=== cmd_scheduler ===
Fig. 1: cmd_scheduler, metal layers overlaid
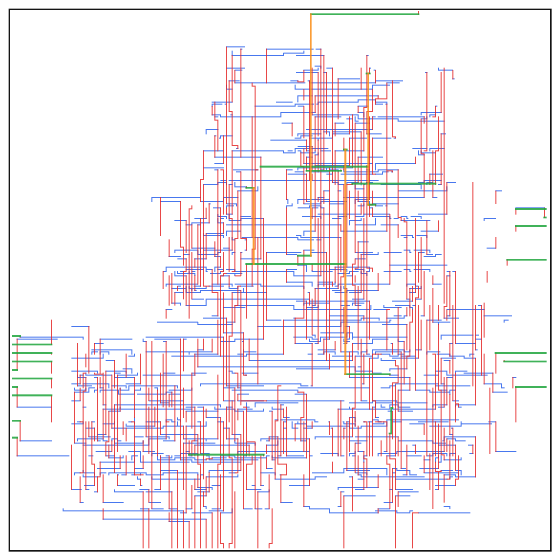

==> config.mk <==
export PLATFORM = sky130hd
export DESIGN_NAME = cmd_scheduler
export DESIGN_NICKNAME = d
export VERILOG_FILES = /design/src/rtl/cmd_scheduler.sv
export SDC_FILE = /design/constraint.sdc
export NUM_CORES = 1
export LEC_CHECK = 0
export ABC_AREA = 1
export CAP_MARGIN = 20
export CORE_MARGIN = 5
export CORE_UTILIZATION = 45
export DETAILED_ROUTE_END_ITERATION = 10
export PLACE_DENSITY = 0.79
export SETUP_SLACK_MARGIN = 0.15
export SYNTH_ARGS = -nofsm -noshare
export SYNTH_HDL_FRONTEND = slang
export SYNTH_SLANG_ARGS = --single-unit
==> constraint.sdc <==
create_clock -name clk -period 4.4 [get_ports clk]
set_clock_uncertainty 0.2 [all_clocks]
set_input_delay 1.32 -clock clk [delete_from_list [all_inputs] [get_ports clk]]
set_output_delay 1.32 -clock clk [all_outputs]
set_load 0.02 [all_outputs]
==> src/rtl/cmd_scheduler.sv <==
// -----------------------------------------------------------------------------
// cmd_scheduler
//
// Collects game-command requests from several independent sources and queues
// them for the game engine. Requester 0 has the highest priority. The lowest
// priority requester (NREQ-1, the gravity tick) carries an aging counter.
// After it loses AGE_MAX consecutive arbitrations it is promoted to the top.
// Accepted nonzero commands go into a QSIZE-deep FIFO. The FIFO head is
// offered to the engine over a valid/ready handshake.
//
// Ports:
//   clk        in   1            clock
//   rst        in   1            asynchronous active-high reset
//   flush      in   1            synchronous queue clear (game start/over)
//   req_valid  in   NREQ         per-requester request
//   req_cmd    in   NREQ*CMD_W   per-requester code, slice i = [i*CMD_W +: CMD_W]
//   req_ready  out  NREQ         one-hot grant (combinational)
//   out_valid  out  1            head of queue valid (registered)
//   out_cmd    out  CMD_W        head command, 0 when empty (registered)
//   out_ready  in   1            engine accepts head this cycle
//   occupancy  out  log2(QSIZE)+1 entries held (registered)
//
// Optional feature macro: CMD_SCHED_COALESCE_EN
//   When defined, a granted COALESCE_CMD is absorbed instead of pushed if the
//   current tail entry is already COALESCE_CMD and that tail survives this
//   cycle. This collapses back-to-back gravity ticks into a single DOWN.
// -----------------------------------------------------------------------------
module cmd_scheduler #(
    parameter int NREQ         = 4,
    parameter int CMD_W        = 4,
    parameter int QSIZE        = 8,
    parameter int AGE_MAX      = 3,
    parameter int COALESCE_CMD = 2
) (
    input  logic                     clk,
    input  logic                     rst,
    input  logic                     flush,
    input  logic [NREQ-1:0]          req_valid,
    input  logic [NREQ*CMD_W-1:0]    req_cmd,
    output logic [NREQ-1:0]          req_ready,
    output logic                     out_valid,
    output logic [CMD_W-1:0]         out_cmd,
    input  logic                     out_ready,
    output logic [$clog2(QSIZE):0]   occupancy
);

    localparam int PTR_W = $clog2(QSIZE);
    localparam int CNT_W = PTR_W + 1;
    localparam int AGE_W = (AGE_MAX > 0) ? $clog2(AGE_MAX + 1) : 1;
    localparam int IDX_W = (NREQ > 1) ? $clog2(NREQ) : 1;

    // FIFO storage and state
    logic [CMD_W-1:0] mem_q [QSIZE];
    logic [PTR_W-1:0] wr_ptr_q, wr_ptr_d;
    logic [PTR_W-1:0] rd_ptr_q, rd_ptr_d;
    logic [CNT_W-1:0] count_q, count_d;
    logic             out_valid_q, out_valid_d;
    logic [CMD_W-1:0] out_cmd_q, out_cmd_d;
    logic [AGE_W-1:0] age_q, age_d;

    // Arbitration and handshake terms
    logic             win_found_s;
    logic [IDX_W-1:0] win_idx_s;
    logic [CMD_W-1:0] win_cmd_s;
    logic             pop_s;
    logic             can_push_s;
    logic             coal_s;
    logic             grant_s;
    logic             push_s;

    // The engine takes the head only if there is one. A flush in the same
    // cycle overrides the pop.
    assign pop_s = out_valid_q & out_ready & ~flush;

    // A slot is free if the queue is not full or the head leaves this cycle.
    assign can_push_s = (count_q < CNT_W'(QSIZE)) | (out_valid_q & out_ready);

    // Pick the winner: an aged gravity tick first, otherwise the lowest
    // valid index.
    always_comb begin
        win_found_s = 1'b0;
        win_idx_s   = '0;
        if (req_valid[NREQ-1] && (age_q == AGE_W'(AGE_MAX))) begin
            win_found_s = 1'b1;
            win_idx_s   = IDX_W'(NREQ - 1);
        end else begin
            for (int i = NREQ - 1; i >= 0; i--) begin
                win_found_s = win_found_s | req_valid[i];
                win_idx_s   = req_valid[i] ? IDX_W'(i) : win_idx_s;
            end
        end
    end

    assign win_cmd_s = req_cmd[int'(win_idx_s)*CMD_W +: CMD_W];

`ifdef CMD_SCHED_COALESCE_EN
    logic [PTR_W-1:0] tail_ptr_s;
    assign tail_ptr_s = wr_ptr_q - PTR_W'(1);

    // Absorb a repeated DOWN only if the tail DOWN is not being popped out
    // from under us (occupancy 1 with the engine taking it).
    assign coal_s = (win_cmd_s == CMD_W'(COALESCE_CMD))
                  & (count_q != CNT_W'(0))
                  & (mem_q[tail_ptr_s] == CMD_W'(COALESCE_CMD))
                  & (~(out_valid_q & out_ready) | (count_q > CNT_W'(1)));
`else
    assign coal_s = 1'b0;
`endif

    // Coalescing never needs a slot, so it can be granted even while full.
    assign grant_s = win_found_s & ~rst & ~flush & (can_push_s | coal_s);

    // Code 0 (NONE) and absorbed DOWNs are acknowledged but not stored.
    assign push_s  = grant_s & (win_cmd_s != CMD_W'(0)) & ~coal_s;

    // Decode the one-hot grant back to the requesters.
    always_comb begin
        req_ready = '0;
        for (int i = 0; i < NREQ; i++) begin
            req_ready[i] = grant_s & (win_idx_s == IDX_W'(i));
        end
    end

    // Compute the next pointers and count. A flush wins over push and pop.
    always_comb begin
        wr_ptr_d = wr_ptr_q;
        rd_ptr_d = rd_ptr_q;
        count_d  = count_q;
        if (flush) begin
            wr_ptr_d = '0;
            rd_ptr_d = '0;
            count_d  = '0;
        end else begin
            if (push_s) begin
                wr_ptr_d = wr_ptr_q + PTR_W'(1);
            end else begin
                wr_ptr_d = wr_ptr_q;
            end
            if (pop_s) begin
                rd_ptr_d = rd_ptr_q + PTR_W'(1);
            end else begin
                rd_ptr_d = rd_ptr_q;
            end
            count_d = count_q + CNT_W'(push_s) - CNT_W'(pop_s);
        end
    end

    // Compute the next registered head. If the queue drains this cycle while
    // a push happens, the new entry becomes the head directly. Otherwise the
    // head is an entry already in storage.
    always_comb begin
        out_valid_d = (count_d != CNT_W'(0));
        if (flush || (count_d == CNT_W'(0))) begin
            out_cmd_d = '0;
        end else if (push_s && (count_q == CNT_W'(pop_s))) begin
            out_cmd_d = win_cmd_s;
        end else begin
            out_cmd_d = mem_q[rd_ptr_d];
        end
    end

    // Compute the next age of the gravity requester. The counter is held
    // while a full queue blocks everyone, because no arbitration was lost.
    always_comb begin
        if (flush || !req_valid[NREQ-1] || req_ready[NREQ-1]) begin
            age_d = '0;
        end else if (can_push_s && (age_q != AGE_W'(AGE_MAX))) begin
            age_d = age_q + AGE_W'(1);
        end else begin
            age_d = age_q;
        end
    end

    // State registers with asynchronous reset.
    always_ff @(posedge clk or posedge rst) begin
        if (rst) begin
            wr_ptr_q    <= '0;
            rd_ptr_q    <= '0;
            count_q     <= '0;
            out_valid_q <= 1'b0;
            out_cmd_q   <= '0;
            age_q       <= '0;
        end else begin
            wr_ptr_q    <= wr_ptr_d;
            rd_ptr_q    <= rd_ptr_d;
            count_q     <= count_d;
            out_valid_q <= out_valid_d;
            out_cmd_q   <= out_cmd_d;
            age_q       <= age_d;
        end
    end

    // FIFO storage. It has no reset because only written slots are ever read.
    always_ff @(posedge clk) begin
        if (push_s) begin
            mem_q[wr_ptr_q] <= win_cmd_s;
        end
    end

    assign out_valid = out_valid_q;
    assign out_cmd   = out_cmd_q;
    assign occupancy = count_q;

endmodule

=== fast_serial_link ===
`src/rtl/fast_serial_link.sv`:
```
// fast_serial_link
//   FTDI fast-opto serial transceiver. Generates FSCLK from the system clock,
//   serialises queued TX bytes onto FSDI once FSCTS allows, and deserialises
//   FSDO frames into a receive queue. Both directions are buffered in
//   show-ahead FIFOs with valid/ready stream handshakes.
//   Line frame (both directions): start 0, d[0]..d[7] LSB first, source bit;
//   the idle line is 1.
//
// Optional feature macro: FAST_SERIAL_LOOPBACK_EN
//   When defined, i_loopback=1 feeds the internal FSDI straight into the RX
//   deserialiser, forces CTS true and holds the o_fsdi pin at 1.
//   When undefined, i_loopback is ignored and the pins are used directly.
//
// Parameters
//   CLK_DIV  i_clk cycles per FSCLK period (even, >= 4)
//   TX_AW    TX FIFO address width (depth 2**TX_AW)
//   RX_AW    RX FIFO address width (depth 2**RX_AW)
//   TX_PORT  source bit appended to every transmitted frame
//
// Ports
//   i_clk, i_reset              system clock, synchronous active-high reset
//   i_tx_data/valid, o_tx_ready TX byte stream into the TX FIFO
//   o_tx_busy                   TX FIFO non-empty or frame in progress
//   o_rx_data/src/valid         RX FIFO head (byte and its source bit)
//   i_rx_ready                  pops the RX FIFO head when valid
//   o_rx_overflow               sticky: a received frame was dropped
//   o_fsclk, o_fsdi             clock and data to the FTDI device
//   i_fsdo, i_fscts             asynchronous data and clear-to-send from FTDI
//   i_loopback                  loopback select (loopback builds only)

module fast_serial_link #(
  parameter int CLK_DIV = 4,
  parameter int TX_AW   = 4,
  parameter int RX_AW   = 4,
  parameter bit TX_PORT = 1'b0
) (
  input  logic       i_clk,
  input  logic       i_reset,
  input  logic [7:0] i_tx_data,
  input  logic       i_tx_valid,
  output logic       o_tx_ready,
  output logic       o_tx_busy,
  output logic [7:0] o_rx_data,
  output logic       o_rx_src,
  output logic       o_rx_valid,
  input  logic       i_rx_ready,
  output logic       o_rx_overflow,
  output logic       o_fsclk,
  output logic       o_fsdi,
  input  logic       i_fsdo,
  input  logic       i_fscts,
  input  logic       i_loopback
);

  localparam int CW       = $clog2(CLK_DIV);
  localparam int TX_DEPTH = 1 << TX_AW;
  localparam int RX_DEPTH = 1 << RX_AW;
  localparam logic [CW-1:0] RISE_AT = CW'(CLK_DIV / 2 - 1);
  localparam logic [CW-1:0] FALL_AT = CW'(CLK_DIV - 1);
  localparam logic [TX_AW:0] TX_FULL = {1'b1, {TX_AW{1'b0}}};
  localparam logic [RX_AW:0] RX_FULL = {1'b1, {RX_AW{1'b0}}};

  typedef enum logic [1:0] {TX_IDLE, TX_WAIT_CTS, TX_SHIFT} tx_state_t;
  typedef enum logic [1:0] {RX_IDLE, RX_DATA, RX_SRC} rx_state_t;

  logic [CW-1:0] div_cnt;
  logic          fsclk;
  logic          rise_tick, fall_tick;
  logic          fsdo_meta, fsdo_sync, cts_meta, cts_sync;
  logic          rx_line, cts_ok, tx_line;

  // Divider: ticks mark the cycle whose closing edge moves FSCLK.
  assign rise_tick = (div_cnt == RISE_AT);
  assign fall_tick = (div_cnt == FALL_AT);
  assign o_fsclk   = fsclk;

  always_ff @(posedge i_clk) begin
    if (i_reset) begin
      div_cnt <= '0;
      fsclk   <= 1'b0;
    end else begin
      div_cnt <= fall_tick ? '0 : div_cnt + 1'b1;
      if (rise_tick)
        fsclk <= 1'b1;
      else if (fall_tick)
        fsclk <= 1'b0;
    end
  end

  // Two-flop synchronisers; FSDO idles high, CTS idles deasserted.
  always_ff @(posedge i_clk) begin
    if (i_reset) begin
      fsdo_meta <= 1'b1;
      fsdo_sync <= 1'b1;
      cts_meta  <= 1'b0;
      cts_sync  <= 1'b0;
    end else begin
      fsdo_meta <= i_fsdo;
      fsdo_sync <= fsdo_meta;
      cts_meta  <= i_fscts;
      cts_sync  <= cts_meta;
    end
  end

`ifdef FAST_SERIAL_LOOPBACK_EN
  // Loopback takes the registered TX line directly, so no synchroniser delay.
  assign rx_line = i_loopback ? tx_line : fsdo_sync;
  assign cts_ok  = i_loopback | cts_sync;
  assign o_fsdi  = i_loopback ? 1'b1 : tx_line;
`else
  logic unused_loopback;
  assign unused_loopback = i_loopback;
  assign rx_line = fsdo_sync;
  assign cts_ok  = cts_sync;
  assign o_fsdi  = tx_line;
`endif

  // ---------------- TX FIFO ----------------
  logic [7:0]       tx_mem [TX_DEPTH];
  logic [TX_AW-1:0] tx_wr_ptr, tx_rd_ptr;
  logic [TX_AW:0]   tx_count;
  logic             tx_push, tx_pop;
  tx_state_t        tx_state;
  logic [8:0]       tx_shift;
  logic [3:0]       tx_bits;
  logic             tx_armed;

  assign o_tx_ready = (tx_count != TX_FULL);
  assign tx_push    = i_tx_valid && o_tx_ready;
  assign tx_pop     = (tx_state == TX_IDLE) && (tx_count != '0);
  assign o_tx_busy  = (tx_count != '0) || (tx_state != TX_IDLE);

  always_ff @(posedge i_clk) begin
    if (tx_push)
      tx_mem[tx_wr_ptr] <= i_tx_data;
  end

  always_ff @(posedge i_clk) begin
    if (i_reset) begin
      tx_wr_ptr <= '0;
      tx_rd_ptr <= '0;
      tx_count  <= '0;
    end else begin
      if (tx_push)
        tx_wr_ptr <= tx_wr_ptr + 1'b1;
      if (tx_pop)
        tx_rd_ptr <= tx_rd_ptr + 1'b1;
      case ({tx_push, tx_pop})
        2'b10:   tx_count <= tx_count + 1'b1;
        2'b01:   tx_count <= tx_count - 1'b1;
        default: tx_count <= tx_count;
      endcase
    end
  end

  // TX FSM: CTS is only consulted before the start bit; once armed the whole
  // frame goes out. Every line change happens on a falling FSCLK edge.
  always_ff @(posedge i_clk) begin
    if (i_reset) begin
      tx_state <= TX_IDLE;
      tx_line  <= 1'b1;
      tx_shift <= '0;
      tx_bits  <= '0;
      tx_armed <= 1'b0;
    end else begin
      case (tx_state)
        TX_IDLE: begin
          if (tx_count != '0) begin
            tx_shift <= {TX_PORT, tx_mem[tx_rd_ptr]};
            tx_armed <= 1'b0;
            tx_state <= TX_WAIT_CTS;
          end
        end
        TX_WAIT_CTS: begin
          if (rise_tick && cts_ok) begin
            tx_armed <= 1'b1;
          end else if (fall_tick && tx_armed) begin
            tx_line  <= 1'b0;
            tx_bits  <= '0;
            tx_state <= TX_SHIFT;
          end
        end
        TX_SHIFT: begin
          if (fall_tick) begin
            if (tx_bits == 4'd9) begin
              tx_line  <= 1'b1;
              tx_state <= TX_IDLE;
            end else begin
              tx_line  <= tx_shift[0];
              tx_shift <= {1'b0, tx_shift[8:1]};
              tx_bits  <= tx_bits + 1'b1;
            end
          end
        end
        default: tx_state <= TX_IDLE;
      endcase
    end
  end

  // ---------------- RX ----------------
  rx_state_t        rx_state;
  logic [7:0]       rx_shift;
  logic [2:0]       rx_bits;
  logic [8:0]       rx_mem [RX_DEPTH];
  logic [RX_AW-1:0] rx_wr_ptr, rx_rd_ptr;
  logic [RX_AW:0]   rx_count;
  logic             rx_push, rx_pop, rx_full, rx_accept;

  // RX FSM: all sampling on rising FSCLK edges.
  always_ff @(posedge i_clk) begin
    if (i_reset) begin
      rx_state <= RX_IDLE;
      rx_shift <= '0;
      rx_bits  <= '0;
    end else if (rise_tick) begin
      case (rx_state)
        RX_IDLE: begin
          if (!rx_line) begin
            rx_bits  <= '0;
            rx_state <= RX_DATA;
          end
        end
        RX_DATA: begin
          rx_shift <= {rx_line, rx_shift[7:1]};
          rx_bits  <= rx_bits + 1'b1;
          if (rx_bits == 3'd7)
            rx_state <= RX_SRC;
        end
        RX_SRC:  rx_state <= RX_IDLE;
        default: rx_state <= RX_IDLE;
      endcase
    end
  end

  // A pop in the same cycle frees the slot, so a push into a full FIFO that
  // is being drained is still accepted.
  assign rx_push    = rise_tick && (rx_state == RX_SRC);
  assign rx_full    = (rx_count == RX_FULL);
  assign rx_pop     = o_rx_valid && i_rx_ready;
  assign rx_accept  = rx_push && (!rx_full || rx_pop);
  assign o_rx_valid = (rx_count != '0);
  assign o_rx_data  = rx_mem[rx_rd_ptr][7:0];
  assign o_rx_src   = rx_mem[rx_rd_ptr][8];

  always_ff @(posedge i_clk) begin
    if (rx_accept)
      rx_mem[rx_wr_ptr] <= {rx_line, rx_shift};
  end

  always_ff @(posedge i_clk) begin
    if (i_reset) begin
      rx_wr_ptr     <= '0;
      rx_rd_ptr     <= '0;
      rx_count      <= '0;
      o_rx_overflow <= 1'b0;
    end else begin
      if (rx_accept)
        rx_wr_ptr <= rx_wr_ptr + 1'b1;
      if (rx_pop)
        rx_rd_ptr <= rx_rd_ptr + 1'b1;
      case ({rx_accept, rx_pop})
        2'b10:   rx_count <= rx_count + 1'b1;
        2'b01:   rx_count <= rx_count - 1'b1;
        default: rx_count <= rx_count;
      endcase
      if (rx_push && !rx_accept)
        o_rx_overflow <= 1'b1;
    end
  end

endmodule

```
`config.mk`:
```
export PLATFORM = sky130hd
export DESIGN_NAME = fast_serial_link
export DESIGN_NICKNAME = d
export VERILOG_FILES = /design/src/rtl/fast_serial_link.sv
export SDC_FILE = /design/constraint.sdc
export NUM_CORES = 1
export LEC_CHECK = 0
export ABC_AREA = 1
export CAP_MARGIN = 10
export CORE_MARGIN = 4
export CORE_UTILIZATION = 35
export CTS_CLUSTER_SIZE = 10
export DETAILED_ROUTE_END_ITERATION = 8
export SLEW_MARGIN = 30
export SYNTH_ARGS = -nofsm -noshare
export SYNTH_HDL_FRONTEND = slang
export SYNTH_SLANG_ARGS = --single-unit
```
`constraint.sdc`:
```
create_clock -name i_clk -period 2.7 [get_ports i_clk]
set_input_delay 0.27 -clock i_clk [delete_from_list [all_inputs] [get_ports i_clk]]
set_output_delay 0.27 -clock i_clk [all_outputs]
set_load 0.02 [all_outputs]
```
=== wb_arbiter ===
[config.mk]
export PLATFORM = sky130hd
export DESIGN_NAME = wb_arbiter
export DESIGN_NICKNAME = d
export VERILOG_FILES = /design/src/rtl/wb_arbiter.sv
export SDC_FILE = /design/constraint.sdc
export NUM_CORES = 1
export LEC_CHECK = 0
export ABC_CLOCK_PERIOD_IN_PS = 1660
export CELL_PAD_IN_SITES_DETAIL_PLACEMENT = 0
export CELL_PAD_IN_SITES_GLOBAL_PLACEMENT = 1
export CORE_MARGIN = 3
export CORE_UTILIZATION = 12
export DETAILED_ROUTE_END_ITERATION = 7
export GPL_ROUTABILITY_DRIVEN = 0
export MAX_ROUTING_LAYER = met4
export PLACE_DENSITY_LB_ADDON = 0.2
export SYNTH_ARGS = -nofsm -noshare
export SYNTH_HDL_FRONTEND = slang
export SYNTH_SLANG_ARGS = --single-unit
[constraint.sdc]
create_clock -name clk -period 1.66 [get_ports clk]
set_input_delay 0.332 -clock clk [delete_from_list [all_inputs] [get_ports clk]]
set_output_delay 0.332 -clock clk [all_outputs]
set_load 0.02 [all_outputs]
[src/rtl/wb_arbiter.sv]
// Two-master Wishbone arbiter: round-robin grant, 1-cycle grant latency, requests mux to a shared slave.
// Grant holds for the whole cyc; other master waits. Optional ack timeout via `WB_ARB_TIMEOUT_EN.
module wb_arbiter #(
    parameter int ADDR_W  = 16,
    parameter int DATA_W  = 32,
    parameter int STRB_W  = DATA_W / 8,
    parameter int TIMEOUT = 255
) (
    input  logic              clk,
    input  logic              reset,
    input  logic [ADDR_W-1:0] m0_wb_adr_i,
    input  logic [DATA_W-1:0] m0_wb_dat_i,
    input  logic              m0_wb_we_i,
    input  logic              m0_wb_stb_i,
    input  logic              m0_wb_cyc_i,
    input  logic [STRB_W-1:0] m0_wb_sel_i,
    output logic [DATA_W-1:0] m0_wb_dat_o,
    output logic              m0_wb_ack_o,
    output logic              m0_wb_err_o,
    input  logic [ADDR_W-1:0] m1_wb_adr_i,
    input  logic [DATA_W-1:0] m1_wb_dat_i,
    input  logic              m1_wb_we_i,
    input  logic              m1_wb_stb_i,
    input  logic              m1_wb_cyc_i,
    input  logic [STRB_W-1:0] m1_wb_sel_i,
    output logic [DATA_W-1:0] m1_wb_dat_o,
    output logic              m1_wb_ack_o,
    output logic              m1_wb_err_o,
    output logic [ADDR_W-1:0] s_wb_adr_o,
    output logic [DATA_W-1:0] s_wb_dat_o,
    output logic              s_wb_we_o,
    output logic              s_wb_stb_o,
    output logic              s_wb_cyc_o,
    output logic [STRB_W-1:0] s_wb_sel_o,
    input  logic [DATA_W-1:0] s_wb_dat_i,
    input  logic              s_wb_ack_i,
    output logic [1:0]        gnt_o
);

    typedef enum logic [1:0] {
        IDLE = 2'd0,
        GNT0 = 2'd1,
        GNT1 = 2'd2
    } state_t;

    state_t     r_state;
    logic       r_last;
    logic [1:0] r_gnt;
    logic       w_req0;
    logic       w_req1;

    assign w_req0 = m0_wb_cyc_i & m0_wb_stb_i;
    assign w_req1 = m1_wb_cyc_i & m1_wb_stb_i;
    assign gnt_o  = r_gnt;

    // r_last=1 after reset so master 0 wins the first contended request.
    always_ff @(posedge clk or negedge reset) begin
        if (!reset) begin
            r_state <= IDLE;
            r_last  <= 1'b1;
            r_gnt   <= 2'b00;
        end else begin
            case (r_state)
                IDLE: begin
                    if (w_req0 && (!w_req1 || r_last)) begin
                        r_state <= GNT0;
                        r_last  <= 1'b0;
                        r_gnt   <= 2'b01;
                    end else if (w_req1) begin
                        r_state <= GNT1;
                        r_last  <= 1'b1;
                        r_gnt   <= 2'b10;
                    end
                end
                GNT0: begin
                    if (!m0_wb_cyc_i) begin
                        r_state <= IDLE;
                        r_gnt   <= 2'b00;
                    end
                end
                GNT1: begin
                    if (!m1_wb_cyc_i) begin
                        r_state <= IDLE;
                        r_gnt   <= 2'b00;
                    end
                end
                default: begin
                    r_state <= IDLE;
                    r_gnt   <= 2'b00;
                end
            endcase
        end
    end

    always_comb begin
        s_wb_adr_o  = '0;
        s_wb_dat_o  = '0;
        s_wb_we_o   = 1'b0;
        s_wb_stb_o  = 1'b0;
        s_wb_cyc_o  = 1'b0;
        s_wb_sel_o  = '0;
        m0_wb_ack_o = 1'b0;
        m1_wb_ack_o = 1'b0;
        case (r_state)
            GNT0: begin
                s_wb_adr_o  = m0_wb_adr_i;
                s_wb_dat_o  = m0_wb_dat_i;
                s_wb_we_o   = m0_wb_we_i;
                s_wb_stb_o  = m0_wb_stb_i;
                s_wb_cyc_o  = m0_wb_cyc_i;
                s_wb_sel_o  = m0_wb_sel_i;
                m0_wb_ack_o = s_wb_ack_i;
            end
            GNT1: begin
                s_wb_adr_o  = m1_wb_adr_i;
                s_wb_dat_o  = m1_wb_dat_i;
                s_wb_we_o   = m1_wb_we_i;
                s_wb_stb_o  = m1_wb_stb_i;
                s_wb_cyc_o  = m1_wb_cyc_i;
                s_wb_sel_o  = m1_wb_sel_i;
                m1_wb_ack_o = s_wb_ack_i;
            end
            default: ;
        endcase
    end

    assign m0_wb_dat_o = s_wb_dat_i;
    assign m1_wb_dat_o = s_wb_dat_i;

`ifdef WB_ARB_TIMEOUT_EN
    localparam logic [15:0] TMO_LAST = 16'(TIMEOUT - 1);

    logic [15:0] r_tmo_cnt;
    logic        w_wait;
    logic        w_tmo_hit;

    assign w_wait    = (r_state != IDLE) & s_wb_cyc_o & s_wb_stb_o & ~s_wb_ack_i;
    assign w_tmo_hit = w_wait & (r_tmo_cnt == TMO_LAST);

    // Counter holds the number of earlier unacked cycles; the error fires during the TIMEOUT-th one.
    always_ff @(posedge clk or negedge reset) begin
        if (!reset) begin
            r_tmo_cnt <= 16'd0;
        end else if ((r_state == IDLE) || !s_wb_cyc_o || s_wb_ack_i) begin
            r_tmo_cnt <= 16'd0;
        end else if (w_wait) begin
            r_tmo_cnt <= w_tmo_hit ? 16'd0 : r_tmo_cnt + 16'd1;
        end
    end

    assign m0_wb_err_o = w_tmo_hit & (r_state == GNT0);
    assign m1_wb_err_o = w_tmo_hit & (r_state == GNT1);
`else
    assign m0_wb_err_o = 1'b0;
    assign m1_wb_err_o = 1'b0;
`endif

endmodule

=== seq_scan_ctrl ===
[src/rtl/seq_scan_ctrl.sv]
// ---------------------------------------------------------------------------
// seq_scan_ctrl
//
// Word-level front end for the serial sequence detector. Parallel words are
// taken over a valid/ready handshake and shifted MSB-first, one bit per clock,
// into a programmable pattern matcher of 1..PAT_W bits. Matches are counted
// (saturating) per scan and scan completion is flagged with a done pulse.
//
// Build option:
//   SEQ_SCAN_OVERLAP_EN  defined   -> overlapping detection (history kept on
//                                     a match)
//                        undefined -> non-overlapping detection (history and
//                                     fill cleared by the matching edge)
//
// Ports:
//   clk          in   sole clock, rising edge
//   rst          in   synchronous active-high reset
//   start        in   begin a scan, latches cfg_pattern / cfg_len
//   cfg_pattern  in   PAT_W pattern, LSB-aligned, bit cfg_len-1 first in time
//   cfg_len      in   LEN_W pattern length (0 = never match, >PAT_W clipped)
//   in_valid     in   input word valid
//   in_data      in   DATA_W input word
//   in_last      in   final word of the scan (qualified by in_valid)
//   in_ready     out  block can accept a word (ARMED)
//   busy         out  scan active (not IDLE)
//   match        out  one-cycle pulse per detected pattern
//   match_count  out  CNT_W saturating match count of current/last scan
//   done         out  one-cycle pulse when the scan completes
// ---------------------------------------------------------------------------
module seq_scan_ctrl #(
  parameter int DATA_W = 8,
  parameter int PAT_W  = 8,
  parameter int CNT_W  = 8,
  parameter int LEN_W  = 4
) (
  input  logic              clk,
  input  logic              rst,
  input  logic              start,
  input  logic [PAT_W-1:0]  cfg_pattern,
  input  logic [LEN_W-1:0]  cfg_len,
  input  logic              in_valid,
  input  logic [DATA_W-1:0] in_data,
  input  logic              in_last,
  output logic              in_ready,
  output logic              busy,
  output logic              match,
  output logic [CNT_W-1:0]  match_count,
  output logic              done
);

  localparam int IDX_W = (DATA_W > 1) ? $clog2(DATA_W) : 1;
  localparam logic [LEN_W-1:0] PAT_W_L  = LEN_W'(PAT_W);
  localparam logic [IDX_W-1:0] IDX_LAST = IDX_W'(DATA_W - 1);
  localparam logic [CNT_W-1:0] CNT_MAX  = {CNT_W{1'b1}};

  typedef enum logic [1:0] {
    ST_IDLE  = 2'd0,
    ST_ARMED = 2'd1,
    ST_SHIFT = 2'd2,
    ST_DONE  = 2'd3
  } state_e;

  // Mask selecting the low 'len' bits of a PAT_W vector.
  function automatic logic [PAT_W-1:0] len_mask(input logic [LEN_W-1:0] len);
    logic [PAT_W-1:0] m;
    m = '0;
    for (int i = 0; i < PAT_W; i++) begin
      m[i] = (LEN_W'(i) < len);
    end
    return m;
  endfunction

  // Saturating increment of the match counter.
  function automatic logic [CNT_W-1:0] sat_inc(input logic [CNT_W-1:0] c);
    logic [CNT_W-1:0] r;
    if (c == CNT_MAX) begin
      r = c;
    end else begin
      r = c + CNT_W'(1);
    end
    return r;
  endfunction

  state_e            state_q,    state_d;
  logic [PAT_W-1:0]  pat_q,      pat_d;
  logic [LEN_W-1:0]  len_q,      len_d;
  logic [DATA_W-1:0] sreg_q,     sreg_d;
  logic              last_q,     last_d;
  logic [IDX_W-1:0]  idx_q,      idx_d;
  logic [PAT_W-1:0]  hist_q,     hist_d;
  logic [LEN_W-1:0]  fill_q,     fill_d;
  logic              match_q,    match_d;
  logic [CNT_W-1:0]  count_q,    count_d;
  logic              in_ready_q, in_ready_d;
  logic              busy_q,     busy_d;
  logic              done_q,     done_d;

  // Matcher datapath: history/fill as they would be after consuming sreg MSB.
  logic [LEN_W-1:0]  eff_len_s;
  logic [PAT_W-1:0]  hist_nxt_s;
  logic [LEN_W-1:0]  fill_nxt_s;
  logic [PAT_W-1:0]  mask_s;
  logic              hit_s;

  // Matcher evaluation for the bit consumed this cycle.
  always_comb begin
    eff_len_s  = (len_q > PAT_W_L) ? PAT_W_L : len_q;
    hist_nxt_s = {hist_q[PAT_W-2:0], sreg_q[DATA_W-1]};
    if (fill_q == PAT_W_L) begin
      fill_nxt_s = fill_q;
    end else begin
      fill_nxt_s = fill_q + LEN_W'(1);
    end
    mask_s = len_mask(eff_len_s);
    // The new bit takes part in the comparison; zero length never matches.
    hit_s  = (eff_len_s != LEN_W'(0)) &&
             (fill_nxt_s >= eff_len_s) &&
             (((hist_nxt_s ^ pat_q) & mask_s) == '0);
  end

  // Scan FSM next-state and datapath update.
  always_comb begin
    state_d = state_q;
    pat_d   = pat_q;
    len_d   = len_q;
    sreg_d  = sreg_q;
    last_d  = last_q;
    idx_d   = idx_q;
    hist_d  = hist_q;
    fill_d  = fill_q;
    match_d = 1'b0;
    count_d = count_q;

    case (state_q)
      ST_IDLE: begin
        if (start) begin
          pat_d   = cfg_pattern;
          len_d   = cfg_len;
          count_d = '0;
          hist_d  = '0;
          fill_d  = '0;
          state_d = ST_ARMED;
        end else begin
          state_d = ST_IDLE;
        end
      end

      ST_ARMED: begin
        // start wins over a word offered in the same cycle.
        if (start) begin
          pat_d   = cfg_pattern;
          len_d   = cfg_len;
          count_d = '0;
          hist_d  = '0;
          fill_d  = '0;
          state_d = ST_ARMED;
        end else if (in_valid) begin
          sreg_d  = in_data;
          last_d  = in_last;
          idx_d   = IDX_LAST;
          state_d = ST_SHIFT;
        end else begin
          state_d = ST_ARMED;
        end
      end

      ST_SHIFT: begin
        sreg_d = {sreg_q[DATA_W-2:0], 1'b0};
        hist_d = hist_nxt_s;
        fill_d = fill_nxt_s;
        if (hit_s) begin
          match_d = 1'b1;
          count_d = sat_inc(count_q);
`ifdef SEQ_SCAN_OVERLAP_EN
          hist_d  = hist_nxt_s;
          fill_d  = fill_nxt_s;
`else
          // Restart after a match: the next one needs L fresh bits.
          hist_d  = '0;
          fill_d  = '0;
`endif
        end else begin
          match_d = 1'b0;
        end
        // idx counts the bits still to consume after this one.
        if (idx_q == '0) begin
          state_d = last_q ? ST_DONE : ST_ARMED;
        end else begin
          idx_d   = idx_q - IDX_W'(1);
          state_d = ST_SHIFT;
        end
      end

      ST_DONE: begin
        state_d = ST_IDLE;
      end

      default: begin
        state_d = ST_IDLE;
      end
    endcase

    // Status outputs are registered copies of the next state.
    in_ready_d = (state_d == ST_ARMED);
    busy_d     = (state_d != ST_IDLE);
    done_d     = (state_d == ST_DONE);
  end

  // State and output registers with synchronous reset.
  always_ff @(posedge clk) begin
    if (rst) begin
      state_q    <= ST_IDLE;
      pat_q      <= '0;
      len_q      <= '0;
      sreg_q     <= '0;
      last_q     <= 1'b0;
      idx_q      <= '0;
      hist_q     <= '0;
      fill_q     <= '0;
      match_q    <= 1'b0;
      count_q    <= '0;
      in_ready_q <= 1'b0;
      busy_q     <= 1'b0;
      done_q     <= 1'b0;
    end else begin
      state_q    <= state_d;
      pat_q      <= pat_d;
      len_q      <= len_d;
      sreg_q     <= sreg_d;
      last_q     <= last_d;
      idx_q      <= idx_d;
      hist_q     <= hist_d;
      fill_q     <= fill_d;
      match_q    <= match_d;
      count_q    <= count_d;
      in_ready_q <= in_ready_d;
      busy_q     <= busy_d;
      done_q     <= done_d;
    end
  end

  assign in_ready    = in_ready_q;
  assign busy        = busy_q;
  assign match       = match_q;
  assign match_count = count_q;
  assign done        = done_q;

endmodule

[config.mk]
export PLATFORM = sky130hd
export DESIGN_NAME = seq_scan_ctrl
export DESIGN_NICKNAME = d
export VERILOG_FILES = /design/src/rtl/seq_scan_ctrl.sv
export SDC_FILE = /design/constraint.sdc
export NUM_CORES = 1
export LEC_CHECK = 0
export CORE_MARGIN = 4
export CORE_UTILIZATION = 60
export CTS_BUF_LIST = sky130_fd_sc_hd__clkbuf_8
export DETAILED_ROUTE_END_ITERATION = 8
export PLACE_DENSITY = 0.95
export SLEW_MARGIN = 20
export SYNTH_ARGS = -nofsm -noshare
export SYNTH_HDL_FRONTEND = slang
export SYNTH_SLANG_ARGS = --single-unit
[constraint.sdc]
create_clock -name clk -period 6.8 [get_ports clk]
set_input_delay 1.36 -clock clk [delete_from_list [all_inputs] [get_ports clk]]
set_output_delay 1.36 -clock clk [all_outputs]
set_load 0.01 [all_outputs]

==> screenshots <==
Track usage over the die.
(a)
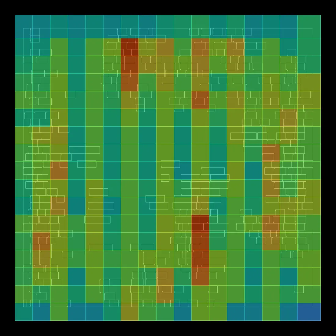
(b)
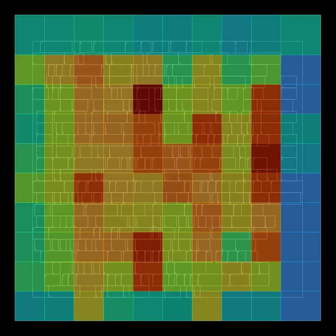
(c)
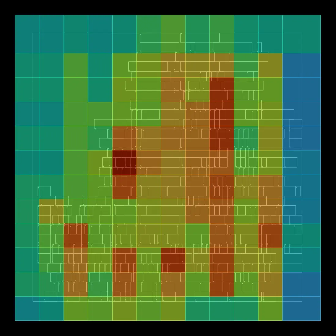
(d)
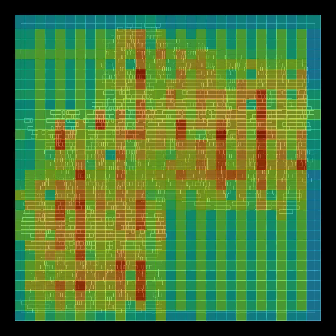
| picture | from |
|---|---|
| (c) | cmd_scheduler |
| (d) | fast_serial_link |
| (a) | wb_arbiter |
| (b) | seq_scan_ctrl |
- highest utilization: (b)
- lowest track usage: (a)

Fig. 2: wb_arbiter, metal layers overlaid
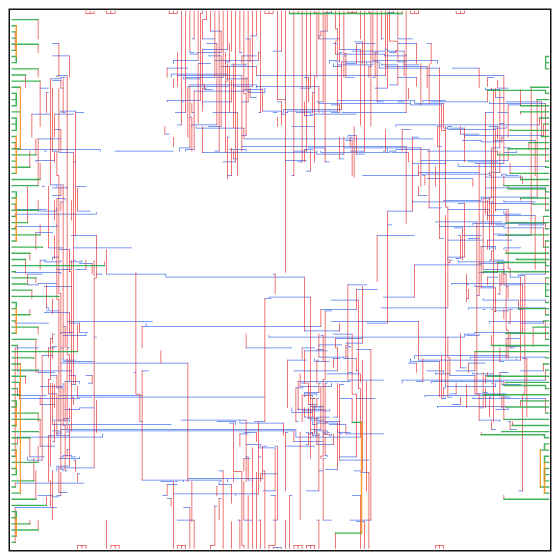
| layer | colour | wire length |
|---|---|---|
| metal 4 | orange | 124 microns |
| metal 3 | green | 695 microns |
| metal 2 | red | 4330 microns |
| metal 1 | blue | 3010 microns |
routed vias: 1992
GRT Total Usage: 10.53%
sum of routed wire length over all layers: 8.157 mm
per-cell routed wire length: 16.06 microns

==> flow_summary.ini, wb_arbiter <==
; generated from flow reports
[clock_tree]
cts_root_buffer = sky130_fd_sc_hd__clkbuf_16
clock_sinks = 3

[synthesis]
synth_xor_xnor_area_share_pct = 0
share_of_flip_flops_with_an_asynchronous_set_or_reset_after_synthesis_pct = 100.0
common_cells = 66 x sky130_fd_sc_hd__buf_4, 54 x sky130_fd_sc_hd__a22oi_1, 54 x sky130_fd_sc_hd__nor2b_1
synth_seq_share_pct = 4.943
synth-adder-area-share_pct = 2.431

[global_route]
globalRouteMet1Util_pct = 10.92
grt_max_degree = 35

[floorplan]
core.rowCount = 40
die-height_microns = 119.4

[power]
clock_power_mw = 0.386
clkPwrFrac_pct = 5.7

[status]
status = finished, violations left
failed_checks = setup timing

[cells_and_area]
final_layout_top_logic_cell = sky130_fd_sc_hd__clkdlybuf4s50_1
finalCoreUtilization_pct = 33.83
finish.net_count = 489
synthToLayoutAreaGrowth_pct = 169.8

[sta]
setup_viol = 59
timing.final.hold_violations = 0
timing.final.ws_setup_ns = -0.3346

[critical_path]
cpPeakStageDelay_ns = 0.42
## wb_arbiter: worst max-delay path by stage
stage | depth (start not counted) | endpoint | from | slack, ns
2_1_floorplan | 6 | s_wb_adr_o[10] | gnt_o[0]$_DFFE_PN0P_ | -0.05
3_3_place_gp | 6 | s_wb_adr_o[0] | gnt_o[0]$_DFFE_PN0P_ | -0.50
3_5_place_dp | 6 | s_wb_dat_o[15] | gnt_o[1]$_DFFE_PN0P_ | -0.52
4_1_cts | 6 | s_wb_dat_o[25] | gnt_o[0]$_DFFE_PN0P_ | -0.36
5_1_grt | 7 | s_wb_dat_o[15] | gnt_o[0]$_DFFE_PN0P_ | -0.39
6_report | 6 | s_wb_dat_o[27] | gnt_o[0]$_DFFE_PN0P_ | -0.33
## wb_arbiter: layout make-up
type                       count  area (sq um)
clock buffer                   4         78.83
tap                          168         210.2
inverter                       3         16.27
multi-input combinational    128          1475
fill                        1285          8147
sequential                     3         78.83
timing repair buffer         202          2306
## wb_arbiter: state kept, by name, summed over array words and instances (netlist names)
register  count
r_last        1
gnt_o         2
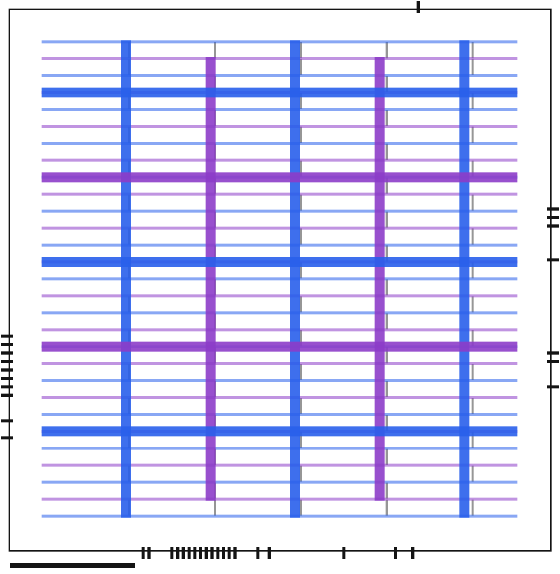
Fig. 3. Floorplan with the power grid (cmd_scheduler).
The bar under the picture is 20 microns long. Pins as bars on the die edge. Tap cells in grey.
| net | colour |
|---|---|
| VDD | purple |
| VSS | blue |
met1 rails: 29
met5 straps: 5
rows: 28
VDD IR-drop max: 0.0002535 V
chip width: 86.69 microns

About Fig. 1:
| layer | colour | wire length |
|---|---|---|
| metal 3 | green | 169 microns |
| metal 1 | blue | 2430 microns |
| metal 4 | orange | 108 microns |
| metal 2 | red | 3000 microns |
routed vias: 2150
sum of routed wire length over all layers: 5.714 mm
GRT Total Usage: 15.72%
per-cell routed wire length: 12.93 microns

==> flow_summary.ini, cmd_scheduler <==
; generated from flow reports
[status]
status = complete, no violations

[critical_path]
critical_path.cell_chain = clkdlybuf4s50_1, nand2_2, inv_2, nor2_1, nor4_4, inv_2, nor3_2, buf_2
critical_path.slowest_cell = sky130_fd_sc_hd__clkdlybuf4s50_1
cp_max_fo = 5
cp_data_arrival_time_ns = 2.63

[place]
detailedPlacementHpwl_mm = 4.078

[sta]
finalSetupTns_ns = 0
timing.final.ws_setup_ns = 0.2485

[synthesis]
yosys_warnings = 0
ys_types = 27
cell_area_after_technology_mapping_sq_um = 2646
mux_area_share_pct = 0

[route]
route.top_layer_used = met4
met3_length_microns = 168
routed-wl-met2_mm = 3.003
drt-vias-per-instance = 4.864

[clock_tree]
ctsHtreeMaxLevel = 2
postCtsHoldBufs = 0
postCtsResizedCells = 25

[power]
power-top-group = combinational cells
report.power.total_mw = 1.444
clkPwrFrac_pct = 18.3
power.switching_mw = 0.5263
power.sequential.total_mw = 0.576

[global_route]
grt_pass1_vias = 2085
grt_pass1_wl_mm = 9.273

[floorplan]
core.rowCount = 28

[run]
timing.max_cap.violations = 0
## cmd_scheduler: cells in the mapped netlist, drive strengths merged, types with 2 or more instances
master	count	area, sq um
a21oi	10	61.31
buf	4	45.04
dfrtp	17	425.4
edfxtp	32	960.9
ha	8	100.1
inv	42	160.1
nand2	96	397.9
nand3	27	147.6
nand4	6	37.54
nor2	37	151.4
nor3	5	25.02
o211ai	2	15.01
o21ai	7	35.03
or2	4	25.03
xor2	2	17.52
## cmd_scheduler: registers in the layout (all words and copies together) (netlist names)
| signal | cells |
|---|---|
| rd_ptr_q | 3 |
| out_cmd | 4 |
| out_valid | 1 |
| wr_ptr_q | 3 |
| occupancy | 4 |
| mem_q | 32 |
| age_q | 2 |
## cmd_scheduler: area by class of cell
cell class / instances / share of cell area, %
multi-input cells: 206 / 33.21
clock buffers: 5 / 2.016
flip-flops and latches: 49 / 40.62
repair buffers: 62 / 16.06
clock inverters: 3 / 0.6598
well taps: 75 / 2.749
inverters: 42 / 4.692
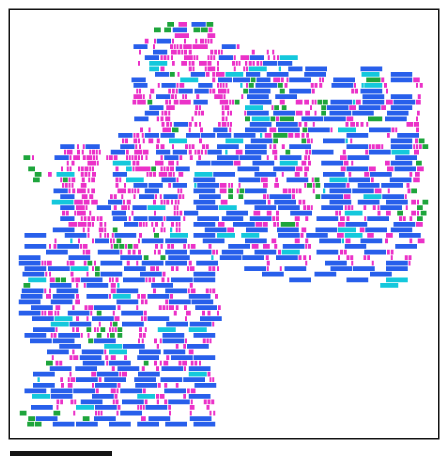
Fig. 4. Placement by cell class (fast_serial_link).
The bar under the picture is 50 microns long.
| class | colour | cells | share of their area |
|---|---|---|---|
| combinational and other logic | magenta | 817 | 27% |
| remaining buffers and delay cells | green | 86 | 4.8% |
| clock drivers and dummy loads | cyan | 62 | 7.6% |
| sequential cells | blue | 343 | 60% |
sequential portion of the cell area: 57.85%
final cell utilization of the core: 41.45%
floorplan row count: 73

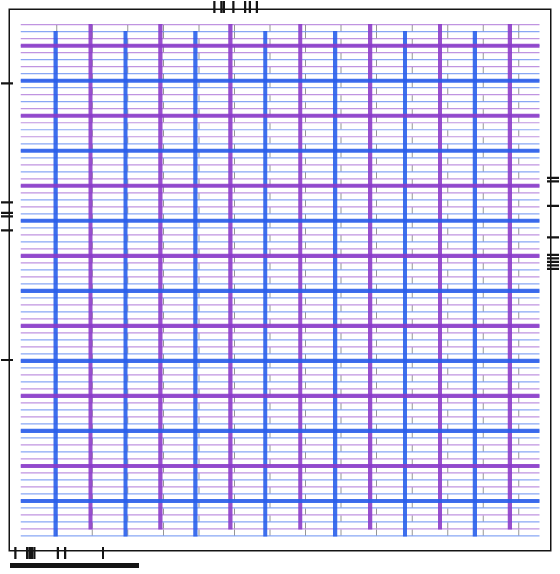
Fig. 5. Floorplan with the power grid (fast_serial_link).
The bar under the picture is 50 microns long. Pins as bars on the die edge. Tap cells in grey.
| net | colour |
|---|---|
| VSS | blue |
| VDD | purple |
met5 straps: 14
rows: 73
height of the chip: 209.7 microns
chip width: 209.7 microns

==> flow_summary.ini, fast_serial_link <==
; generated from flow reports
[status]
status = complete, no violations

[cells_and_area]
top_reg_by_flops = rx_mem
instances_no_fill = 1833
layout-drive-gt1-share_pct = 10.55

[synthesis]
netlist_top_cells_area = sky130_fd_sc_hd__edfxtp_1 57%, sky130_fd_sc_hd__dfxtp_1 10%, sky130_fd_sc_hd__o211ai_1 3.7%
synth_top_cell_by_count = sky130_fd_sc_hd__edfxtp_1

[clock_tree]
path_clk_slew_ns = 0.05
clock_tree.buffer_depth = 3

[sta]
rsz0062_at_grt = false
max_transition_viols_final = 0
timing.final.hold_violations = 0

[power]
pwr-share-comb_pct = 25.3
power_per_cell_area_nw_per_um2 = 905.4
report.power.total_mw = 15.02

[min_path]
hold_class = input pin to flip-flop

[place]
post-place-ws_ns = 0.4232

[critical_path]
r2r_start = rx_count[0]$_SDFFE_PP0P_

[route]
dr_total_vias = 9075
[fast_serial_link: final cells by class]
type	instances	area (sq um)
Fill cell	3750	23420
Sequential cell	343	9594
Multi-Input combinational cell	701	3914
Inverter	116	436.7
Clock inverter	4	72.57
Clock buffer	58	1142
Timing Repair Buffer	86	767.0
Tap cell	525	656.9
[fast_serial_link: timing repair]
action / CTS / global route
endpoints found under the setup margin: 9 / 0
resized: 9 / 0
buffers inserted: 4 / 0
[fast_serial_link: worst max-delay path: stages (launching register included)]
cell and delay, ns:
sky130_fd_sc_hd__dfxtp_4 0.37, sky130_fd_sc_hd__buf_4 0.15, sky130_fd_sc_hd__buf_4 0.16, sky130_fd_sc_hd__a21oi_1 0.13
sky130_fd_sc_hd__o21ai_0 0.10, sky130_fd_sc_hd__o211ai_1 0.14, sky130_fd_sc_hd__nand3_1 0.20, sky130_fd_sc_hd__nand2_1 0.10
sky130_fd_sc_hd__dlygate4sd2_1 0.33
[fast_serial_link: logic make-up after synthesis]
family / after synthesis / share of synthesized area, %
xor+xnor: 8 / 0.4921
simple gates: 341 / 10.53
mux: 36 / 2.531
flops: 343 / 67.34
fa+ha+maj: 23 / 2.074
buf+inv: 176 / 5.175
compound gates: 293 / 11.86
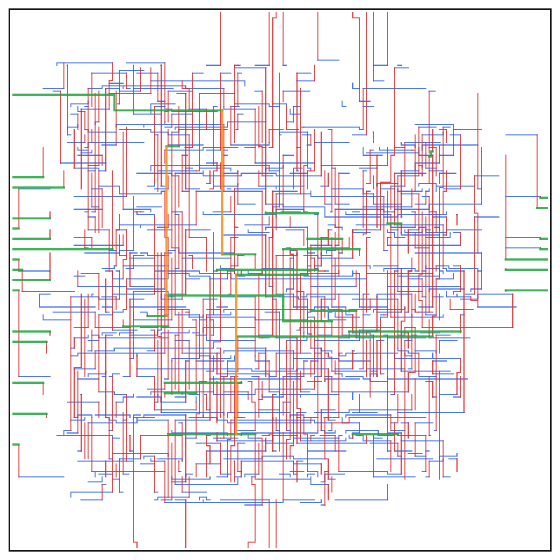
Fig. 6. Metal layers overlaid (seq_scan_ctrl).
| layer | colour | wire length |
|---|---|---|
| metal 4 | orange | 62.6 microns |
| metal 2 | red | 2680 microns |
| metal 1 | blue | 2360 microns |
| metal 3 | green | 275 microns |
GRT Total Usage: 21.97%
per-cell routed wire length: 14.90 microns
routed vias: 2151

==> flow_summary.ini, seq_scan_ctrl <==
; generated from flow reports
[route]
drt-initial-drc-count = 136
wl_met1_mm = 2.359
finalWirelength_mm = 5.378

[critical_path]
r2r_cells = 9
timing_worst_setup_path_type = input pin to flip-flop
worstSetupPathDepth = 5
critPathTopFamily = simple AND/OR/NAND/NOR gates
crit_required_ns = 6.97

[global_route]
grt_max_degree = 45
grt.busiest_layer = met2

[synthesis]
synthesis.nets = 318
netlist_top_cells_area = sky130_fd_sc_hd__dfxtp_1 41%, sky130_fd_sc_hd__nand2_1 6.7%, sky130_fd_sc_hd__a21oi_1 5.4%
yosys_warnings = 0

[floorplan]
initial_core_util_pct = 63.97

[cells_and_area]
finalCoreUtilization_pct = 76.68

[clock_tree]
clock_latency_ns = 0.30
cts.repair_timing.setup_buffer_count = 0
clock_tree.buffer_depth = 2

[run]
warnings = 28

[place]
numPortBuffers = 36
cell_count_after_placement = 353

[sta]
finalHoldWorstSlack_ns = 0.4724
fin_crit_sh_pct = 48.04
tightest_slew_ns = 1.032
rsz0062_at_grt = false

[status]
status = complete, no violations
==> seq_scan_ctrl: where the power goes <==
| group | total (mW) | internal [mW] | switching (mW) |
|---|---|---|---|
| clock network | 0.214 | 0.119 | 0.0953 |
| registers | 0.303 | 0.296 | 0.00747 |
| logic | 0.0714 | 0.0329 | 0.0385 |
==> seq_scan_ctrl: area by class of cell <==
cell class | instances | share of cell area (%)
Clock inverter | 2 | 1.168
Clock buffer | 6 | 2.856
Timing Repair Buffer | 38 | 12.98
Tap cell | 48 | 2.077
Sequential cell | 49 | 33.92
Multi-Input combinational cell | 208 | 45.69
Inverter | 10 | 1.298
==> seq_scan_ctrl: kinds of logic after synthesis <==
family,after synthesis,synth area share (%)
AND-OR/OR-AND,76,21.58
XOR/XNOR,11,3.994
adder cells (fa/ha/maj),9,4.668
buffers and inverters,27,4.564
flip-flops,49,40.66
multiplexers,9,3.735
AND/OR/NAND/NOR,103,20.80
==> seq_scan_ctrl: state kept, by name (all words and copies together), names as in the netlist <==
signal,cells
idx_q,3
hist_q,7
match,1
last_q,1
state_q,2
len_q,4
sreg_q,8
done,1
in_ready,1
match_count,8
busy,1
fill_q,4
pat_q,8

=== dds_cmd_assembler_flat ===
Fig. 7: dds_cmd_assembler_flat, placement by cell class
The bar under the picture is 20 microns long.
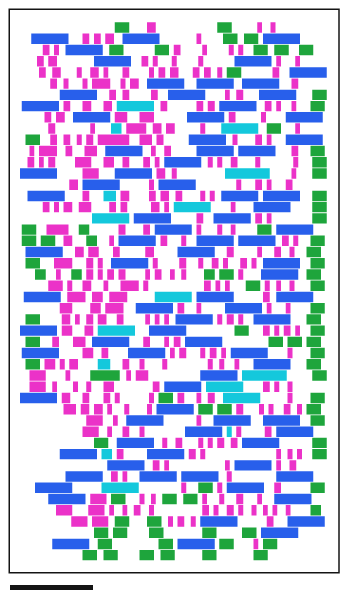

[src/rtl/dds_cmd_assembler_if.sv]
// Host byte stream in, assembled DDS command out, plus the DDS busy handshake.
// master: byte source and DDS controller side; slave: the command assembler.
// Signal names follow the board-level naming of the DDS controller.
interface dds_cmd_assembler_if #(
    parameter int LENGTH_BIT_COUNT = 3,
    parameter int MAXLENGTH8       = 56
);
    logic [7:0]                  RX_Byte;
    logic                        RX_Byte_Valid;
    logic                        DDS_Busy;
    logic [3:0]                  ChipSelect;
    logic [LENGTH_BIT_COUNT-1:0] DDS_Data_Bytes;
    logic [MAXLENGTH8-1:0]       DDS_Data;
    logic                        DDS_Data_Ready;
    logic                        Cmd_Error;
    logic                        Overrun;

    modport master (
        output RX_Byte, RX_Byte_Valid, DDS_Busy,
        input  ChipSelect, DDS_Data_Bytes, DDS_Data, DDS_Data_Ready, Cmd_Error, Overrun
    );

    modport slave (
        input  RX_Byte, RX_Byte_Valid, DDS_Busy,
        output ChipSelect, DDS_Data_Bytes, DDS_Data, DDS_Data_Ready, Cmd_Error, Overrun
    );
endinterface

[src/rtl/dds_cmd_assembler.sv]
// Assembles header + N payload bytes (MSB first) into one DDS command and hands it off.
// Latency: DDS_Data_Ready rises the cycle after the last payload byte (later if DDS_Busy is still high).
// Backpressure: none on the byte stream; bytes arriving while a command is held are dropped and flagged.
module dds_cmd_assembler #(
    parameter int LENGTH_BIT_COUNT = 3,
    parameter int MAXLENGTH        = 7,
    parameter int MAXLENGTH8       = MAXLENGTH * 8,
    parameter int TIMEOUT_CYCLES   = 50000
) (
    input  logic clk50MHz,
    input  logic reset_n,
    dds_cmd_assembler_if.slave bus
);
    localparam int GW = $clog2(TIMEOUT_CYCLES + 1);

    localparam logic [1:0] IDLE    = 2'd0;
    localparam logic [1:0] COLLECT = 2'd1;
    localparam logic [1:0] ISSUE   = 2'd2;
    localparam logic [1:0] DRAIN   = 2'd3;

    logic [1:0]                  state_q, state_d;
    logic [3:0]                  cs_q, cs_d;
    logic [LENGTH_BIT_COUNT-1:0] bytes_q, bytes_d;
    logic [LENGTH_BIT_COUNT-1:0] rem_q, rem_d;
    logic [MAXLENGTH8-1:0]       data_q, data_d;
    logic [GW-1:0]               gap_q, gap_d;
    logic                        rdy_q, rdy_d;
    logic                        err_q, err_d;
    logic                        ovr_q, ovr_d;
    logic                        hdr_ok;

    // Header is usable only with a non-empty target mask, reserved bit clear and a non-zero length.
    assign hdr_ok = (bus.RX_Byte[7:4] != 4'd0) && !bus.RX_Byte[3] &&
                    (bus.RX_Byte[2:0] != 3'd0) && (int'(bus.RX_Byte[2:0]) <= MAXLENGTH);

    // Next-state logic; error/overrun flags default low so they only ever pulse for one cycle.
    always_comb begin
        state_d = state_q;
        cs_d    = cs_q;
        bytes_d = bytes_q;
        rem_d   = rem_q;
        data_d  = data_q;
        gap_d   = gap_q;
        rdy_d   = rdy_q;
        err_d   = 1'b0;
        ovr_d   = 1'b0;
        case (state_q)
            IDLE: begin
                if (bus.RX_Byte_Valid) begin
                    if (hdr_ok) begin
                        cs_d    = bus.RX_Byte[7:4];
                        bytes_d = LENGTH_BIT_COUNT'(bus.RX_Byte[2:0]);
                        rem_d   = LENGTH_BIT_COUNT'(bus.RX_Byte[2:0]);
                        data_d  = '0;
                        gap_d   = '0;
                        state_d = COLLECT;
                    end else begin
                        err_d = 1'b1;
                    end
                end
            end
            COLLECT: begin
                if (rem_q == '0) begin
                    // Payload complete but the previous command's busy is still up: hold off.
                    ovr_d = bus.RX_Byte_Valid;
                    if (!bus.DDS_Busy) begin
                        rdy_d   = 1'b1;
                        state_d = ISSUE;
                    end
                end else if (bus.RX_Byte_Valid) begin
                    data_d = {data_q[MAXLENGTH8-9:0], bus.RX_Byte};
                    rem_d  = rem_q - LENGTH_BIT_COUNT'(1);
                    gap_d  = '0;
                    if ((rem_q == LENGTH_BIT_COUNT'(1)) && !bus.DDS_Busy) begin
                        rdy_d   = 1'b1;
                        state_d = ISSUE;
                    end
                end else if (gap_q == GW'(TIMEOUT_CYCLES - 1)) begin
                    err_d   = 1'b1;
                    gap_d   = '0;
                    state_d = IDLE;
                end else begin
                    gap_d = gap_q + GW'(1);
                end
            end
            ISSUE: begin
                ovr_d = bus.RX_Byte_Valid;
                if (bus.DDS_Busy) begin
                    rdy_d   = 1'b0;
                    state_d = DRAIN;
                end
            end
            default: begin
                // DRAIN: command outputs stay frozen until the controller drops busy.
                ovr_d = bus.RX_Byte_Valid;
                if (!bus.DDS_Busy) begin
                    state_d = IDLE;
                end
            end
        endcase
    end

    // State and output registers; reset abandons any command in flight.
    always_ff @(posedge clk50MHz or negedge reset_n) begin
        if (!reset_n) begin
            state_q <= IDLE;
            cs_q    <= '0;
            bytes_q <= '0;
            rem_q   <= '0;
            data_q  <= '0;
            gap_q   <= '0;
            rdy_q   <= 1'b0;
            err_q   <= 1'b0;
            ovr_q   <= 1'b0;
        end else begin
            state_q <= state_d;
            cs_q    <= cs_d;
            bytes_q <= bytes_d;
            rem_q   <= rem_d;
            data_q  <= data_d;
            gap_q   <= gap_d;
            rdy_q   <= rdy_d;
            err_q   <= err_d;
            ovr_q   <= ovr_d;
        end
    end

    assign bus.ChipSelect     = cs_q;
    assign bus.DDS_Data_Bytes = bytes_q;
    assign bus.DDS_Data       = data_q;
    assign bus.DDS_Data_Ready = rdy_q;
    assign bus.Cmd_Error      = err_q;
    assign bus.Overrun        = ovr_q;
endmodule

[src/flat_wrapper.sv]
// flat-port wrapper written by rule: the top's interface ports become plain ports
module dds_cmd_assembler_flat 
#(
    parameter int LENGTH_BIT_COUNT = 3,
    parameter int MAXLENGTH        = 7,
    parameter int MAXLENGTH8       = MAXLENGTH * 8,
    parameter int TIMEOUT_CYCLES   = 50000
)
  (clk50MHz, reset_n, bus_RX_Byte, bus_RX_Byte_Valid, bus_DDS_Busy, bus_ChipSelect, bus_DDS_Data_Bytes, bus_DDS_Data, bus_DDS_Data_Ready, bus_Cmd_Error, bus_Overrun);
  dds_cmd_assembler_if #(.LENGTH_BIT_COUNT(LENGTH_BIT_COUNT), .MAXLENGTH8(MAXLENGTH8)) bus_i ();
  input  logic clk50MHz;
  input  logic reset_n;
  input wire logic [$bits(bus_i.RX_Byte)-1:0] bus_RX_Byte;
  input wire logic [$bits(bus_i.RX_Byte_Valid)-1:0] bus_RX_Byte_Valid;
  input wire logic [$bits(bus_i.DDS_Busy)-1:0] bus_DDS_Busy;
  output wire logic [$bits(bus_i.ChipSelect)-1:0] bus_ChipSelect;
  output wire logic [$bits(bus_i.DDS_Data_Bytes)-1:0] bus_DDS_Data_Bytes;
  output wire logic [$bits(bus_i.DDS_Data)-1:0] bus_DDS_Data;
  output wire logic [$bits(bus_i.DDS_Data_Ready)-1:0] bus_DDS_Data_Ready;
  output wire logic [$bits(bus_i.Cmd_Error)-1:0] bus_Cmd_Error;
  output wire logic [$bits(bus_i.Overrun)-1:0] bus_Overrun;
  assign bus_i.RX_Byte = bus_RX_Byte;
  assign bus_i.RX_Byte_Valid = bus_RX_Byte_Valid;
  assign bus_i.DDS_Busy = bus_DDS_Busy;
  assign bus_ChipSelect = bus_i.ChipSelect;
  assign bus_DDS_Data_Bytes = bus_i.DDS_Data_Bytes;
  assign bus_DDS_Data = bus_i.DDS_Data;
  assign bus_DDS_Data_Ready = bus_i.DDS_Data_Ready;
  assign bus_Cmd_Error = bus_i.Cmd_Error;
  assign bus_Overrun = bus_i.Overrun;
  dds_cmd_assembler #(.LENGTH_BIT_COUNT(LENGTH_BIT_COUNT), .MAXLENGTH(MAXLENGTH), .MAXLENGTH8(MAXLENGTH8), .TIMEOUT_CYCLES(TIMEOUT_CYCLES)) u_core (.clk50MHz(clk50MHz), .reset_n(reset_n), .bus(bus_i));
endmodule
[config.mk]
export PLATFORM = sky130hd
export DESIGN_NAME = dds_cmd_assembler_flat
export DESIGN_NICKNAME = d
export VERILOG_FILES = /design/src/rtl/dds_cmd_assembler_if.sv /design/src/rtl/dds_cmd_assembler.sv /design/src/flat_wrapper.sv
export SDC_FILE = /design/constraint.sdc
export NUM_CORES = 1
export LEC_CHECK = 0
export ABC_AREA = 0
export CAP_MARGIN = 5
export CELL_PAD_IN_SITES_DETAIL_PLACEMENT = 1
export CELL_PAD_IN_SITES_GLOBAL_PLACEMENT = 1
export CORE_ASPECT_RATIO = 1.75
export CORE_MARGIN = 2
export CORE_UTILIZATION = 40
export CTS_CLUSTER_DIAMETER = 40
export DETAILED_ROUTE_END_ITERATION = 16
export PLACE_DENSITY_LB_ADDON = 0.1
export SLEW_MARGIN = 40
export SYNTH_ARGS = -nofsm -noshare
export SYNTH_HDL_FRONTEND = slang
export SYNTH_SLANG_ARGS = --single-unit
[constraint.sdc]
create_clock -name clk50MHz -period 3.37 [get_ports clk50MHz]
set_input_delay 0.5055 -clock clk50MHz [delete_from_list [all_inputs] [get_ports clk50MHz]]
set_output_delay 0.5055 -clock clk50MHz [all_outputs]
set_load 0.01 [all_outputs]
=== lim_chain_counter ===
--- src/rtl/lim_pkg.sv ---
// rtl/lim_pkg.sv - shared constants and helpers for the limited-modulus chain counter
package lim_pkg;

  localparam int DIGIT_W_DEF = 4;

  // Two minutes-and-seconds style pairs: digit 0 (LSBs) is mod 10, digit 1 is mod 6.
  localparam logic [15:0] LIMITS_DEF = {4'd6, 4'd10, 4'd6, 4'd10};

  function automatic int presc_w(input int p);
    return (p <= 2) ? 1 : $clog2(p);
  endfunction

endpackage

--- src/rtl/lim_digit.sv ---
// rtl/lim_digit.sv - one modulo-LIMIT digit of the cascaded counter
module lim_digit
  import lim_pkg::*;
#(
  parameter int DIGIT_W = DIGIT_W_DEF,
  parameter int LIMIT   = 10
) (
  input  logic               clk,
  input  logic               reset,
  input  logic               clr,
  input  logic               load,
  input  logic [DIGIT_W-1:0] load_d,
  input  logic               step,
  input  logic               dir,
  input  logic               cin,
  output logic [DIGIT_W-1:0] q,
  output logic               tc
);

  localparam logic [DIGIT_W-1:0] TOP   = DIGIT_W'(LIMIT - 1);
  localparam logic [DIGIT_W:0]   LIM_X = (DIGIT_W + 1)'(LIMIT);

  if (LIMIT < 2 || LIMIT > (1 << DIGIT_W)) begin : g_bad_limit
    $error("lim_digit: LIMIT must lie in 2..2**DIGIT_W");
  end

  logic [DIGIT_W-1:0] nxt;

  always_comb begin
    if (dir) nxt = (q == '0)  ? TOP : q - DIGIT_W'(1);
    else     nxt = (q == TOP) ? '0  : q + DIGIT_W'(1);
  end

  assign tc = dir ? (q == '0) : (q == TOP);

  always_ff @(posedge clk) begin
    if (reset || clr) begin
      q <= '0;
    end else if (load) begin
      q <= ({1'b0, load_d} >= LIM_X) ? TOP : load_d;
    end else if (step && cin) begin
      q <= nxt;
    end
  end

endmodule

--- src/rtl/lim_chain_counter.sv ---
// rtl/lim_chain_counter.sv - prescaled cascade of per-digit modulo counters
module lim_chain_counter
  import lim_pkg::*;
#(
  parameter int                        DIGITS   = 4,
  parameter int                        DIGIT_W  = DIGIT_W_DEF,
  parameter logic [DIGITS*DIGIT_W-1:0] LIMITS   = LIMITS_DEF,
  parameter int                        PRESCALE = 100000000
) (
  input  logic                      clk,
  input  logic                      reset,
  input  logic                      en,
  input  logic                      clr,
  input  logic                      dir,
  input  logic                      load,
  input  logic [DIGITS*DIGIT_W-1:0] load_val,
  output logic [DIGITS*DIGIT_W-1:0] count,
  output logic                      tick,
  output logic                      wrap
);

  localparam int            PW    = presc_w(PRESCALE);
  localparam logic [PW-1:0] PLAST = PW'(PRESCALE - 1);

  if (PRESCALE < 1) begin : g_bad_prescale
    $error("lim_chain_counter: PRESCALE must be at least 1");
  end

  logic [PW-1:0]     psc;
  logic              step;
  logic [DIGITS-1:0] tc;
  logic [DIGITS-1:0] cin;

  assign step = en && (psc == PLAST);

  for (genvar i = 0; i < DIGITS; i++) begin : g_digit
    // A zero LIMITS field encodes the full 2**DIGIT_W modulus, which cannot fit in DIGIT_W bits.
    localparam logic [DIGIT_W-1:0] FIELD = LIMITS[i*DIGIT_W +: DIGIT_W];
    localparam int                 LIM   = (FIELD == '0) ? (1 << DIGIT_W) : int'(FIELD);

    if (i == 0) begin : g_first
      assign cin[i] = 1'b1;
    end else begin : g_rest
      assign cin[i] = cin[i-1] & tc[i-1];
    end

    lim_digit #(
      .DIGIT_W (DIGIT_W),
      .LIMIT   (LIM)
    ) u_digit (
      .clk    (clk),
      .reset  (reset),
      .clr    (clr),
      .load   (load),
      .load_d (load_val[i*DIGIT_W +: DIGIT_W]),
      .step   (step),
      .dir    (dir),
      .cin    (cin[i]),
      .q      (count[i*DIGIT_W +: DIGIT_W]),
      .tc     (tc[i])
    );
  end

  always_ff @(posedge clk) begin
    if (reset || clr || load) begin
      psc  <= '0;
      tick <= 1'b0;
      wrap <= 1'b0;
    end else if (en) begin
      psc  <= step ? '0 : psc + PW'(1);
      tick <= step;
      wrap <= step && (&tc);
    end else begin
      tick <= 1'b0;
      wrap <= 1'b0;
    end
  end

endmodule

--- config.mk ---
export PLATFORM = sky130hd
export DESIGN_NAME = lim_chain_counter
export DESIGN_NICKNAME = d
export VERILOG_FILES = /design/src/rtl/lim_pkg.sv /design/src/rtl/lim_digit.sv /design/src/rtl/lim_chain_counter.sv
export SDC_FILE = /design/constraint.sdc
export NUM_CORES = 1
export LEC_CHECK = 0
export CAP_MARGIN = 20
export CORE_UTILIZATION = 45
export DETAILED_ROUTE_END_ITERATION = 6
export HOLD_SLACK_MARGIN = 0.06
export PLACE_DENSITY_LB_ADDON = 0.25
export SKIP_CTS_REPAIR_TIMING = 1
export SYNTH_ARGS = -nofsm -noshare
export SYNTH_HDL_FRONTEND = slang
export SYNTH_SLANG_ARGS = --single-unit
--- constraint.sdc ---
create_clock -name clk -period 2.2 [get_ports clk]
set_input_delay 0.44 -clock clk [delete_from_list [all_inputs] [get_ports clk]]
set_output_delay 0.44 -clock clk [all_outputs]
set_load 0.01 [all_outputs]
Fig. 8: dds_cmd_assembler_flat, metal layers overlaid
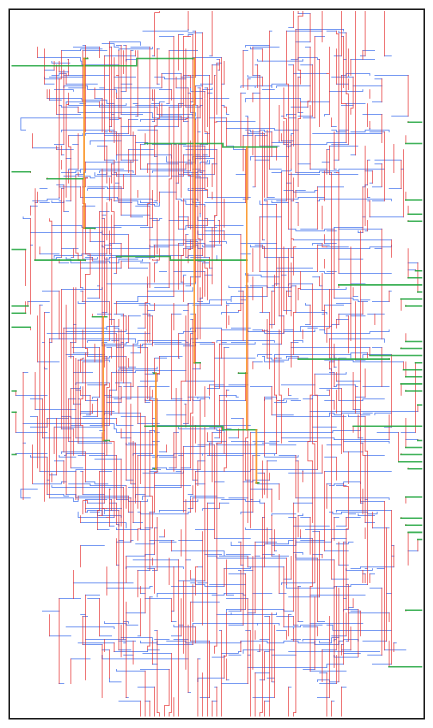
| layer | colour | wire length |
|---|---|---|
| metal 2 | red | 6170 microns |
| metal 3 | green | 293 microns |
| metal 4 | orange | 198 microns |
| metal 1 | blue | 4210 microns |
routed vias: 3334
sum of routed wire length over all layers: 10.87 mm

Notes on Fig. 7 above:
| class | colour | cells | share of their area |
|---|---|---|---|
| sequential cells | blue | 87 | 44% |
| combinational and other logic | magenta | 322 | 34% |
| clock drivers and dummy loads | cyan | 16 | 6.4% |
| remaining buffers and delay cells | green | 83 | 17% |
floorplan row count: 48
sequential portion of the cell area: 42.21%
fin area: 5157 sq um
placeable core region: 9789 sq um

==> flow_summary.ini, dds_cmd_assembler_flat <==
; generated from flow reports
[status]
status = complete, no violations

[clock_tree]
cts_tree = yes
ctsHtreeMaxLevel = 3
cts.repair_timing.setup_buffer_count = 0

[critical_path]
r2r_start = u_core.state_q[1]$_DFFE_PN0P_

[route]
route.top_layer_used = met4
final_antenna_net_count = 0

[min_path]
hold_class = input pin to asynchronous set/reset pin

[global_route]
global_routing_usage_on_met2_pct = 40.48
grt_pass1_wl_mm = 18.39
grtUsageMet3_pct = 4.117

[synthesis]
yosys_warnings = 0
common_cells = 127 x sky130_fd_sc_hd__nand2_1, 87 x sky130_fd_sc_hd__dfrtp_1, 75 x sky130_fd_sc_hd__o21ai_0
cell_area_after_technology_mapping_sq_um = 3993

[sta]
setup_viol = 0

[cells_and_area]
final_layout_top_logic_cell = sky130_fd_sc_hd__nand2_1
layout-drive-gt1-share_pct = 7.874

[place]
post-place-ws_ns = 0.6381
==> dds_cmd_assembler_flat: registers in the layout, summed over array words and instances, names as in the netlist <==
register / count
u_core.gap_q: 16
u_core.bus.ChipSelect: 4
u_core.state_q: 2
u_core.bus.Overrun: 1
u_core.bus.DDS_Data_Bytes: 3
u_core.rem_q: 3
u_core.bus.DDS_Data_Ready: 1
u_core.bus.DDS_Data: 56
u_core.bus.Cmd_Error: 1
==> dds_cmd_assembler_flat: per-stage QoR <==
step / hold WS (ns) / power, mW
3_5_place_dp: 0.4698 / 3.463
2_1_floorplan: 0.2099 / 2.609
5_1_grt: 0.1968 / 4.843
6_report: 0.1560 / 4.507
3_3_place_gp: 0.4616 / 3.369
4_1_cts: 0.1731 / 4.571
==> dds_cmd_assembler_flat: cell type report <==
type                       instances  area (sq um)
fill                            1134          4632
sequential                        87          2177
timing repair buffer              83         825.8
multi-input combinational        306          1617
tap                              125         156.4
inverter                          16         60.06
clock buffer                      10         229.0
clock inverter                     6         92.59
==> dds_cmd_assembler_flat: cell families after synthesis <==
family                     synth area share [%]
buffers and inverters                     5.296
AOI/OAI and AO/OA                         14.76
DFF                                       54.53
and+or+nand+nor                           20.97
adders and majority gates                 2.194
muxes                                     2.256
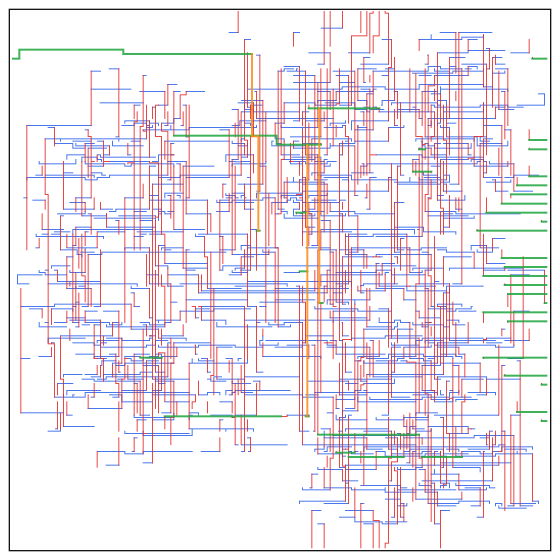
Fig. 9. Metal layers overlaid (lim_chain_counter).
| layer | colour | wire length |
|---|---|---|
| metal 4 | orange | 97.5 microns |
| metal 2 | red | 3240 microns |
| metal 3 | green | 249 microns |
| metal 1 | blue | 3130 microns |
sum of routed wire length over all layers: 6.717 mm
per-cell routed wire length: 14.17 microns
routed vias: 2665
GRT Total Usage: 21.55%

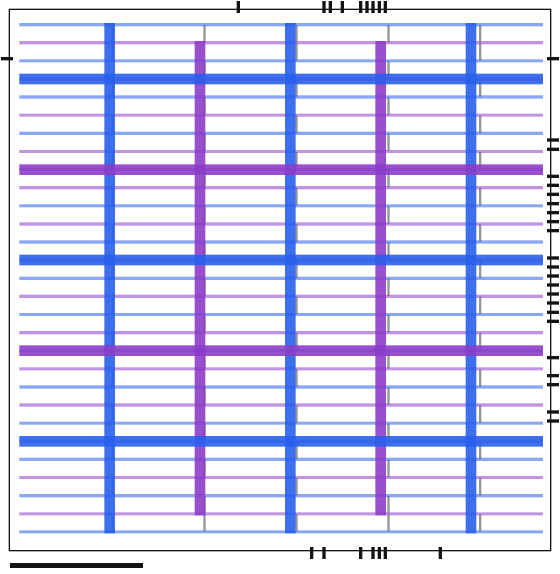
Fig. 10. Floorplan with the power grid (lim_chain_counter).
The bar under the picture is 20 microns long. Pins as bars on the die edge. Tap cells in grey.
| net | colour |
|---|---|
| VDD | purple |
| VSS | blue |
met5 straps: 5
signal pins: 40
tap cells: 75
met1 rails: 29
VDD IR-drop max: 0.0002997 V
chip width: 81.08 microns

==> flow_summary.ini, lim_chain_counter <==
; generated from flow reports
[status]
status = complete, no violations

[run]
warnings = 26

[global_route]
number_of_antenna_violations_at_the_first_check_in_global_routing = 0
globalRouteOverflowTotal = 0
grt_max_degree = 26

[synthesis]
dominant_register_cell_in_the_synthesized_netlist = sky130_fd_sc_hd__dfxtp_1
syn_avg_cell_area_sq_um = 8.180
mux_area_share_pct = 2.979
ys.flops = 45
edf_count = 0
synth_seq_share_pct = 32.01
yosys_warnings = 0
synth-adder-area-share_pct = 0.4446

[sta]
tightest_slew_ns = 0.5162
timing.final.hold_violations = 0
fin_crit_sh_pct = 94.19
setup_viol = 0
max_transition_viols_final = 0
rsz0062_at_grt = false

[clock_tree]
clock_tree.buffer_depth = 2

[critical_path]
crit-reg2reg-capture = g_digit[1].u_digit.q[2]$_SDFFE_PP0P_
timing_worst_setup_path_type = input pin to flip-flop

[floorplan]
core.rowCount = 28

[min_path]
min_delay_startpoint = psc[4]$_SDFFE_PP0P_

[cells_and_area]
count_of_antenna_diodes_in_the_layout = 0

[route]
drc = 0
drt-initial-drc-count = 93
drt_first_pass_iters = 4

[power]
power.sequential.total_mw = 0.848
[lim_chain_counter: worst max-delay path: stages]
cell	delay, ns
sky130_fd_sc_hd__clkdlybuf4s50_1	0.45
sky130_fd_sc_hd__buf_4	0.18
sky130_fd_sc_hd__and3b_1	0.25
sky130_fd_sc_hd__o21ai_0	0.18
sky130_fd_sc_hd__nor4_4	0.31
sky130_fd_sc_hd__nor3_1	0.08
sky130_fd_sc_hd__a2111oi_1	0.36
[lim_chain_counter: sequential cells by signal, indices dropped and copies added (netlist names)]
signal	cells
g_digit.u_digit.q	16
psc	27
wrap	1
tick	1
[lim_chain_counter: per-layer routing]
metal | track usage (%) | part of all wire (%)
met4 | 6.607 | 1.4
met5 | 0 | 0
met2 | 36.81 | 48
met3 | 4.045 | 3.7
met1 | 27.29 | 47
[lim_chain_counter: per-stage QoR]
stage,instances,hold WS (ns)
floorplan,344,0.4578
global placement,466,0.4703
detailed placement,466,0.4863
CTS,474,0.4977
global route,474,0.5299
finish,474,0.4976
[lim_chain_counter: cell type report]
class	count	area share, %
clock buffers	8	2.274
repair buffers	71	18.27
multi-input cells	262	49.82
flip-flops and latches	45	25.59
well taps	75	2.665
inverters	13	1.386

==> layout pictures side by side <==
Track usage over the die.
image #1
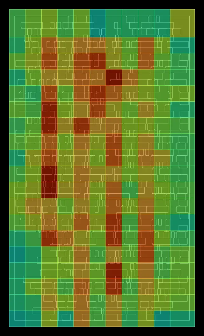
image #2
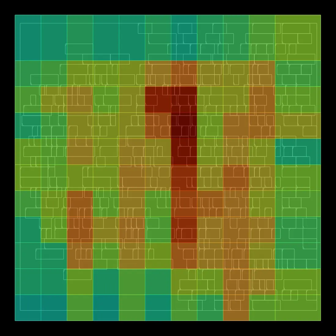
Image #1 is dds_cmd_assembler_flat.
Image #2 is lim_chain_counter.


=== mem_access_unit ===
Fig. 11: mem_access_unit, metal layers overlaid
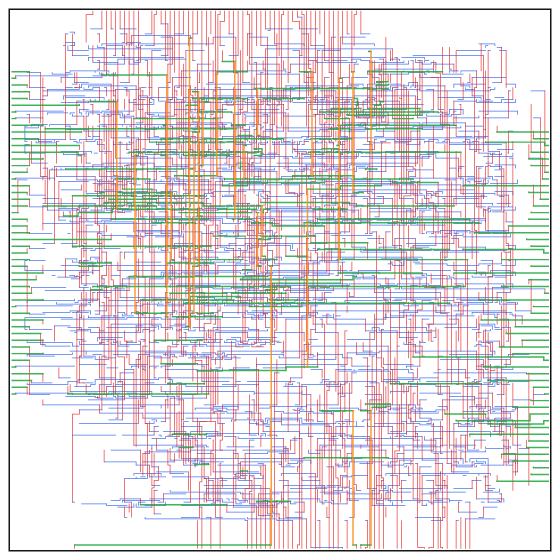

--- config.mk ---
export PLATFORM = sky130hd
export DESIGN_NAME = mem_access_unit
export DESIGN_NICKNAME = d
export VERILOG_FILES = /design/src/rtl/mau_pkg.sv /design/src/rtl/mau_lane_mux.sv /design/src/rtl/mem_access_unit.sv
export SDC_FILE = /design/constraint.sdc
export NUM_CORES = 1
export LEC_CHECK = 0
export ABC_AREA = 1
export CAP_MARGIN = 0
export CORE_MARGIN = 3
export CORE_UTILIZATION = 49
export DETAILED_ROUTE_END_ITERATION = 6
export PLACE_DENSITY = 0.87
export SYNTH_ARGS = -nofsm -noshare
export SYNTH_HDL_FRONTEND = slang
export SYNTH_SLANG_ARGS = --single-unit
--- constraint.sdc ---
create_clock -name clk -period 12.27 [get_ports clk]
set_input_delay 2.454 -clock clk [delete_from_list [all_inputs] [get_ports clk]]
set_output_delay 2.454 -clock clk [all_outputs]
set_load 0.005 [all_outputs]
--- src/rtl/mau_pkg.sv ---
// Shared definitions for the MEM-stage load/store unit.
//   - Memory access size encodings
//   - FSM state type for the sub-word read-modify-write sequence
//   - is_misaligned(): alignment/legality rule for a request
package mau_pkg;

  localparam logic [1:0] MAU_SIZE_WORD = 2'b00;
  localparam logic [1:0] MAU_SIZE_HALF = 2'b01;
  localparam logic [1:0] MAU_SIZE_BYTE = 2'b10;
  localparam logic [1:0] MAU_SIZE_ILL  = 2'b11;

  typedef enum logic {
    MAU_IDLE   = 1'b0,
    MAU_RMW_WR = 1'b1
  } mau_state_t;

  // Illegal size, odd half address, or non-word-aligned word address.
  function automatic logic is_misaligned(input logic [1:0] size, input logic [1:0] addr_lo);
    logic bad;
    case (size)
      MAU_SIZE_WORD: bad = (addr_lo != 2'b00);
      MAU_SIZE_HALF: bad = addr_lo[0];
      MAU_SIZE_BYTE: bad = 1'b0;
      default:       bad = 1'b1;
    endcase
    return bad;
  endfunction

endpackage

--- src/rtl/mau_lane_mux.sv ---
// Combinational byte-lane datapath.
//   i_size      access size (mau_pkg encodings)
//   i_unsigned  1 = zero-extend loads, 0 = sign-extend
//   i_addr_lo   Address[1:0], little-endian lane select
//   i_rdata     word read from data memory
//   i_wdata     store data, sub-word value in the low bits
//   o_load_data extracted and extended load value
//   o_merged    i_rdata with the addressed lane(s) replaced by i_wdata
module mau_lane_mux
  import mau_pkg::*;
(
  input  logic [1:0]  i_size,
  input  logic        i_unsigned,
  input  logic [1:0]  i_addr_lo,
  input  logic [31:0] i_rdata,
  input  logic [31:0] i_wdata,
  output logic [31:0] o_load_data,
  output logic [31:0] o_merged
);

  logic [4:0]  w_shamt;
  logic [31:0] w_shifted;
  logic [31:0] w_mask;

  assign w_shamt   = {i_addr_lo, 3'b000};
  assign w_shifted = i_rdata >> w_shamt;

  always_comb begin
    o_load_data = i_rdata;
    w_mask      = 32'hFFFF_FFFF;
    case (i_size)
      MAU_SIZE_BYTE: begin
        o_load_data = {{24{~i_unsigned & w_shifted[7]}}, w_shifted[7:0]};
        w_mask      = 32'h0000_00FF << w_shamt;
      end
      MAU_SIZE_HALF: begin
        o_load_data = {{16{~i_unsigned & w_shifted[15]}}, w_shifted[15:0]};
        w_mask      = 32'h0000_FFFF << w_shamt;
      end
      default: begin
        o_load_data = i_rdata;
        w_mask      = 32'hFFFF_FFFF;
      end
    endcase
  end

  assign o_merged = (i_rdata & ~w_mask) | ((i_wdata << w_shamt) & w_mask);

endmodule

--- src/rtl/mem_access_unit.sv ---
// MEM-stage load/store front end for a word-only data memory.
// Loads are extracted/extended combinationally; word stores go straight
// through; byte/half stores use a two-cycle read-modify-write with a
// one-cycle stall. Misaligned/illegal requests are flagged and never write.
// Ports:
//   clk, reset (async, active-high)
//   MemRead, MemWrite, MemSize, MemUnsigned, Address, WriteData  - request
//   LoadData, Stall, MisalignErr                                 - to pipeline
//   DM_Address, DM_WriteData, DM_MemWrite, DM_MemRead, DM_ReadData - data memory
//   MisalignCount - only when MAU_MISALIGN_CNT_EN is defined; saturating
//                   count of cycles with MisalignErr=1
module mem_access_unit
  import mau_pkg::*;
#(
  parameter int ADDR_W = 32,
  parameter int CNT_W  = 16
) (
  input  logic              clk,
  input  logic              reset,
  input  logic              MemRead,
  input  logic              MemWrite,
  input  logic [1:0]        MemSize,
  input  logic              MemUnsigned,
  input  logic [ADDR_W-1:0] Address,
  input  logic [31:0]       WriteData,
  output logic [31:0]       LoadData,
  output logic              Stall,
  output logic              MisalignErr,
  output logic [ADDR_W-1:0] DM_Address,
  output logic [31:0]       DM_WriteData,
  output logic              DM_MemWrite,
  output logic              DM_MemRead,
  input  logic [31:0]       DM_ReadData
`ifdef MAU_MISALIGN_CNT_EN
  ,
  output logic [CNT_W-1:0]  MisalignCount
`endif
);

  mau_state_t        r_state;
  logic [31:0]       r_merge_buf;
  logic [ADDR_W-1:0] r_addr_buf;

  logic        w_err;
  logic        w_rmw_start;
  logic [31:0] w_load_ext;
  logic [31:0] w_merged;

  assign w_err       = (MemRead | MemWrite) & is_misaligned(MemSize, Address[1:0]);
  assign w_rmw_start = (r_state == MAU_IDLE) & MemWrite & ~w_err & (MemSize != MAU_SIZE_WORD);

  mau_lane_mux u_lane_mux (
    .i_size      (MemSize),
    .i_unsigned  (MemUnsigned),
    .i_addr_lo   (Address[1:0]),
    .i_rdata     (DM_ReadData),
    .i_wdata     (WriteData),
    .o_load_data (w_load_ext),
    .o_merged    (w_merged)
  );

  // Outputs are gated by reset so an in-flight RMW write is cut off at once.
  always_comb begin
    LoadData     = 32'd0;
    Stall        = 1'b0;
    MisalignErr  = 1'b0;
    DM_Address   = '0;
    DM_WriteData = 32'd0;
    DM_MemWrite  = 1'b0;
    DM_MemRead   = 1'b0;
    if (!reset) begin
      if (r_state == MAU_RMW_WR) begin
        DM_Address   = {r_addr_buf[ADDR_W-1:2], 2'b00};
        DM_WriteData = r_merge_buf;
        DM_MemWrite  = 1'b1;
      end else begin
        DM_Address = {Address[ADDR_W-1:2], 2'b00};
        if (w_err) begin
          MisalignErr = 1'b1;
        end else if (MemWrite) begin
          if (MemSize == MAU_SIZE_WORD) begin
            DM_MemWrite  = 1'b1;
            DM_WriteData = WriteData;
          end else begin
            DM_MemRead = 1'b1;
            Stall      = 1'b1;
          end
        end else if (MemRead) begin
          DM_MemRead = 1'b1;
          LoadData   = w_load_ext;
        end
      end
    end
  end

  always_ff @(posedge clk or posedge reset) begin
    if (reset) begin
      r_state     <= MAU_IDLE;
      r_merge_buf <= 32'd0;
      r_addr_buf  <= '0;
    end else begin
      case (r_state)
        MAU_IDLE: begin
          if (w_rmw_start) begin
            r_merge_buf <= w_merged;
            r_addr_buf  <= Address;
            r_state     <= MAU_RMW_WR;
          end
        end
        default: r_state <= MAU_IDLE;
      endcase
    end
  end

`ifdef MAU_MISALIGN_CNT_EN
  logic [CNT_W-1:0] r_misalign_cnt;

  always_ff @(posedge clk or posedge reset) begin
    if (reset) begin
      r_misalign_cnt <= '0;
    end else if (MisalignErr && (r_misalign_cnt != {CNT_W{1'b1}})) begin
      r_misalign_cnt <= r_misalign_cnt + CNT_W'(1);
    end
  end

  assign MisalignCount = r_misalign_cnt;
`endif

endmodule

=== pc_fetch_unit ===
===== src/rtl/rv_core_pkg.sv =====
// rtl/rv_core_pkg.sv - shared types and constants for the fetch path
package rv_core_pkg;

    localparam int XLEN = 32;
    localparam logic [1:0] INSTR_ALIGN_MASK = 2'b11;

    typedef enum logic [1:0] {
        FETCH = 2'd0,
        EXEC  = 2'd1,
        TRAP  = 2'd2
    } fetch_state_t;

endpackage


===== src/rtl/next_pc_select.sv =====
// rtl/next_pc_select.sv - next-pc priority mux with alignment check
module next_pc_select
    import rv_core_pkg::*;
(
    input  logic [XLEN-1:0] pc,
    input  logic            pc_src,
    input  logic [XLEN-1:0] branch_target,
    input  logic            jump,
    input  logic [XLEN-1:0] jump_target,
    output logic [XLEN-1:0] next_pc,
    output logic            misalign
);

    // Jump beats branch beats fall-through; JAL/JALR targets lose bit 0.
    always_comb begin
        next_pc = pc + 32'd4;
        if (jump) begin
            next_pc = {jump_target[XLEN-1:1], 1'b0};
        end else if (pc_src) begin
            next_pc = branch_target;
        end
        misalign = |(next_pc[1:0] & INSTR_ALIGN_MASK);
    end

endmodule


===== src/rtl/pc_fetch_unit.sv =====
// rtl/pc_fetch_unit.sv - program counter and instruction fetch sequencer
module pc_fetch_unit
    import rv_core_pkg::*;
#(
    parameter logic [XLEN-1:0] RESET_VECTOR = 32'h0000_0000,
    parameter logic [XLEN-1:0] TRAP_VECTOR  = 32'h0000_0100
) (
    input  logic            clk,
    input  logic            rst,
    input  logic            pc_src,
    input  logic [XLEN-1:0] branch_target,
    input  logic            jump,
    input  logic [XLEN-1:0] jump_target,
    input  logic            advance,
    output logic            imem_req,
    output logic [XLEN-1:0] imem_addr,
    input  logic            imem_ack,
    input  logic [XLEN-1:0] imem_rdata,
    output logic [XLEN-1:0] instr,
    output logic            instr_valid,
    output logic [XLEN-1:0] pc,
    output logic [XLEN-1:0] pc_plus4,
    output logic            misaligned,
    output logic [XLEN-1:0] bad_addr,
    output logic [XLEN-1:0] instret
);

    fetch_state_t    state;
    fetch_state_t    state_next;
    logic [XLEN-1:0] next_pc;
    logic            next_misalign;

    next_pc_select u_next_pc_select (
        .pc            (pc),
        .pc_src        (pc_src),
        .branch_target (branch_target),
        .jump          (jump),
        .jump_target   (jump_target),
        .next_pc       (next_pc),
        .misalign      (next_misalign)
    );

    assign imem_addr = pc;
    assign pc_plus4  = pc + 32'd4;

    // State register; reset restarts fetching at the reset vector.
    always_ff @(posedge clk) begin
        if (rst) begin
            state <= FETCH;
        end else begin
            state <= state_next;
        end
    end

    // Next-state and per-state handshake outputs; ack only matters in FETCH.
    always_comb begin
        state_next  = state;
        imem_req    = 1'b0;
        instr_valid = 1'b0;
        misaligned  = 1'b0;
        case (state)
            FETCH: begin
                imem_req = 1'b1;
                if (imem_ack) begin
                    state_next = EXEC;
                end
            end
            EXEC: begin
                instr_valid = 1'b1;
                if (advance) begin
                    state_next = next_misalign ? TRAP : FETCH;
                end
            end
            TRAP: begin
                misaligned = 1'b1;
                state_next = FETCH;
            end
            default: begin
                state_next = FETCH;
            end
        endcase
    end

    // PC, captured instruction, trap address and retire counter.
    always_ff @(posedge clk) begin
        if (rst) begin
            pc       <= RESET_VECTOR;
            instr    <= '0;
            bad_addr <= '0;
            instret  <= '0;
        end else begin
            case (state)
                FETCH: begin
                    if (imem_ack) begin
                        instr <= imem_rdata;
                    end
                end
                EXEC: begin
                    if (advance) begin
                        instret <= instret + 32'd1;
                        if (next_misalign) begin
                            bad_addr <= next_pc;
                            pc       <= TRAP_VECTOR;
                        end else begin
                            pc <= next_pc;
                        end
                    end
                end
                default: begin
                end
            endcase
        end
    end

endmodule


===== config.mk =====
export PLATFORM = sky130hd
export DESIGN_NAME = pc_fetch_unit
export DESIGN_NICKNAME = d
export VERILOG_FILES = /design/src/rtl/rv_core_pkg.sv /design/src/rtl/next_pc_select.sv /design/src/rtl/pc_fetch_unit.sv
export SDC_FILE = /design/constraint.sdc
export NUM_CORES = 1
export LEC_CHECK = 0
export ABC_AREA = 1
export CORE_MARGIN = 5
export CORE_UTILIZATION = 27
export DETAILED_ROUTE_END_ITERATION = 8
export SYNTH_ARGS = -nofsm -noshare
export SYNTH_HDL_FRONTEND = slang
export SYNTH_SLANG_ARGS = --single-unit

===== constraint.sdc =====
create_clock -name clk -period 2.05 [get_ports clk]
set_input_delay 0.41 -clock clk [delete_from_list [all_inputs] [get_ports clk]]
set_output_delay 0.41 -clock clk [all_outputs]
set_load 0.05 [all_outputs]

=== gen_waddr_bank_ctrl ===
$ cat src/rtl/gen_waddr_bank_ctrl.sv
// rtl/gen_waddr_bank_ctrl.sv - write-side ping-pong bank controller for the matrix buffer
module gen_waddr_bank_ctrl #(
    parameter int DATA_W = 8,
    parameter int ADDR_W = 3
) (
    input  logic              SYS_CLK,
    input  logic              SYS_RST,
    input  logic              DIN_VALID,
    input  logic [DATA_W-1:0] DIN,
    output logic              DIN_READY,
    input  logic              READ_ONE_MATRIX,
    output logic              WR_EN,
    output logic              WR_BANK,
    output logic [ADDR_W-1:0] WR_ADDR,
    output logic [DATA_W-1:0] WR_DATA,
    output logic              RD_BANK,
    output logic              ONE_BANK_FULL,
    output logic              TWO_BANK_FULL,
    output logic [1:0]        FULL_CNT,
    output logic              RD_UNDERRUN_ERR
);

    localparam logic [ADDR_W-1:0] LAST_ADDR = {ADDR_W{1'b1}};

    logic              wb_q, wb_d;
    logic              rb_q, rb_d;
    logic [ADDR_W-1:0] waddr_q, waddr_d;
    logic [1:0]        full_q, full_d;
    logic [1:0]        full_cnt_q, full_cnt_d;
    logic              err_q, err_d;
    logic              wr_en_q, wr_en_d;
    logic              wr_bank_q, wr_bank_d;
    logic [ADDR_W-1:0] wr_addr_q, wr_addr_d;
    logic [DATA_W-1:0] wr_data_q, wr_data_d;

    logic accept;
    logic release_ok;

    // Ready depends only on state so DIN_VALID never loops back into DIN_READY.
    always_comb begin
        DIN_READY  = SYS_RST & ~full_q[wb_q];
        accept     = DIN_VALID & DIN_READY;
        release_ok = READ_ONE_MATRIX & full_q[rb_q];
    end

    // Next-state: address/bank advance on accept, bank release on a valid read pulse.
    always_comb begin
        wb_d      = wb_q;
        rb_d      = rb_q;
        waddr_d   = waddr_q;
        full_d    = full_q;
        err_d     = err_q;
        wr_en_d   = 1'b0;
        wr_bank_d = wr_bank_q;
        wr_addr_d = wr_addr_q;
        wr_data_d = wr_data_q;

        // Release is evaluated on the pre-edge full bits; with wb==rb and the bank
        // empty the pulse is an underrun, so the set below can never be undone here.
        if (READ_ONE_MATRIX) begin
            if (release_ok) begin
                full_d[rb_q] = 1'b0;
                rb_d         = ~rb_q;
            end else begin
                err_d = 1'b1;
            end
        end

        if (accept) begin
            wr_en_d   = 1'b1;
            wr_bank_d = wb_q;
            wr_addr_d = waddr_q;
            wr_data_d = DIN;
            if (waddr_q == LAST_ADDR) begin
                waddr_d      = '0;
                full_d[wb_q] = 1'b1;
                wb_d         = ~wb_q;
            end else begin
                waddr_d = waddr_q + 1'b1;
            end
        end

        full_cnt_d = {1'b0, full_d[0]} + {1'b0, full_d[1]};
    end

    // State and registered outputs; reset discards any partially written matrix.
    always_ff @(posedge SYS_CLK) begin
        if (!SYS_RST) begin
            wb_q       <= 1'b0;
            rb_q       <= 1'b0;
            waddr_q    <= '0;
            full_q     <= '0;
            full_cnt_q <= '0;
            err_q      <= 1'b0;
            wr_en_q    <= 1'b0;
            wr_bank_q  <= 1'b0;
            wr_addr_q  <= '0;
            wr_data_q  <= '0;
        end else begin
            wb_q       <= wb_d;
            rb_q       <= rb_d;
            waddr_q    <= waddr_d;
            full_q     <= full_d;
            full_cnt_q <= full_cnt_d;
            err_q      <= err_d;
            wr_en_q    <= wr_en_d;
            wr_bank_q  <= wr_bank_d;
            wr_addr_q  <= wr_addr_d;
            wr_data_q  <= wr_data_d;
        end
    end

    // Flags derive from the registered count so they line up with the last word's strobe.
    always_comb begin
        WR_EN           = wr_en_q;
        WR_BANK         = wr_bank_q;
        WR_ADDR         = wr_addr_q;
        WR_DATA         = wr_data_q;
        RD_BANK         = rb_q;
        FULL_CNT        = full_cnt_q;
        ONE_BANK_FULL   = (full_cnt_q != 2'd0);
        TWO_BANK_FULL   = (full_cnt_q == 2'd2);
        RD_UNDERRUN_ERR = err_q;
    end

endmodule

$ cat config.mk
export PLATFORM = sky130hd
export DESIGN_NAME = gen_waddr_bank_ctrl
export DESIGN_NICKNAME = d
export VERILOG_FILES = /design/src/rtl/gen_waddr_bank_ctrl.sv
export SDC_FILE = /design/constraint.sdc
export NUM_CORES = 1
export LEC_CHECK = 0
export CAP_MARGIN = 30
export CORE_MARGIN = 10
export CORE_UTILIZATION = 44
export CTS_CLUSTER_SIZE = 8
export DETAILED_ROUTE_END_ITERATION = 12
export GPL_ROUTABILITY_DRIVEN = 0
export PLACE_DENSITY = 0.78
export RECOVER_POWER = 25
export SLEW_MARGIN = 5
export SYNTH_ARGS = -nofsm -noshare
export SYNTH_HDL_FRONTEND = slang
export SYNTH_SLANG_ARGS = --single-unit
$ cat constraint.sdc
create_clock -name SYS_CLK -period 1.8 [get_ports SYS_CLK]
set_input_delay 0.18 -clock SYS_CLK [delete_from_list [all_inputs] [get_ports SYS_CLK]]
set_output_delay 0.18 -clock SYS_CLK [all_outputs]
set_load 0.05 [all_outputs]
=== weight_load_ctrl_flat ===
File: config.mk
export PLATFORM = sky130hd
export DESIGN_NAME = weight_load_ctrl_flat
export DESIGN_NICKNAME = d
export VERILOG_FILES = /design/src/rtl/weight_load_ctrl_if.sv /design/src/rtl/weight_load_ctrl.sv /design/src/flat_wrapper.sv
export SDC_FILE = /design/constraint.sdc
export NUM_CORES = 1
export LEC_CHECK = 0
export ABC_AREA = 0
export CAP_MARGIN = 20
export CELL_PAD_IN_SITES_DETAIL_PLACEMENT = 1
export CELL_PAD_IN_SITES_GLOBAL_PLACEMENT = 2
export CORE_MARGIN = 10
export CORE_UTILIZATION = 24
export CTS_CLUSTER_SIZE = 24
export DETAILED_ROUTE_END_ITERATION = 7
export PLACE_DENSITY = 0.84
export SYNTH_ARGS = -nofsm -noshare
export SYNTH_HDL_FRONTEND = slang
export SYNTH_SLANG_ARGS = --single-unit
File: constraint.sdc
create_clock -name clk -period 3.5 [get_ports clk]
set_input_delay 0.35 -clock clk [delete_from_list [all_inputs] [get_ports clk]]
set_output_delay 0.35 -clock clk [all_outputs]
set_load 0.02 [all_outputs]
File: src/rtl/weight_load_ctrl_if.sv
// weight_load_ctrl_if: host-write, array-load and status signals of the weight load controller
interface weight_load_ctrl_if #(
    parameter int FIFO_DEPTH  = 4,
    parameter int NUM_PE_ROWS = 8
);
    localparam int RW = $clog2(NUM_PE_ROWS);
    localparam int OW = $clog2(FIFO_DEPTH + 1);
    logic          wr_valid;
    logic          wr_ready;
    logic          fifo_we;
    logic          load_req;
    logic          fifo_re;
    logic          row_we;
    logic [RW-1:0] row_sel;
    logic          load_busy;
    logic          load_done;
    logic [OW-1:0] occupancy;
    logic          err;
    modport master (
        output wr_valid, load_req,
        input  wr_ready, fifo_we, fifo_re, row_we, row_sel, load_busy, load_done, occupancy, err
    );
    modport slave (
        input  wr_valid, load_req,
        output wr_ready, fifo_we, fifo_re, row_we, row_sel, load_busy, load_done, occupancy, err
    );
endinterface

File: src/rtl/weight_load_ctrl.sv
// weight_load_ctrl: tracks weight FIFO occupancy and streams one tile into the PE rows per load request; optional sticky protocol error via WEIGHT_LOAD_ERR_EN
module weight_load_ctrl #(
    parameter int FIFO_DEPTH  = 4,
    parameter int NUM_PE_ROWS = 8
) (
    input logic              clk,
    input logic              rstn,
    weight_load_ctrl_if.slave bus
);
    localparam int RW = $clog2(NUM_PE_ROWS);
    localparam int OW = $clog2(FIFO_DEPTH + 1);
    localparam logic [RW-1:0] LAST = RW'(NUM_PE_ROWS - 1);
    localparam logic [OW-1:0] FULL = OW'(FIFO_DEPTH);
    typedef enum logic [1:0] {IDLE, SHIFT, DONE} state_t;
    state_t        state, state_nx;
    logic [RW-1:0] row_cnt;
    logic [OW-1:0] occ;
    logic          wr_ok, rd_ok;
    assign wr_ok = bus.wr_valid && (occ < FULL);
    assign rd_ok = (state == IDLE) && bus.load_req && (occ != '0);
    // state register
    always_ff @(posedge clk)
        state <= !rstn ? IDLE : state_nx;
    // next state: a read in IDLE starts a tile, the last row leads to a one-cycle DONE
    always_comb
        state_nx = state == IDLE  ? (rd_ok ? SHIFT : IDLE) :
                   state == SHIFT ? (row_cnt == LAST ? DONE : SHIFT) : IDLE;
    // row index counts only while shifting and rests at zero otherwise
    always_ff @(posedge clk)
        row_cnt <= (!rstn || state != SHIFT || row_cnt == LAST) ? '0 : row_cnt + 1'b1;
    // occupancy moves only when exactly one of write/read fires
    always_ff @(posedge clk)
        if (!rstn) occ <= '0;
        else if (wr_ok && !rd_ok) occ <= occ + 1'b1;
        else if (rd_ok && !wr_ok) occ <= occ - 1'b1;
    // outputs; load-side strobes are held low while reset is asserted
    always_comb begin
        bus.wr_ready  = occ < FULL;
        bus.fifo_we   = wr_ok;
        bus.fifo_re   = rstn && rd_ok;
        bus.row_we    = rstn && (state == SHIFT);
        bus.row_sel   = row_cnt;
        bus.load_busy = rstn && (state != IDLE);
        bus.load_done = rstn && (state == DONE);
        bus.occupancy = occ;
    end
`ifdef WEIGHT_LOAD_ERR_EN
    logic err_q;
    // sticky flag for a write into a full FIFO or a load request with nothing to load
    always_ff @(posedge clk)
        err_q <= !rstn ? 1'b0 : err_q | (bus.wr_valid && occ == FULL) |
                 (bus.load_req && state == IDLE && occ == '0);
    assign bus.err = err_q;
`else
    assign bus.err = 1'b0;
`endif
endmodule

File: src/flat_wrapper.sv
// flat-port wrapper written by rule: the top's interface ports become plain ports
module weight_load_ctrl_flat 
#(
    parameter int FIFO_DEPTH  = 4,
    parameter int NUM_PE_ROWS = 8
)
  (clk, rstn, bus_wr_valid, bus_load_req, bus_wr_ready, bus_fifo_we, bus_fifo_re, bus_row_we, bus_row_sel, bus_load_busy, bus_load_done, bus_occupancy, bus_err);
  weight_load_ctrl_if #(.FIFO_DEPTH(FIFO_DEPTH), .NUM_PE_ROWS(NUM_PE_ROWS)) bus_i ();
  input logic clk;
  input logic rstn;
  input wire logic [$bits(bus_i.wr_valid)-1:0] bus_wr_valid;
  input wire logic [$bits(bus_i.load_req)-1:0] bus_load_req;
  output wire logic [$bits(bus_i.wr_ready)-1:0] bus_wr_ready;
  output wire logic [$bits(bus_i.fifo_we)-1:0] bus_fifo_we;
  output wire logic [$bits(bus_i.fifo_re)-1:0] bus_fifo_re;
  output wire logic [$bits(bus_i.row_we)-1:0] bus_row_we;
  output wire logic [$bits(bus_i.row_sel)-1:0] bus_row_sel;
  output wire logic [$bits(bus_i.load_busy)-1:0] bus_load_busy;
  output wire logic [$bits(bus_i.load_done)-1:0] bus_load_done;
  output wire logic [$bits(bus_i.occupancy)-1:0] bus_occupancy;
  output wire logic [$bits(bus_i.err)-1:0] bus_err;
  assign bus_i.wr_valid = bus_wr_valid;
  assign bus_i.load_req = bus_load_req;
  assign bus_wr_ready = bus_i.wr_ready;
  assign bus_fifo_we = bus_i.fifo_we;
  assign bus_fifo_re = bus_i.fifo_re;
  assign bus_row_we = bus_i.row_we;
  assign bus_row_sel = bus_i.row_sel;
  assign bus_load_busy = bus_i.load_busy;
  assign bus_load_done = bus_i.load_done;
  assign bus_occupancy = bus_i.occupancy;
  assign bus_err = bus_i.err;
  weight_load_ctrl #(.FIFO_DEPTH(FIFO_DEPTH), .NUM_PE_ROWS(NUM_PE_ROWS)) u_core (.clk(clk), .rstn(rstn), .bus(bus_i));
endmodule
Fig. 12: weight_load_ctrl_flat, floorplan with the power grid
The bar under the picture is 20 microns long. Pins as bars on the die edge. Tap cells in grey.
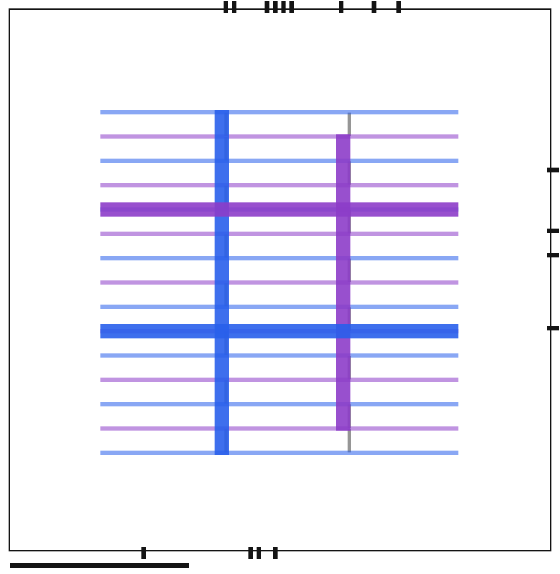
| net | colour |
|---|---|
| VSS | blue |
| VDD | purple |
rows: 14
met4 straps: 2
signal pins: 17
tap cells: 16
met1 rails: 15
height of the chip: 60.40 microns
chip width: 60.40 microns
placeable core region: 1524 sq um
VDD IR-drop max: 0.0002838 V

==> flow_summary.ini, weight_load_ctrl_flat <==
; generated from flow reports
[cells_and_area]
register_area_sq_um = 160.2
fillCellCount = 172
final_layout_top_logic_cell = sky130_fd_sc_hd__clkdlybuf4s50_1

[route]
routed_wire_length_per_instance_microns = 13.24
routed-wl-met2_microns = 528

[global_route]
grtUsageMet3_pct = 2.923
grt_pass1_vias = 343
globalRouteTotalUtil_pct = 5.870
globalRouteOverflowTotal = 0

[synthesis]
logic_family = simple AND/OR/NAND/NOR gates
mux_area_share_pct = 2.556
yosysTopAreaCell = sky130_fd_sc_hd__dfxtp_1
synth_largest_type_area_fraction_pct = 40.89
ys_cells = 39

[clock_tree]
clock_tree.buffer_depth = 2

[place]
numPortBuffers = 15

[status]
status = complete, no violations

[sta]
fin_crit_sh_pct = 67.61
finalHoldWorstSlack_ns = 0.4644

[floorplan]
full_die_area_sq_um = 3648
## weight_load_ctrl_flat: registers in the layout, indices dropped and copies added (netlist names)
signal / flops
u_core.bus.occupancy: 3
u_core.bus.row_sel: 3
u_core.state: 2
## weight_load_ctrl_flat: layout make-up
class | count | area share, %
Inverter | 3 | 1.952
Timing Repair Buffer | 15 | 26.03
Clock buffer | 3 | 3.905
Tap cell | 16 | 3.471
Sequential cell | 8 | 27.77
Multi-Input combinational cell | 27 | 36.88
## weight_load_ctrl_flat: path summary, 6_finish.rpt
check                                       startpoint                                    to  depth (start not counted)
setup / recovery  u_core.bus.occupancy[2]$_SDFFE_PN0P_  u_core.bus.occupancy[2]$_SDFFE_PN0P_                          8
hold / removal        u_core.bus.row_sel[0]$_SDFF_PP0_      u_core.bus.row_sel[0]$_SDFF_PP0_                          1
setup reg to reg  u_core.bus.occupancy[2]$_SDFFE_PN0P_  u_core.bus.occupancy[2]$_SDFFE_PN0P_                          8
hold reg to reg       u_core.bus.row_sel[0]$_SDFF_PP0_      u_core.bus.row_sel[0]$_SDFF_PP0_                          1
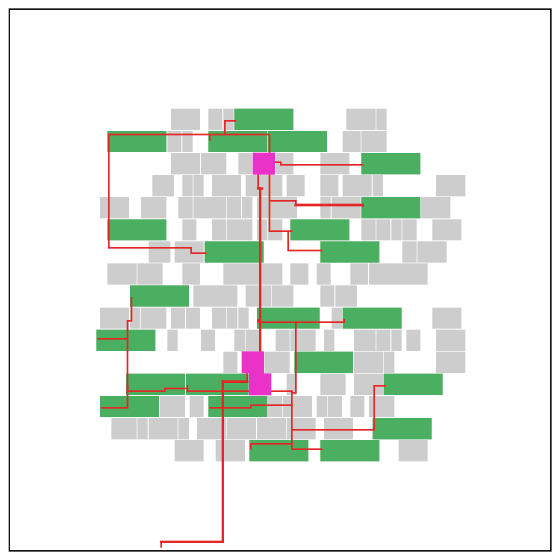
Fig. 13. Clock network drawn from the DEF (gen_waddr_bank_ctrl).
[flip-flops] green | count: 23
[clock wires] red | length: 263 microns
[clock drivers] magenta | count: 3
routed clock nets: 4
clock skew after layout: 0.005052 ns
Clock net power: 0.240 mW
portion of total power attributed to the clock network: 24.3%
clk latency late pin: 0.31 ns

==> flow_summary.ini, gen_waddr_bank_ctrl <==
; generated from flow reports
[status]
status = complete, no violations

[synthesis]
dominant_register_cell_in_the_synthesized_netlist = sky130_fd_sc_hd__dfxtp_1
ys_types = 24
synthesis.instances = 105
synth_seq_share_pct = 48.36
edf_count = 0
yosys_warnings = 0

[floorplan]
tap_cell_count = 27

[critical_path]
cp_max_fo = 4
critical_path.endpoint = FULL_CNT[0]$_SDFF_PN0_
cp-startpoint = waddr_q[0]$_SDFFE_PN0N_
r2r_cells = 7

[place]
numPortBuffers = 31
detailedPlacementHpwl_mm = 1.684

[route]
final_antenna_net_count = 0
routed-wl-met2_mm = 1.063
drc = 0

[sta]
setup_viol = 0
achievable-frequency_mhz = 590.8

[run]
timing.max_cap.violations = 0

[global_route]
grt_pass1_vias = 767
grt_max_degree = 21
globalRouteMet1Util_pct = 13.41

[min_path]
holdPathEnd = WR_DATA[4]$_SDFFE_PN0N_

[cells_and_area]
finalCoreUtilization_pct = 66.38
fillCellCount = 172

[clock_tree]
postCtsHoldBufs = 0
tritoncts.num_buffers = 3

[power]
power.switching_mw = 0.2915
power-top-group = sequential cells
-- gen_waddr_bank_ctrl: sequential cells by signal, summed over array words and instances, names as in the netlist --
signal	cells
waddr_q	3
FULL_CNT	2
wb_q	1
WR_DATA	8
WR_EN	1
RD_BANK	1
WR_BANK	1
WR_ADDR	3
RD_UNDERRUN_ERR	1
full_q	2
-- gen_waddr_bank_ctrl: cell families (layout without fill, tap and decap cells) --
family	Yosys count	in the layout	synth area share (%)
multiplexers	3	3	3.548
buffers and inverters	10	43	6.306
AND/OR/NAND/NOR	43	43	21.16
flip-flops	23	23	48.36
adder cells (fa/ha/maj)	3	3	3.943
AND-OR/OR-AND	23	23	16.69
-- gen_waddr_bank_ctrl: worst max-delay path: stages (launching register included) --
cell and delay (ns):
sky130_fd_sc_hd__dfxtp_2 0.38, sky130_fd_sc_hd__ha_1 0.16, sky130_fd_sc_hd__ha_2 0.18, sky130_fd_sc_hd__nand3_2 0.08, sky130_fd_sc_hd__or3_4 0.34, sky130_fd_sc_hd__nand2_1 0.08
sky130_fd_sc_hd__ha_1 0.22, sky130_fd_sc_hd__and2_1 0.15
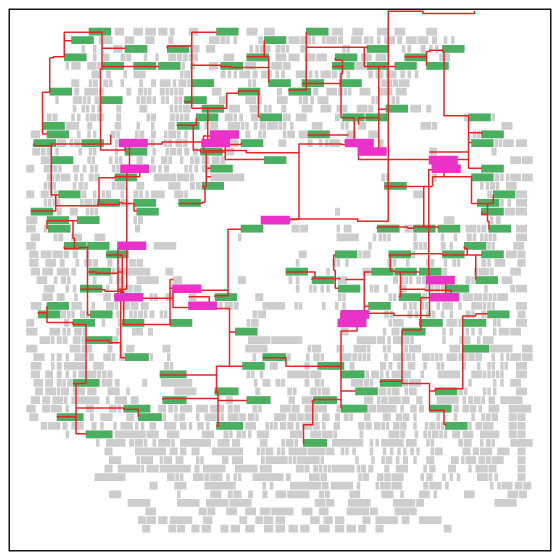
Fig. 14. Clock network drawn from the DEF (pc_fetch_unit).
[clock drivers] magenta | count: 17
[clock wires] red | length: 2070 microns
[flip-flops] green | count: 130
routed clock nets: 18
clock skew after layout: 0.01430 ns
portion of total power attributed to the clock network: 41.8%
clk latency late pin: 0.42 ns
Clock net power: 3.01 mW

==> flow_summary.ini, pc_fetch_unit <==
; generated from flow reports
[status]
status = finished, violations left
failed_checks = setup timing

[sta]
finalHoldWorstSlack_ns = 0.4688
setup_viol = 26
timing.final.ws_setup_ns = -0.3019

[critical_path]
r2r_start = imem_addr[2]$_SDFFE_PP0P_
worstSetupPathDepth = 8
r2r_cells = 12
crit_required_ns = 1.64

[clock_tree]
cts_tree = yes

[floorplan]
fp.coreArea_sq_um = 25840

[power]
power-top-group = the clock network

[route]
drc = 0
final_antenna_net_count = 0

[synthesis]
synth_largest_type_area_fraction_pct = 36.99
synthesis.instances = 1070

[cells_and_area]
final_layout_top_logic_cell = sky130_fd_sc_hd__nand2_1
[pc_fetch_unit: registers in the layout, summed over array words and instances, names as in the netlist]
name / flops
state: 2
imem_addr: 32
bad_addr: 32
instret: 32
instr: 32
[pc_fetch_unit: area by class of cell]
type,count,area [sq um]
tap,335,419.2
clock inverter,13,136.4
sequential,130,2656
multi-input combinational,774,4195
inverter,86,336.6
timing repair buffer,382,3830
fill,2599,13820
antenna,1,2.502
clock buffer,19,442.9
[pc_fetch_unit: worst register-to-register path, delay by kind of cell (launching register included)]
family / cells / cell delay (ns)
simple gates: 6 / 0.73
buf+inv: 4 / 0.43
flops: 1 / 0.36
xor+xnor: 1 / 0.20
compound gates: 1 / 0.12
[pc_fetch_unit: layer usage]
| layer | wire length (microns) | global-route usage [%] | up-vias |
|---|---|---|---|
| met5 | 0 | 0 | - |
| met4 | 529 | 4.960 | 0 |
| met3 | 1846 | 4.390 | 26 |
| met2 | 13500 | 30.50 | 246 |
| met1 | 11810 | 23.36 | 3655 |
| li1 | - | - | 3971 |
[pc_fetch_unit: cells by family after synthesis]
kind of cell	synth area share, %
compound gates	11.72
xor+xnor	3.521
simple gates	35.69
fa+ha+maj	0.3556
flops	36.99
buf+inv	11.72
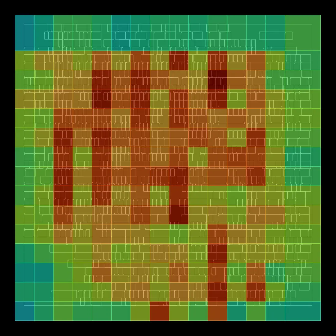
Fig. 15. Track usage over the die (mem_access_unit).
per-cell routed wire length: 15.83 microns
routing usage on met1: 44.44%
met3 usage: 6.166%

About Fig. 11:
| layer | colour | wire length |
|---|---|---|
| metal 3 | green | 2180 microns |
| metal 2 | red | 8130 microns |
| metal 1 | blue | 7890 microns |
| metal 4 | orange | 595 microns |
GRT Total Usage: 30.80%
routed vias: 6433
sum of routed wire length over all layers: 18.79 mm

==> flow_summary.ini, mem_access_unit <==
; generated from flow reports
[critical_path]
cp_data_arrival_time_ns = 5.60
crit-reg2reg-capture = r_merge_buf[31]$_DFFE_PP0P_
cp_max_fo = 23
critical_path.endpoint = DM_WriteData[18]
cp-startpoint = Address[1]
cpPeakStageDelay_ns = 0.83
endpoint_kind = primary output

[clock_tree]
clock_tree.buffer_depth = 2
ctsHtreeMaxLevel = 3
path_clk_slew_ns = 0.06
cts_tree = yes

[sta]
fin_crit_ns = 8.054
clock_skew_after_layout_ns = 0.01203
timing.final.hold_violations = 0
slew-limit-headroom_pct = 34.04

[floorplan]
full_die_area_sq_um = 11970
fp.coreArea_sq_um = 10370

[cells_and_area]
instances_no_fill = 1187

[power]
power.share.sequential_pct = 40.1
power-top-group = sequential cells

[synthesis]
share_of_flip_flops_with_an_asynchronous_set_or_reset_after_synthesis_pct = 100.0
synth_top_cell_by_count = sky130_fd_sc_hd__nand2_1
ys_cells = 891

[route]
drt-vias-per-instance = 5.420

[status]
status = complete, no violations

[place]
detailedPlacementHpwl_mm = 13.96
cell_count_after_placement = 1172
[mem_access_unit: metrics by stage]
step | hold slack [ns] | power [mW] | util (%)
6_report | 0.4836 | 0.6959 | 70.64
5_1_grt | 0.4998 | 0.7409 | 70.64
4_1_cts | 0.4830 | 0.6925 | 70.64
3_5_place_dp | 0.4656 | 0.5311 | 68.99
3_3_place_gp | 0.4635 | 0.5244 | 68.99
2_1_floorplan | 0.4479 | 0.4216 | -
[mem_access_unit: kinds of logic after synthesis]
group	count (synthesis)	synth area share [%]
and+or+nand+nor	451	34.26
AOI/OAI and AO/OA	227	22.55
buffers and inverters	145	12.06
DFF	63	30.10
adders and majority gates	4	0.9556
other	1	0.07160
[mem_access_unit: registers in the layout (all words and copies together) (netlist names)]
| signal | count |
|---|---|
| r_merge_buf | 32 |
| r_addr_buf | 30 |
| r_state | 1 |
[mem_access_unit: cell type report]
class / instances / area share, %
multi-input cells: 684 / 41.43
repair buffers: 208 / 28.15
flip-flops and latches: 63 / 21.52
inverters: 81 / 4.236
well taps: 136 / 2.323
clock buffers: 10 / 1.879
clock inverters: 5 / 0.4611

==> gallery <==
Metal layers overlaid.
Plate I
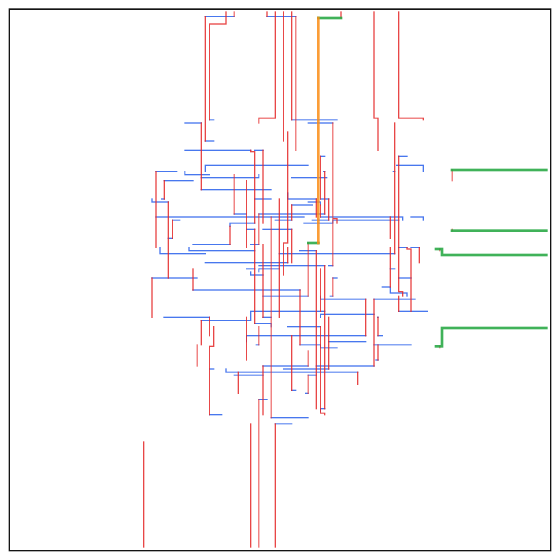
Plate II
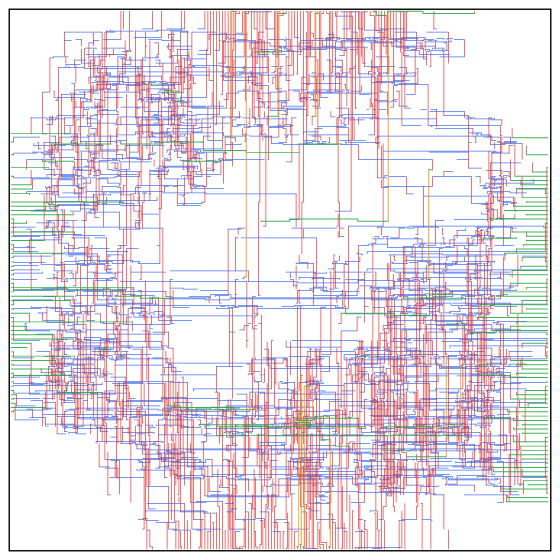
Plate III
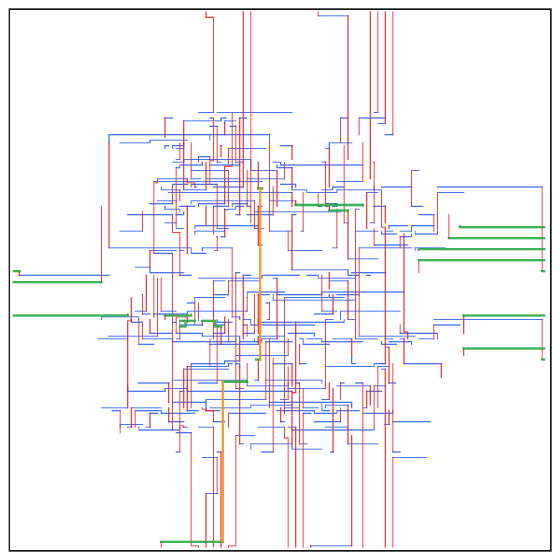
Plate III: gen_waddr_bank_ctrl
Plate I: weight_load_ctrl_flat
Plate II: pc_fetch_unit


=== alu_issue_ctrl ===
**src/rtl/alu_issue_ctrl.sv**
```systemverilog
// -----------------------------------------------------------------------------
// alu_issue_ctrl
//   Issue controller in front of a two-cycle-latency ALU. Commands are queued
//   in a DEPTH-entry command FIFO and issued to the ALU only when a result
//   slot is guaranteed. Returning results are collected in a DEPTH-entry
//   result FIFO and leave in acceptance order.
//
//   Credits = DEPTH - result-FIFO count - in-flight count. Reserving a slot at
//   issue time means a returning result can never find the result FIFO full.
//
// Configuration macro:
//   ALU_ISSUE_BYPASS_EN - when defined, a command arriving while the command
//                         FIFO is empty (and a credit exists) goes straight
//                         to the ALU in the same cycle without being queued.
//
// Ports:
//   clk, rst_n                  clock, asynchronous active-low reset
//   in_valid/in_ready           upstream command handshake
//   in_a, in_b, in_op           command operands and opcode
//   alu_a, alu_b, alu_op        ALU inputs (all zero as a bubble)
//   alu_res, alu_carry          ALU outputs, valid two cycles after issue
//   res_valid/res_ready         downstream result handshake
//   res_data, res_carry         head result
//   busy                        any command queued, in flight, or result held
// -----------------------------------------------------------------------------
module alu_issue_ctrl #(
  parameter int DEPTH = 4
) (
  input  logic       clk,
  input  logic       rst_n,
  input  logic       in_valid,
  output logic       in_ready,
  input  logic [7:0] in_a,
  input  logic [7:0] in_b,
  input  logic [2:0] in_op,
  output logic [7:0] alu_a,
  output logic [7:0] alu_b,
  output logic [2:0] alu_op,
  input  logic [7:0] alu_res,
  input  logic       alu_carry,
  output logic       res_valid,
  input  logic       res_ready,
  output logic [7:0] res_data,
  output logic       res_carry,
  output logic       busy
);

  localparam int AW = $clog2(DEPTH);
  localparam int CW = AW + 1;

  typedef struct packed {
    logic [7:0] a;
    logic [7:0] b;
    logic [2:0] op;
  } cmd_t;

  cmd_t          cmd_mem [DEPTH];
  logic [8:0]    res_mem [DEPTH];

  logic [AW-1:0] cmd_wr_q, cmd_wr_d, cmd_rd_q, cmd_rd_d;
  logic [AW-1:0] res_wr_q, res_wr_d, res_rd_q, res_rd_d;
  logic [CW-1:0] cmd_cnt_q, cmd_cnt_d, res_cnt_q, res_cnt_d;
  logic [1:0]    inflight_q, inflight_d;  // [0]: issued last cycle, [1]: result now on alu_res

  logic          cmd_empty, cmd_full, res_empty;
  logic [CW-1:0] in_flight_cnt, credits;
  logic          has_credit, bypass, issue;
  logic          cmd_push, cmd_pop, res_push, res_pop;
  cmd_t          issue_cmd;

  assign cmd_empty     = (cmd_cnt_q == '0);
  assign cmd_full      = (cmd_cnt_q == CW'(DEPTH));
  assign res_empty     = (res_cnt_q == '0);
  assign in_flight_cnt = CW'(inflight_q[0]) + CW'(inflight_q[1]);
  assign credits       = CW'(DEPTH) - res_cnt_q - in_flight_cnt;
  assign has_credit    = (credits != '0);

`ifdef ALU_ISSUE_BYPASS_EN
  // rst_n gates the bypass so the ALU sees bubbles while reset is held even
  // if upstream keeps in_valid asserted.
  assign bypass = rst_n & cmd_empty & in_valid & has_credit;
`else
  assign bypass = 1'b0;
`endif

  // Readiness reflects FIFO occupancy only, never this cycle's issue decision.
  assign in_ready  = ~cmd_full;
  assign issue     = has_credit & (~cmd_empty | bypass);
  assign issue_cmd = cmd_empty ? cmd_t'{a: in_a, b: in_b, op: in_op} : cmd_mem[cmd_rd_q];

  assign alu_a  = issue ? issue_cmd.a  : 8'h00;
  assign alu_b  = issue ? issue_cmd.b  : 8'h00;
  assign alu_op = issue ? issue_cmd.op : 3'b000;

  assign cmd_push = in_valid & in_ready & ~bypass;
  assign cmd_pop  = issue & ~cmd_empty;
  // Only tracked issues are captured, so bubbles never enter the result FIFO.
  // Credits guarantee a free slot whenever this push happens.
  assign res_push = inflight_q[1];
  assign res_pop  = res_valid & res_ready;

  assign res_valid = ~res_empty;
  // Gated by res_valid so stale storage is never visible, including in reset.
  assign res_data  = res_valid ? res_mem[res_rd_q][7:0] : 8'h00;
  assign res_carry = res_valid ? res_mem[res_rd_q][8]   : 1'b0;
  assign busy      = ~cmd_empty | (inflight_q != 2'b00) | ~res_empty;

  // NOTE: every next-state value is assigned unconditionally here, so no
  // path through the block leaves a variable unassigned and no latch forms.
  always_comb begin
    cmd_wr_d   = cmd_push ? cmd_wr_q + 1'b1 : cmd_wr_q;
    cmd_rd_d   = cmd_pop  ? cmd_rd_q + 1'b1 : cmd_rd_q;
    res_wr_d   = res_push ? res_wr_q + 1'b1 : res_wr_q;
    res_rd_d   = res_pop  ? res_rd_q + 1'b1 : res_rd_q;
    cmd_cnt_d  = cmd_cnt_q + CW'(cmd_push) - CW'(cmd_pop);
    res_cnt_d  = res_cnt_q + CW'(res_push) - CW'(res_pop);
    inflight_d = {inflight_q[0], issue};
  end

  // NOTE: state registers use non-blocking assignments so every register
  // samples pre-edge values regardless of evaluation order.
  always_ff @(posedge clk or negedge rst_n) begin
    if (!rst_n) begin
      cmd_wr_q   <= '0;
      cmd_rd_q   <= '0;
      res_wr_q   <= '0;
      res_rd_q   <= '0;
      cmd_cnt_q  <= '0;
      res_cnt_q  <= '0;
      inflight_q <= 2'b00;
    end else begin
      cmd_wr_q   <= cmd_wr_d;
      cmd_rd_q   <= cmd_rd_d;
      res_wr_q   <= res_wr_d;
      res_rd_q   <= res_rd_d;
      cmd_cnt_q  <= cmd_cnt_d;
      res_cnt_q  <= res_cnt_d;
      inflight_q <= inflight_d;
    end
  end

  // NOTE: FIFO storage is deliberately not reset; clearing pointers and
  // counts empties the queues, and outputs are masked while empty.
  always_ff @(posedge clk) begin
    if (cmd_push) cmd_mem[cmd_wr_q] <= cmd_t'{a: in_a, b: in_b, op: in_op};
    if (res_push) res_mem[res_wr_q] <= {alu_carry, alu_res};
  end

endmodule

```
**config.mk**
```make
export PLATFORM = sky130hd
export DESIGN_NAME = alu_issue_ctrl
export DESIGN_NICKNAME = d
export VERILOG_FILES = /design/src/rtl/alu_issue_ctrl.sv
export SDC_FILE = /design/constraint.sdc
export NUM_CORES = 1
export LEC_CHECK = 0
export ABC_AREA = 1
export CORE_MARGIN = 2
export CORE_UTILIZATION = 40
export CTS_BUF_LIST = sky130_fd_sc_hd__clkbuf_16
export DETAILED_ROUTE_END_ITERATION = 10
export GPL_ROUTABILITY_DRIVEN = 0
export HOLD_SLACK_MARGIN = 0.02
export REMOVE_ABC_BUFFERS = 1
export SYNTH_ARGS = -nofsm -noshare
export SYNTH_HDL_FRONTEND = slang
export SYNTH_SLANG_ARGS = --single-unit
```
**constraint.sdc**
```tcl
create_clock -name clk -period 3.1 [get_ports clk]
set_input_delay 0.93 -clock clk [delete_from_list [all_inputs] [get_ports clk]]
set_output_delay 0.93 -clock clk [all_outputs]
set_load 0.1 [all_outputs]
```
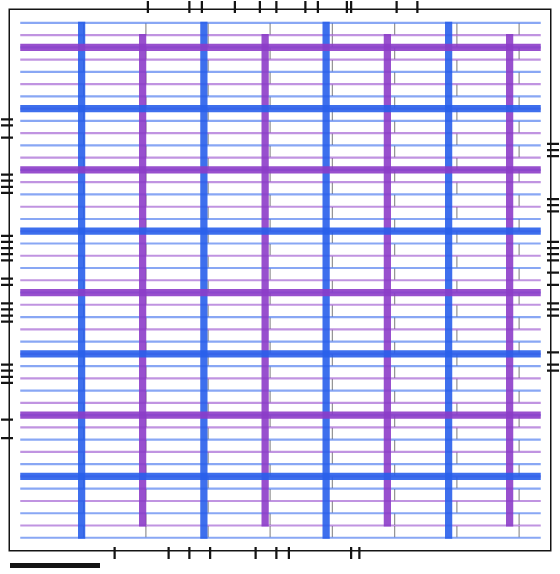
Fig. 16. Floorplan with the power grid (alu_issue_ctrl).
The bar under the picture is 20 microns long. Pins as bars on the die edge. Tap cells in grey.
| net | colour |
|---|---|
| VSS | blue |
| VDD | purple |
met5 straps: 8
met1 rails: 43
met4 straps: 8
height of the chip: 119.8 microns
placeable core region: 13190 sq um
chip width: 119.8 microns

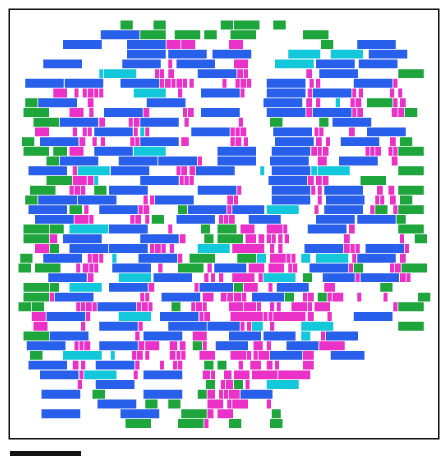
Fig. 17. Placement by cell class (alu_issue_ctrl).
The bar under the picture is 20 microns long.
| class | colour | cells | share of their area |
|---|---|---|---|
| combinational and other logic | magenta | 310 | 24% |
| sequential cells | blue | 128 | 52% |
| clock drivers and dummy loads | cyan | 32 | 8.0% |
| remaining buffers and delay cells | green | 88 | 16% |
final cell utilization of the core: 56.42%
fin area: 7442 sq um
floorplan row count: 42
sequential portion of the cell area: 50.61%

==> flow_summary.ini <==
; generated from flow reports
[critical_path]
worstSetupPathDepth = 11
cp-start-kind = flip-flop
cp.buffers_inverters = 4
critPathTopFamily = adder cells

[sta]
max_transition_viols_final = 0
timing.final.ws_setup_ns = -0.1639
fin_crit_sh_pct = 105.3
fin_crit_ns = 3.264
rsz0062_at_grt = true
setup_viol = 19

[floorplan]
initial_core_util_pct = 40.67

[status]
status = finished, violations left
failed_checks = setup timing

[cells_and_area]
largestRegisters = cmd_mem (76), res_mem (36)
final_layout_top_logic_cell = sky130_fd_sc_hd__edfxtp_1
count_of_antenna_diodes_in_the_layout = 0
logic_area_sq_um = 1570
largest_register_ffs = 76

[route]
drt-initial-drc-count = 197
dr_total_vias = 3514
routed_wire_length_per_instance_microns = 15.32

[synthesis]
synthesis.instances = 458
ys_cells = 458
ys.flops = 128

[global_route]
grt_pass1_wl_mm = 18.46

[min_path]
timing.hold.worst_path_depth = 0

[place]
numPortBuffers = 62
==> logic make-up after synthesis <==
family,count (synthesis),share of synthesized area [%]
fa+ha+maj,18,4.479
xor+xnor,9,1.470
flops,128,70.17
simple gates,207,15.44
compound gates,42,3.919
buf+inv,54,4.525
==> what timing repair did <==
action,CTS,global route
pin swaps,7,5
setup endpoints to repair,19,28
gates resized,51,11
setup buffers,9,3
==> final cells by class <==
type                    instances  area share (%)
multi-input cells             276           21.10
flip-flops and latches        128           50.61
clock buffers                  17           5.716
inverters                      34           1.799
clock inverters                15           2.051
repair buffers                 88           15.77
well taps                     176           2.959
==> through the flow <==
stage                     std cells  TNS, ns  hold WS, ns  setup WS (ns)
after floorplan                 438   -14.74       0.3744        -0.6352
after global placement          690        0       0.3946         0.1897
after detailed placement        690        0       0.3980        0.08679
after CTS                       731   -2.474       0.4086        -0.1800
after global routing            734   -3.927       0.4246        -0.2448
final                           734   -2.422       0.4148        -0.1639


==> gallery <==
Floorplan with the power grid.
panel A
The bar under the picture is 20 microns long. Pins as bars on the die edge. Tap cells in grey.
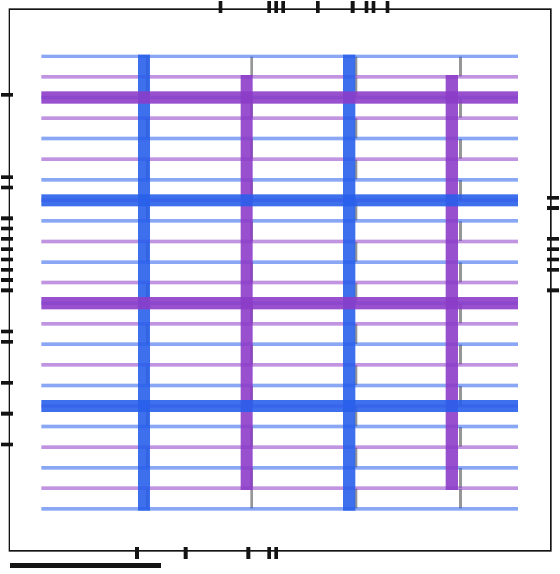
panel B
The bar under the picture is 50 microns long. Pins as bars on the die edge. Tap cells in grey.
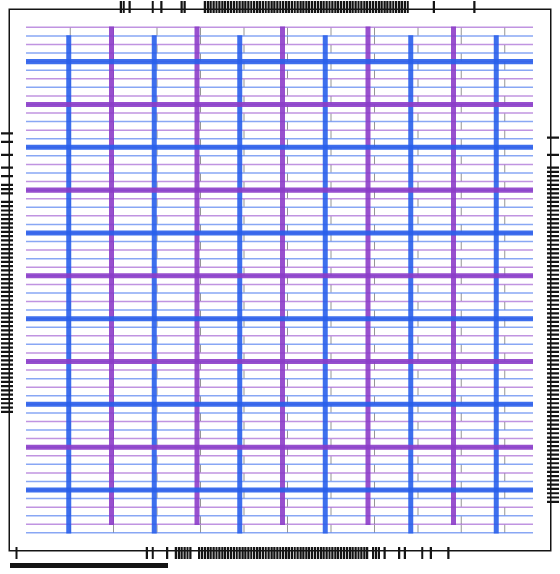
panel C
The bar under the picture is 20 microns long. Pins as bars on the die edge. Tap cells in grey.
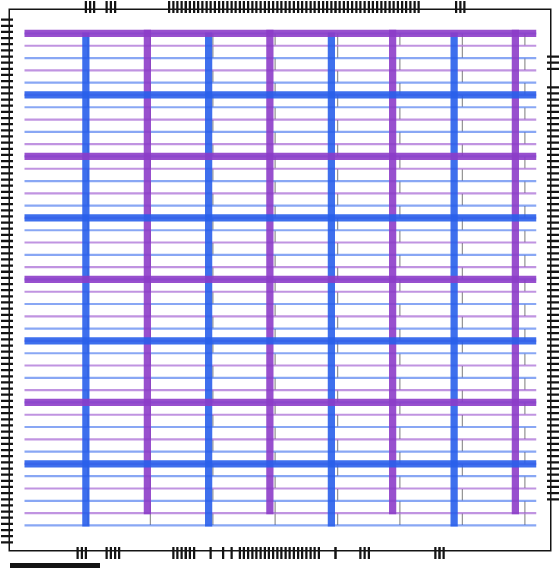
panel D
The bar under the picture is 20 microns long. Pins as bars on the die edge. Tap cells in grey.
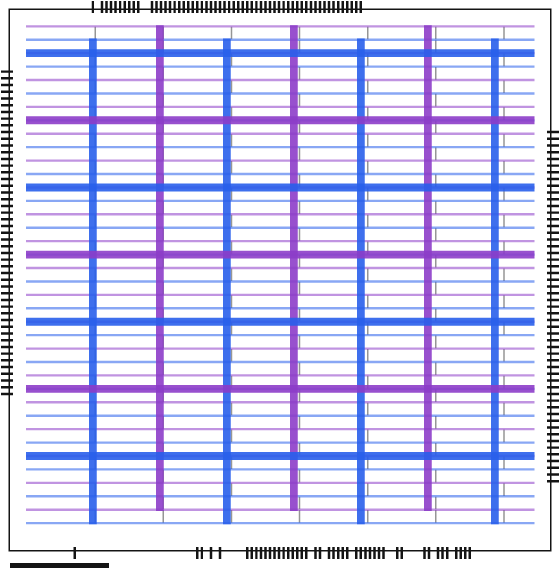
panel E
The bar under the picture is 20 microns long. Pins as bars on the die edge. Tap cells in grey.
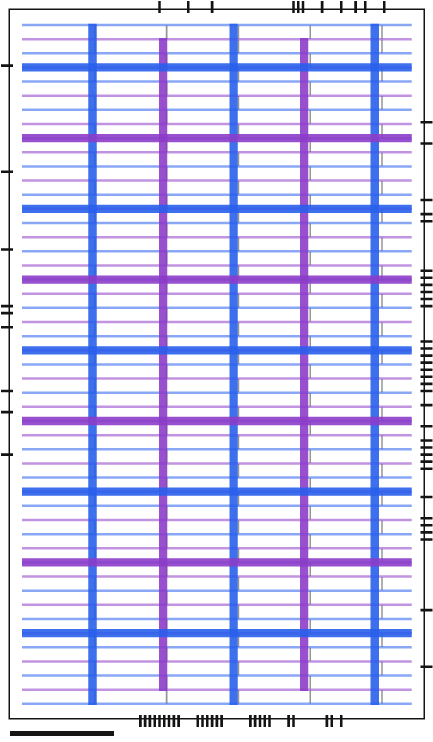
panel F
The bar under the picture is 20 microns long. Pins as bars on the die edge. Tap cells in grey.
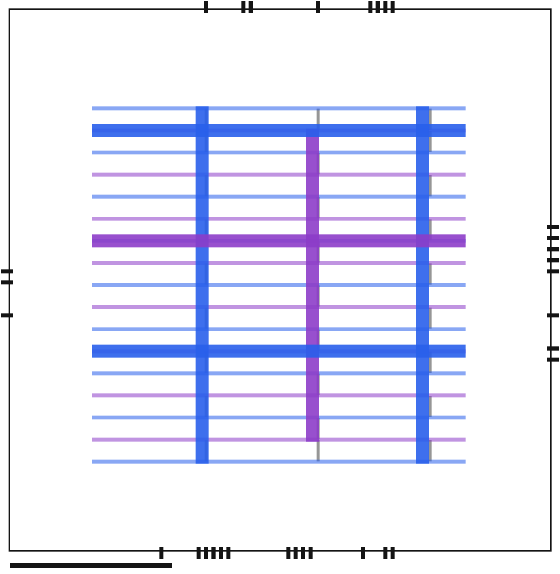
| from | picture |
|---|---|
| mem_access_unit | panel D |
| pc_fetch_unit | panel B |
| dds_cmd_assembler_flat | panel E |
| gen_waddr_bank_ctrl | panel F |
| seq_scan_ctrl | panel A |
| wb_arbiter | panel C |
- smallest die: panel F


==> screenshots <==
Track usage over the die.
picture 1
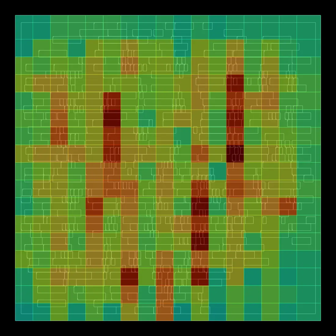
picture 2
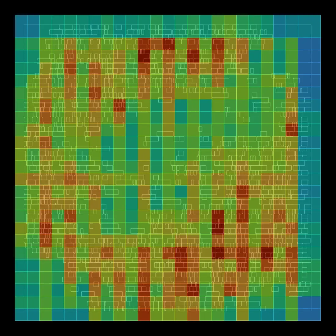
picture 3
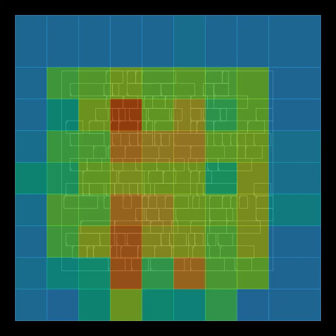
picture 2: pc_fetch_unit
picture 3: gen_waddr_bank_ctrl
picture 1: alu_issue_ctrl

Power figures rest on the tool's default switching activity, not on a simulated workload.
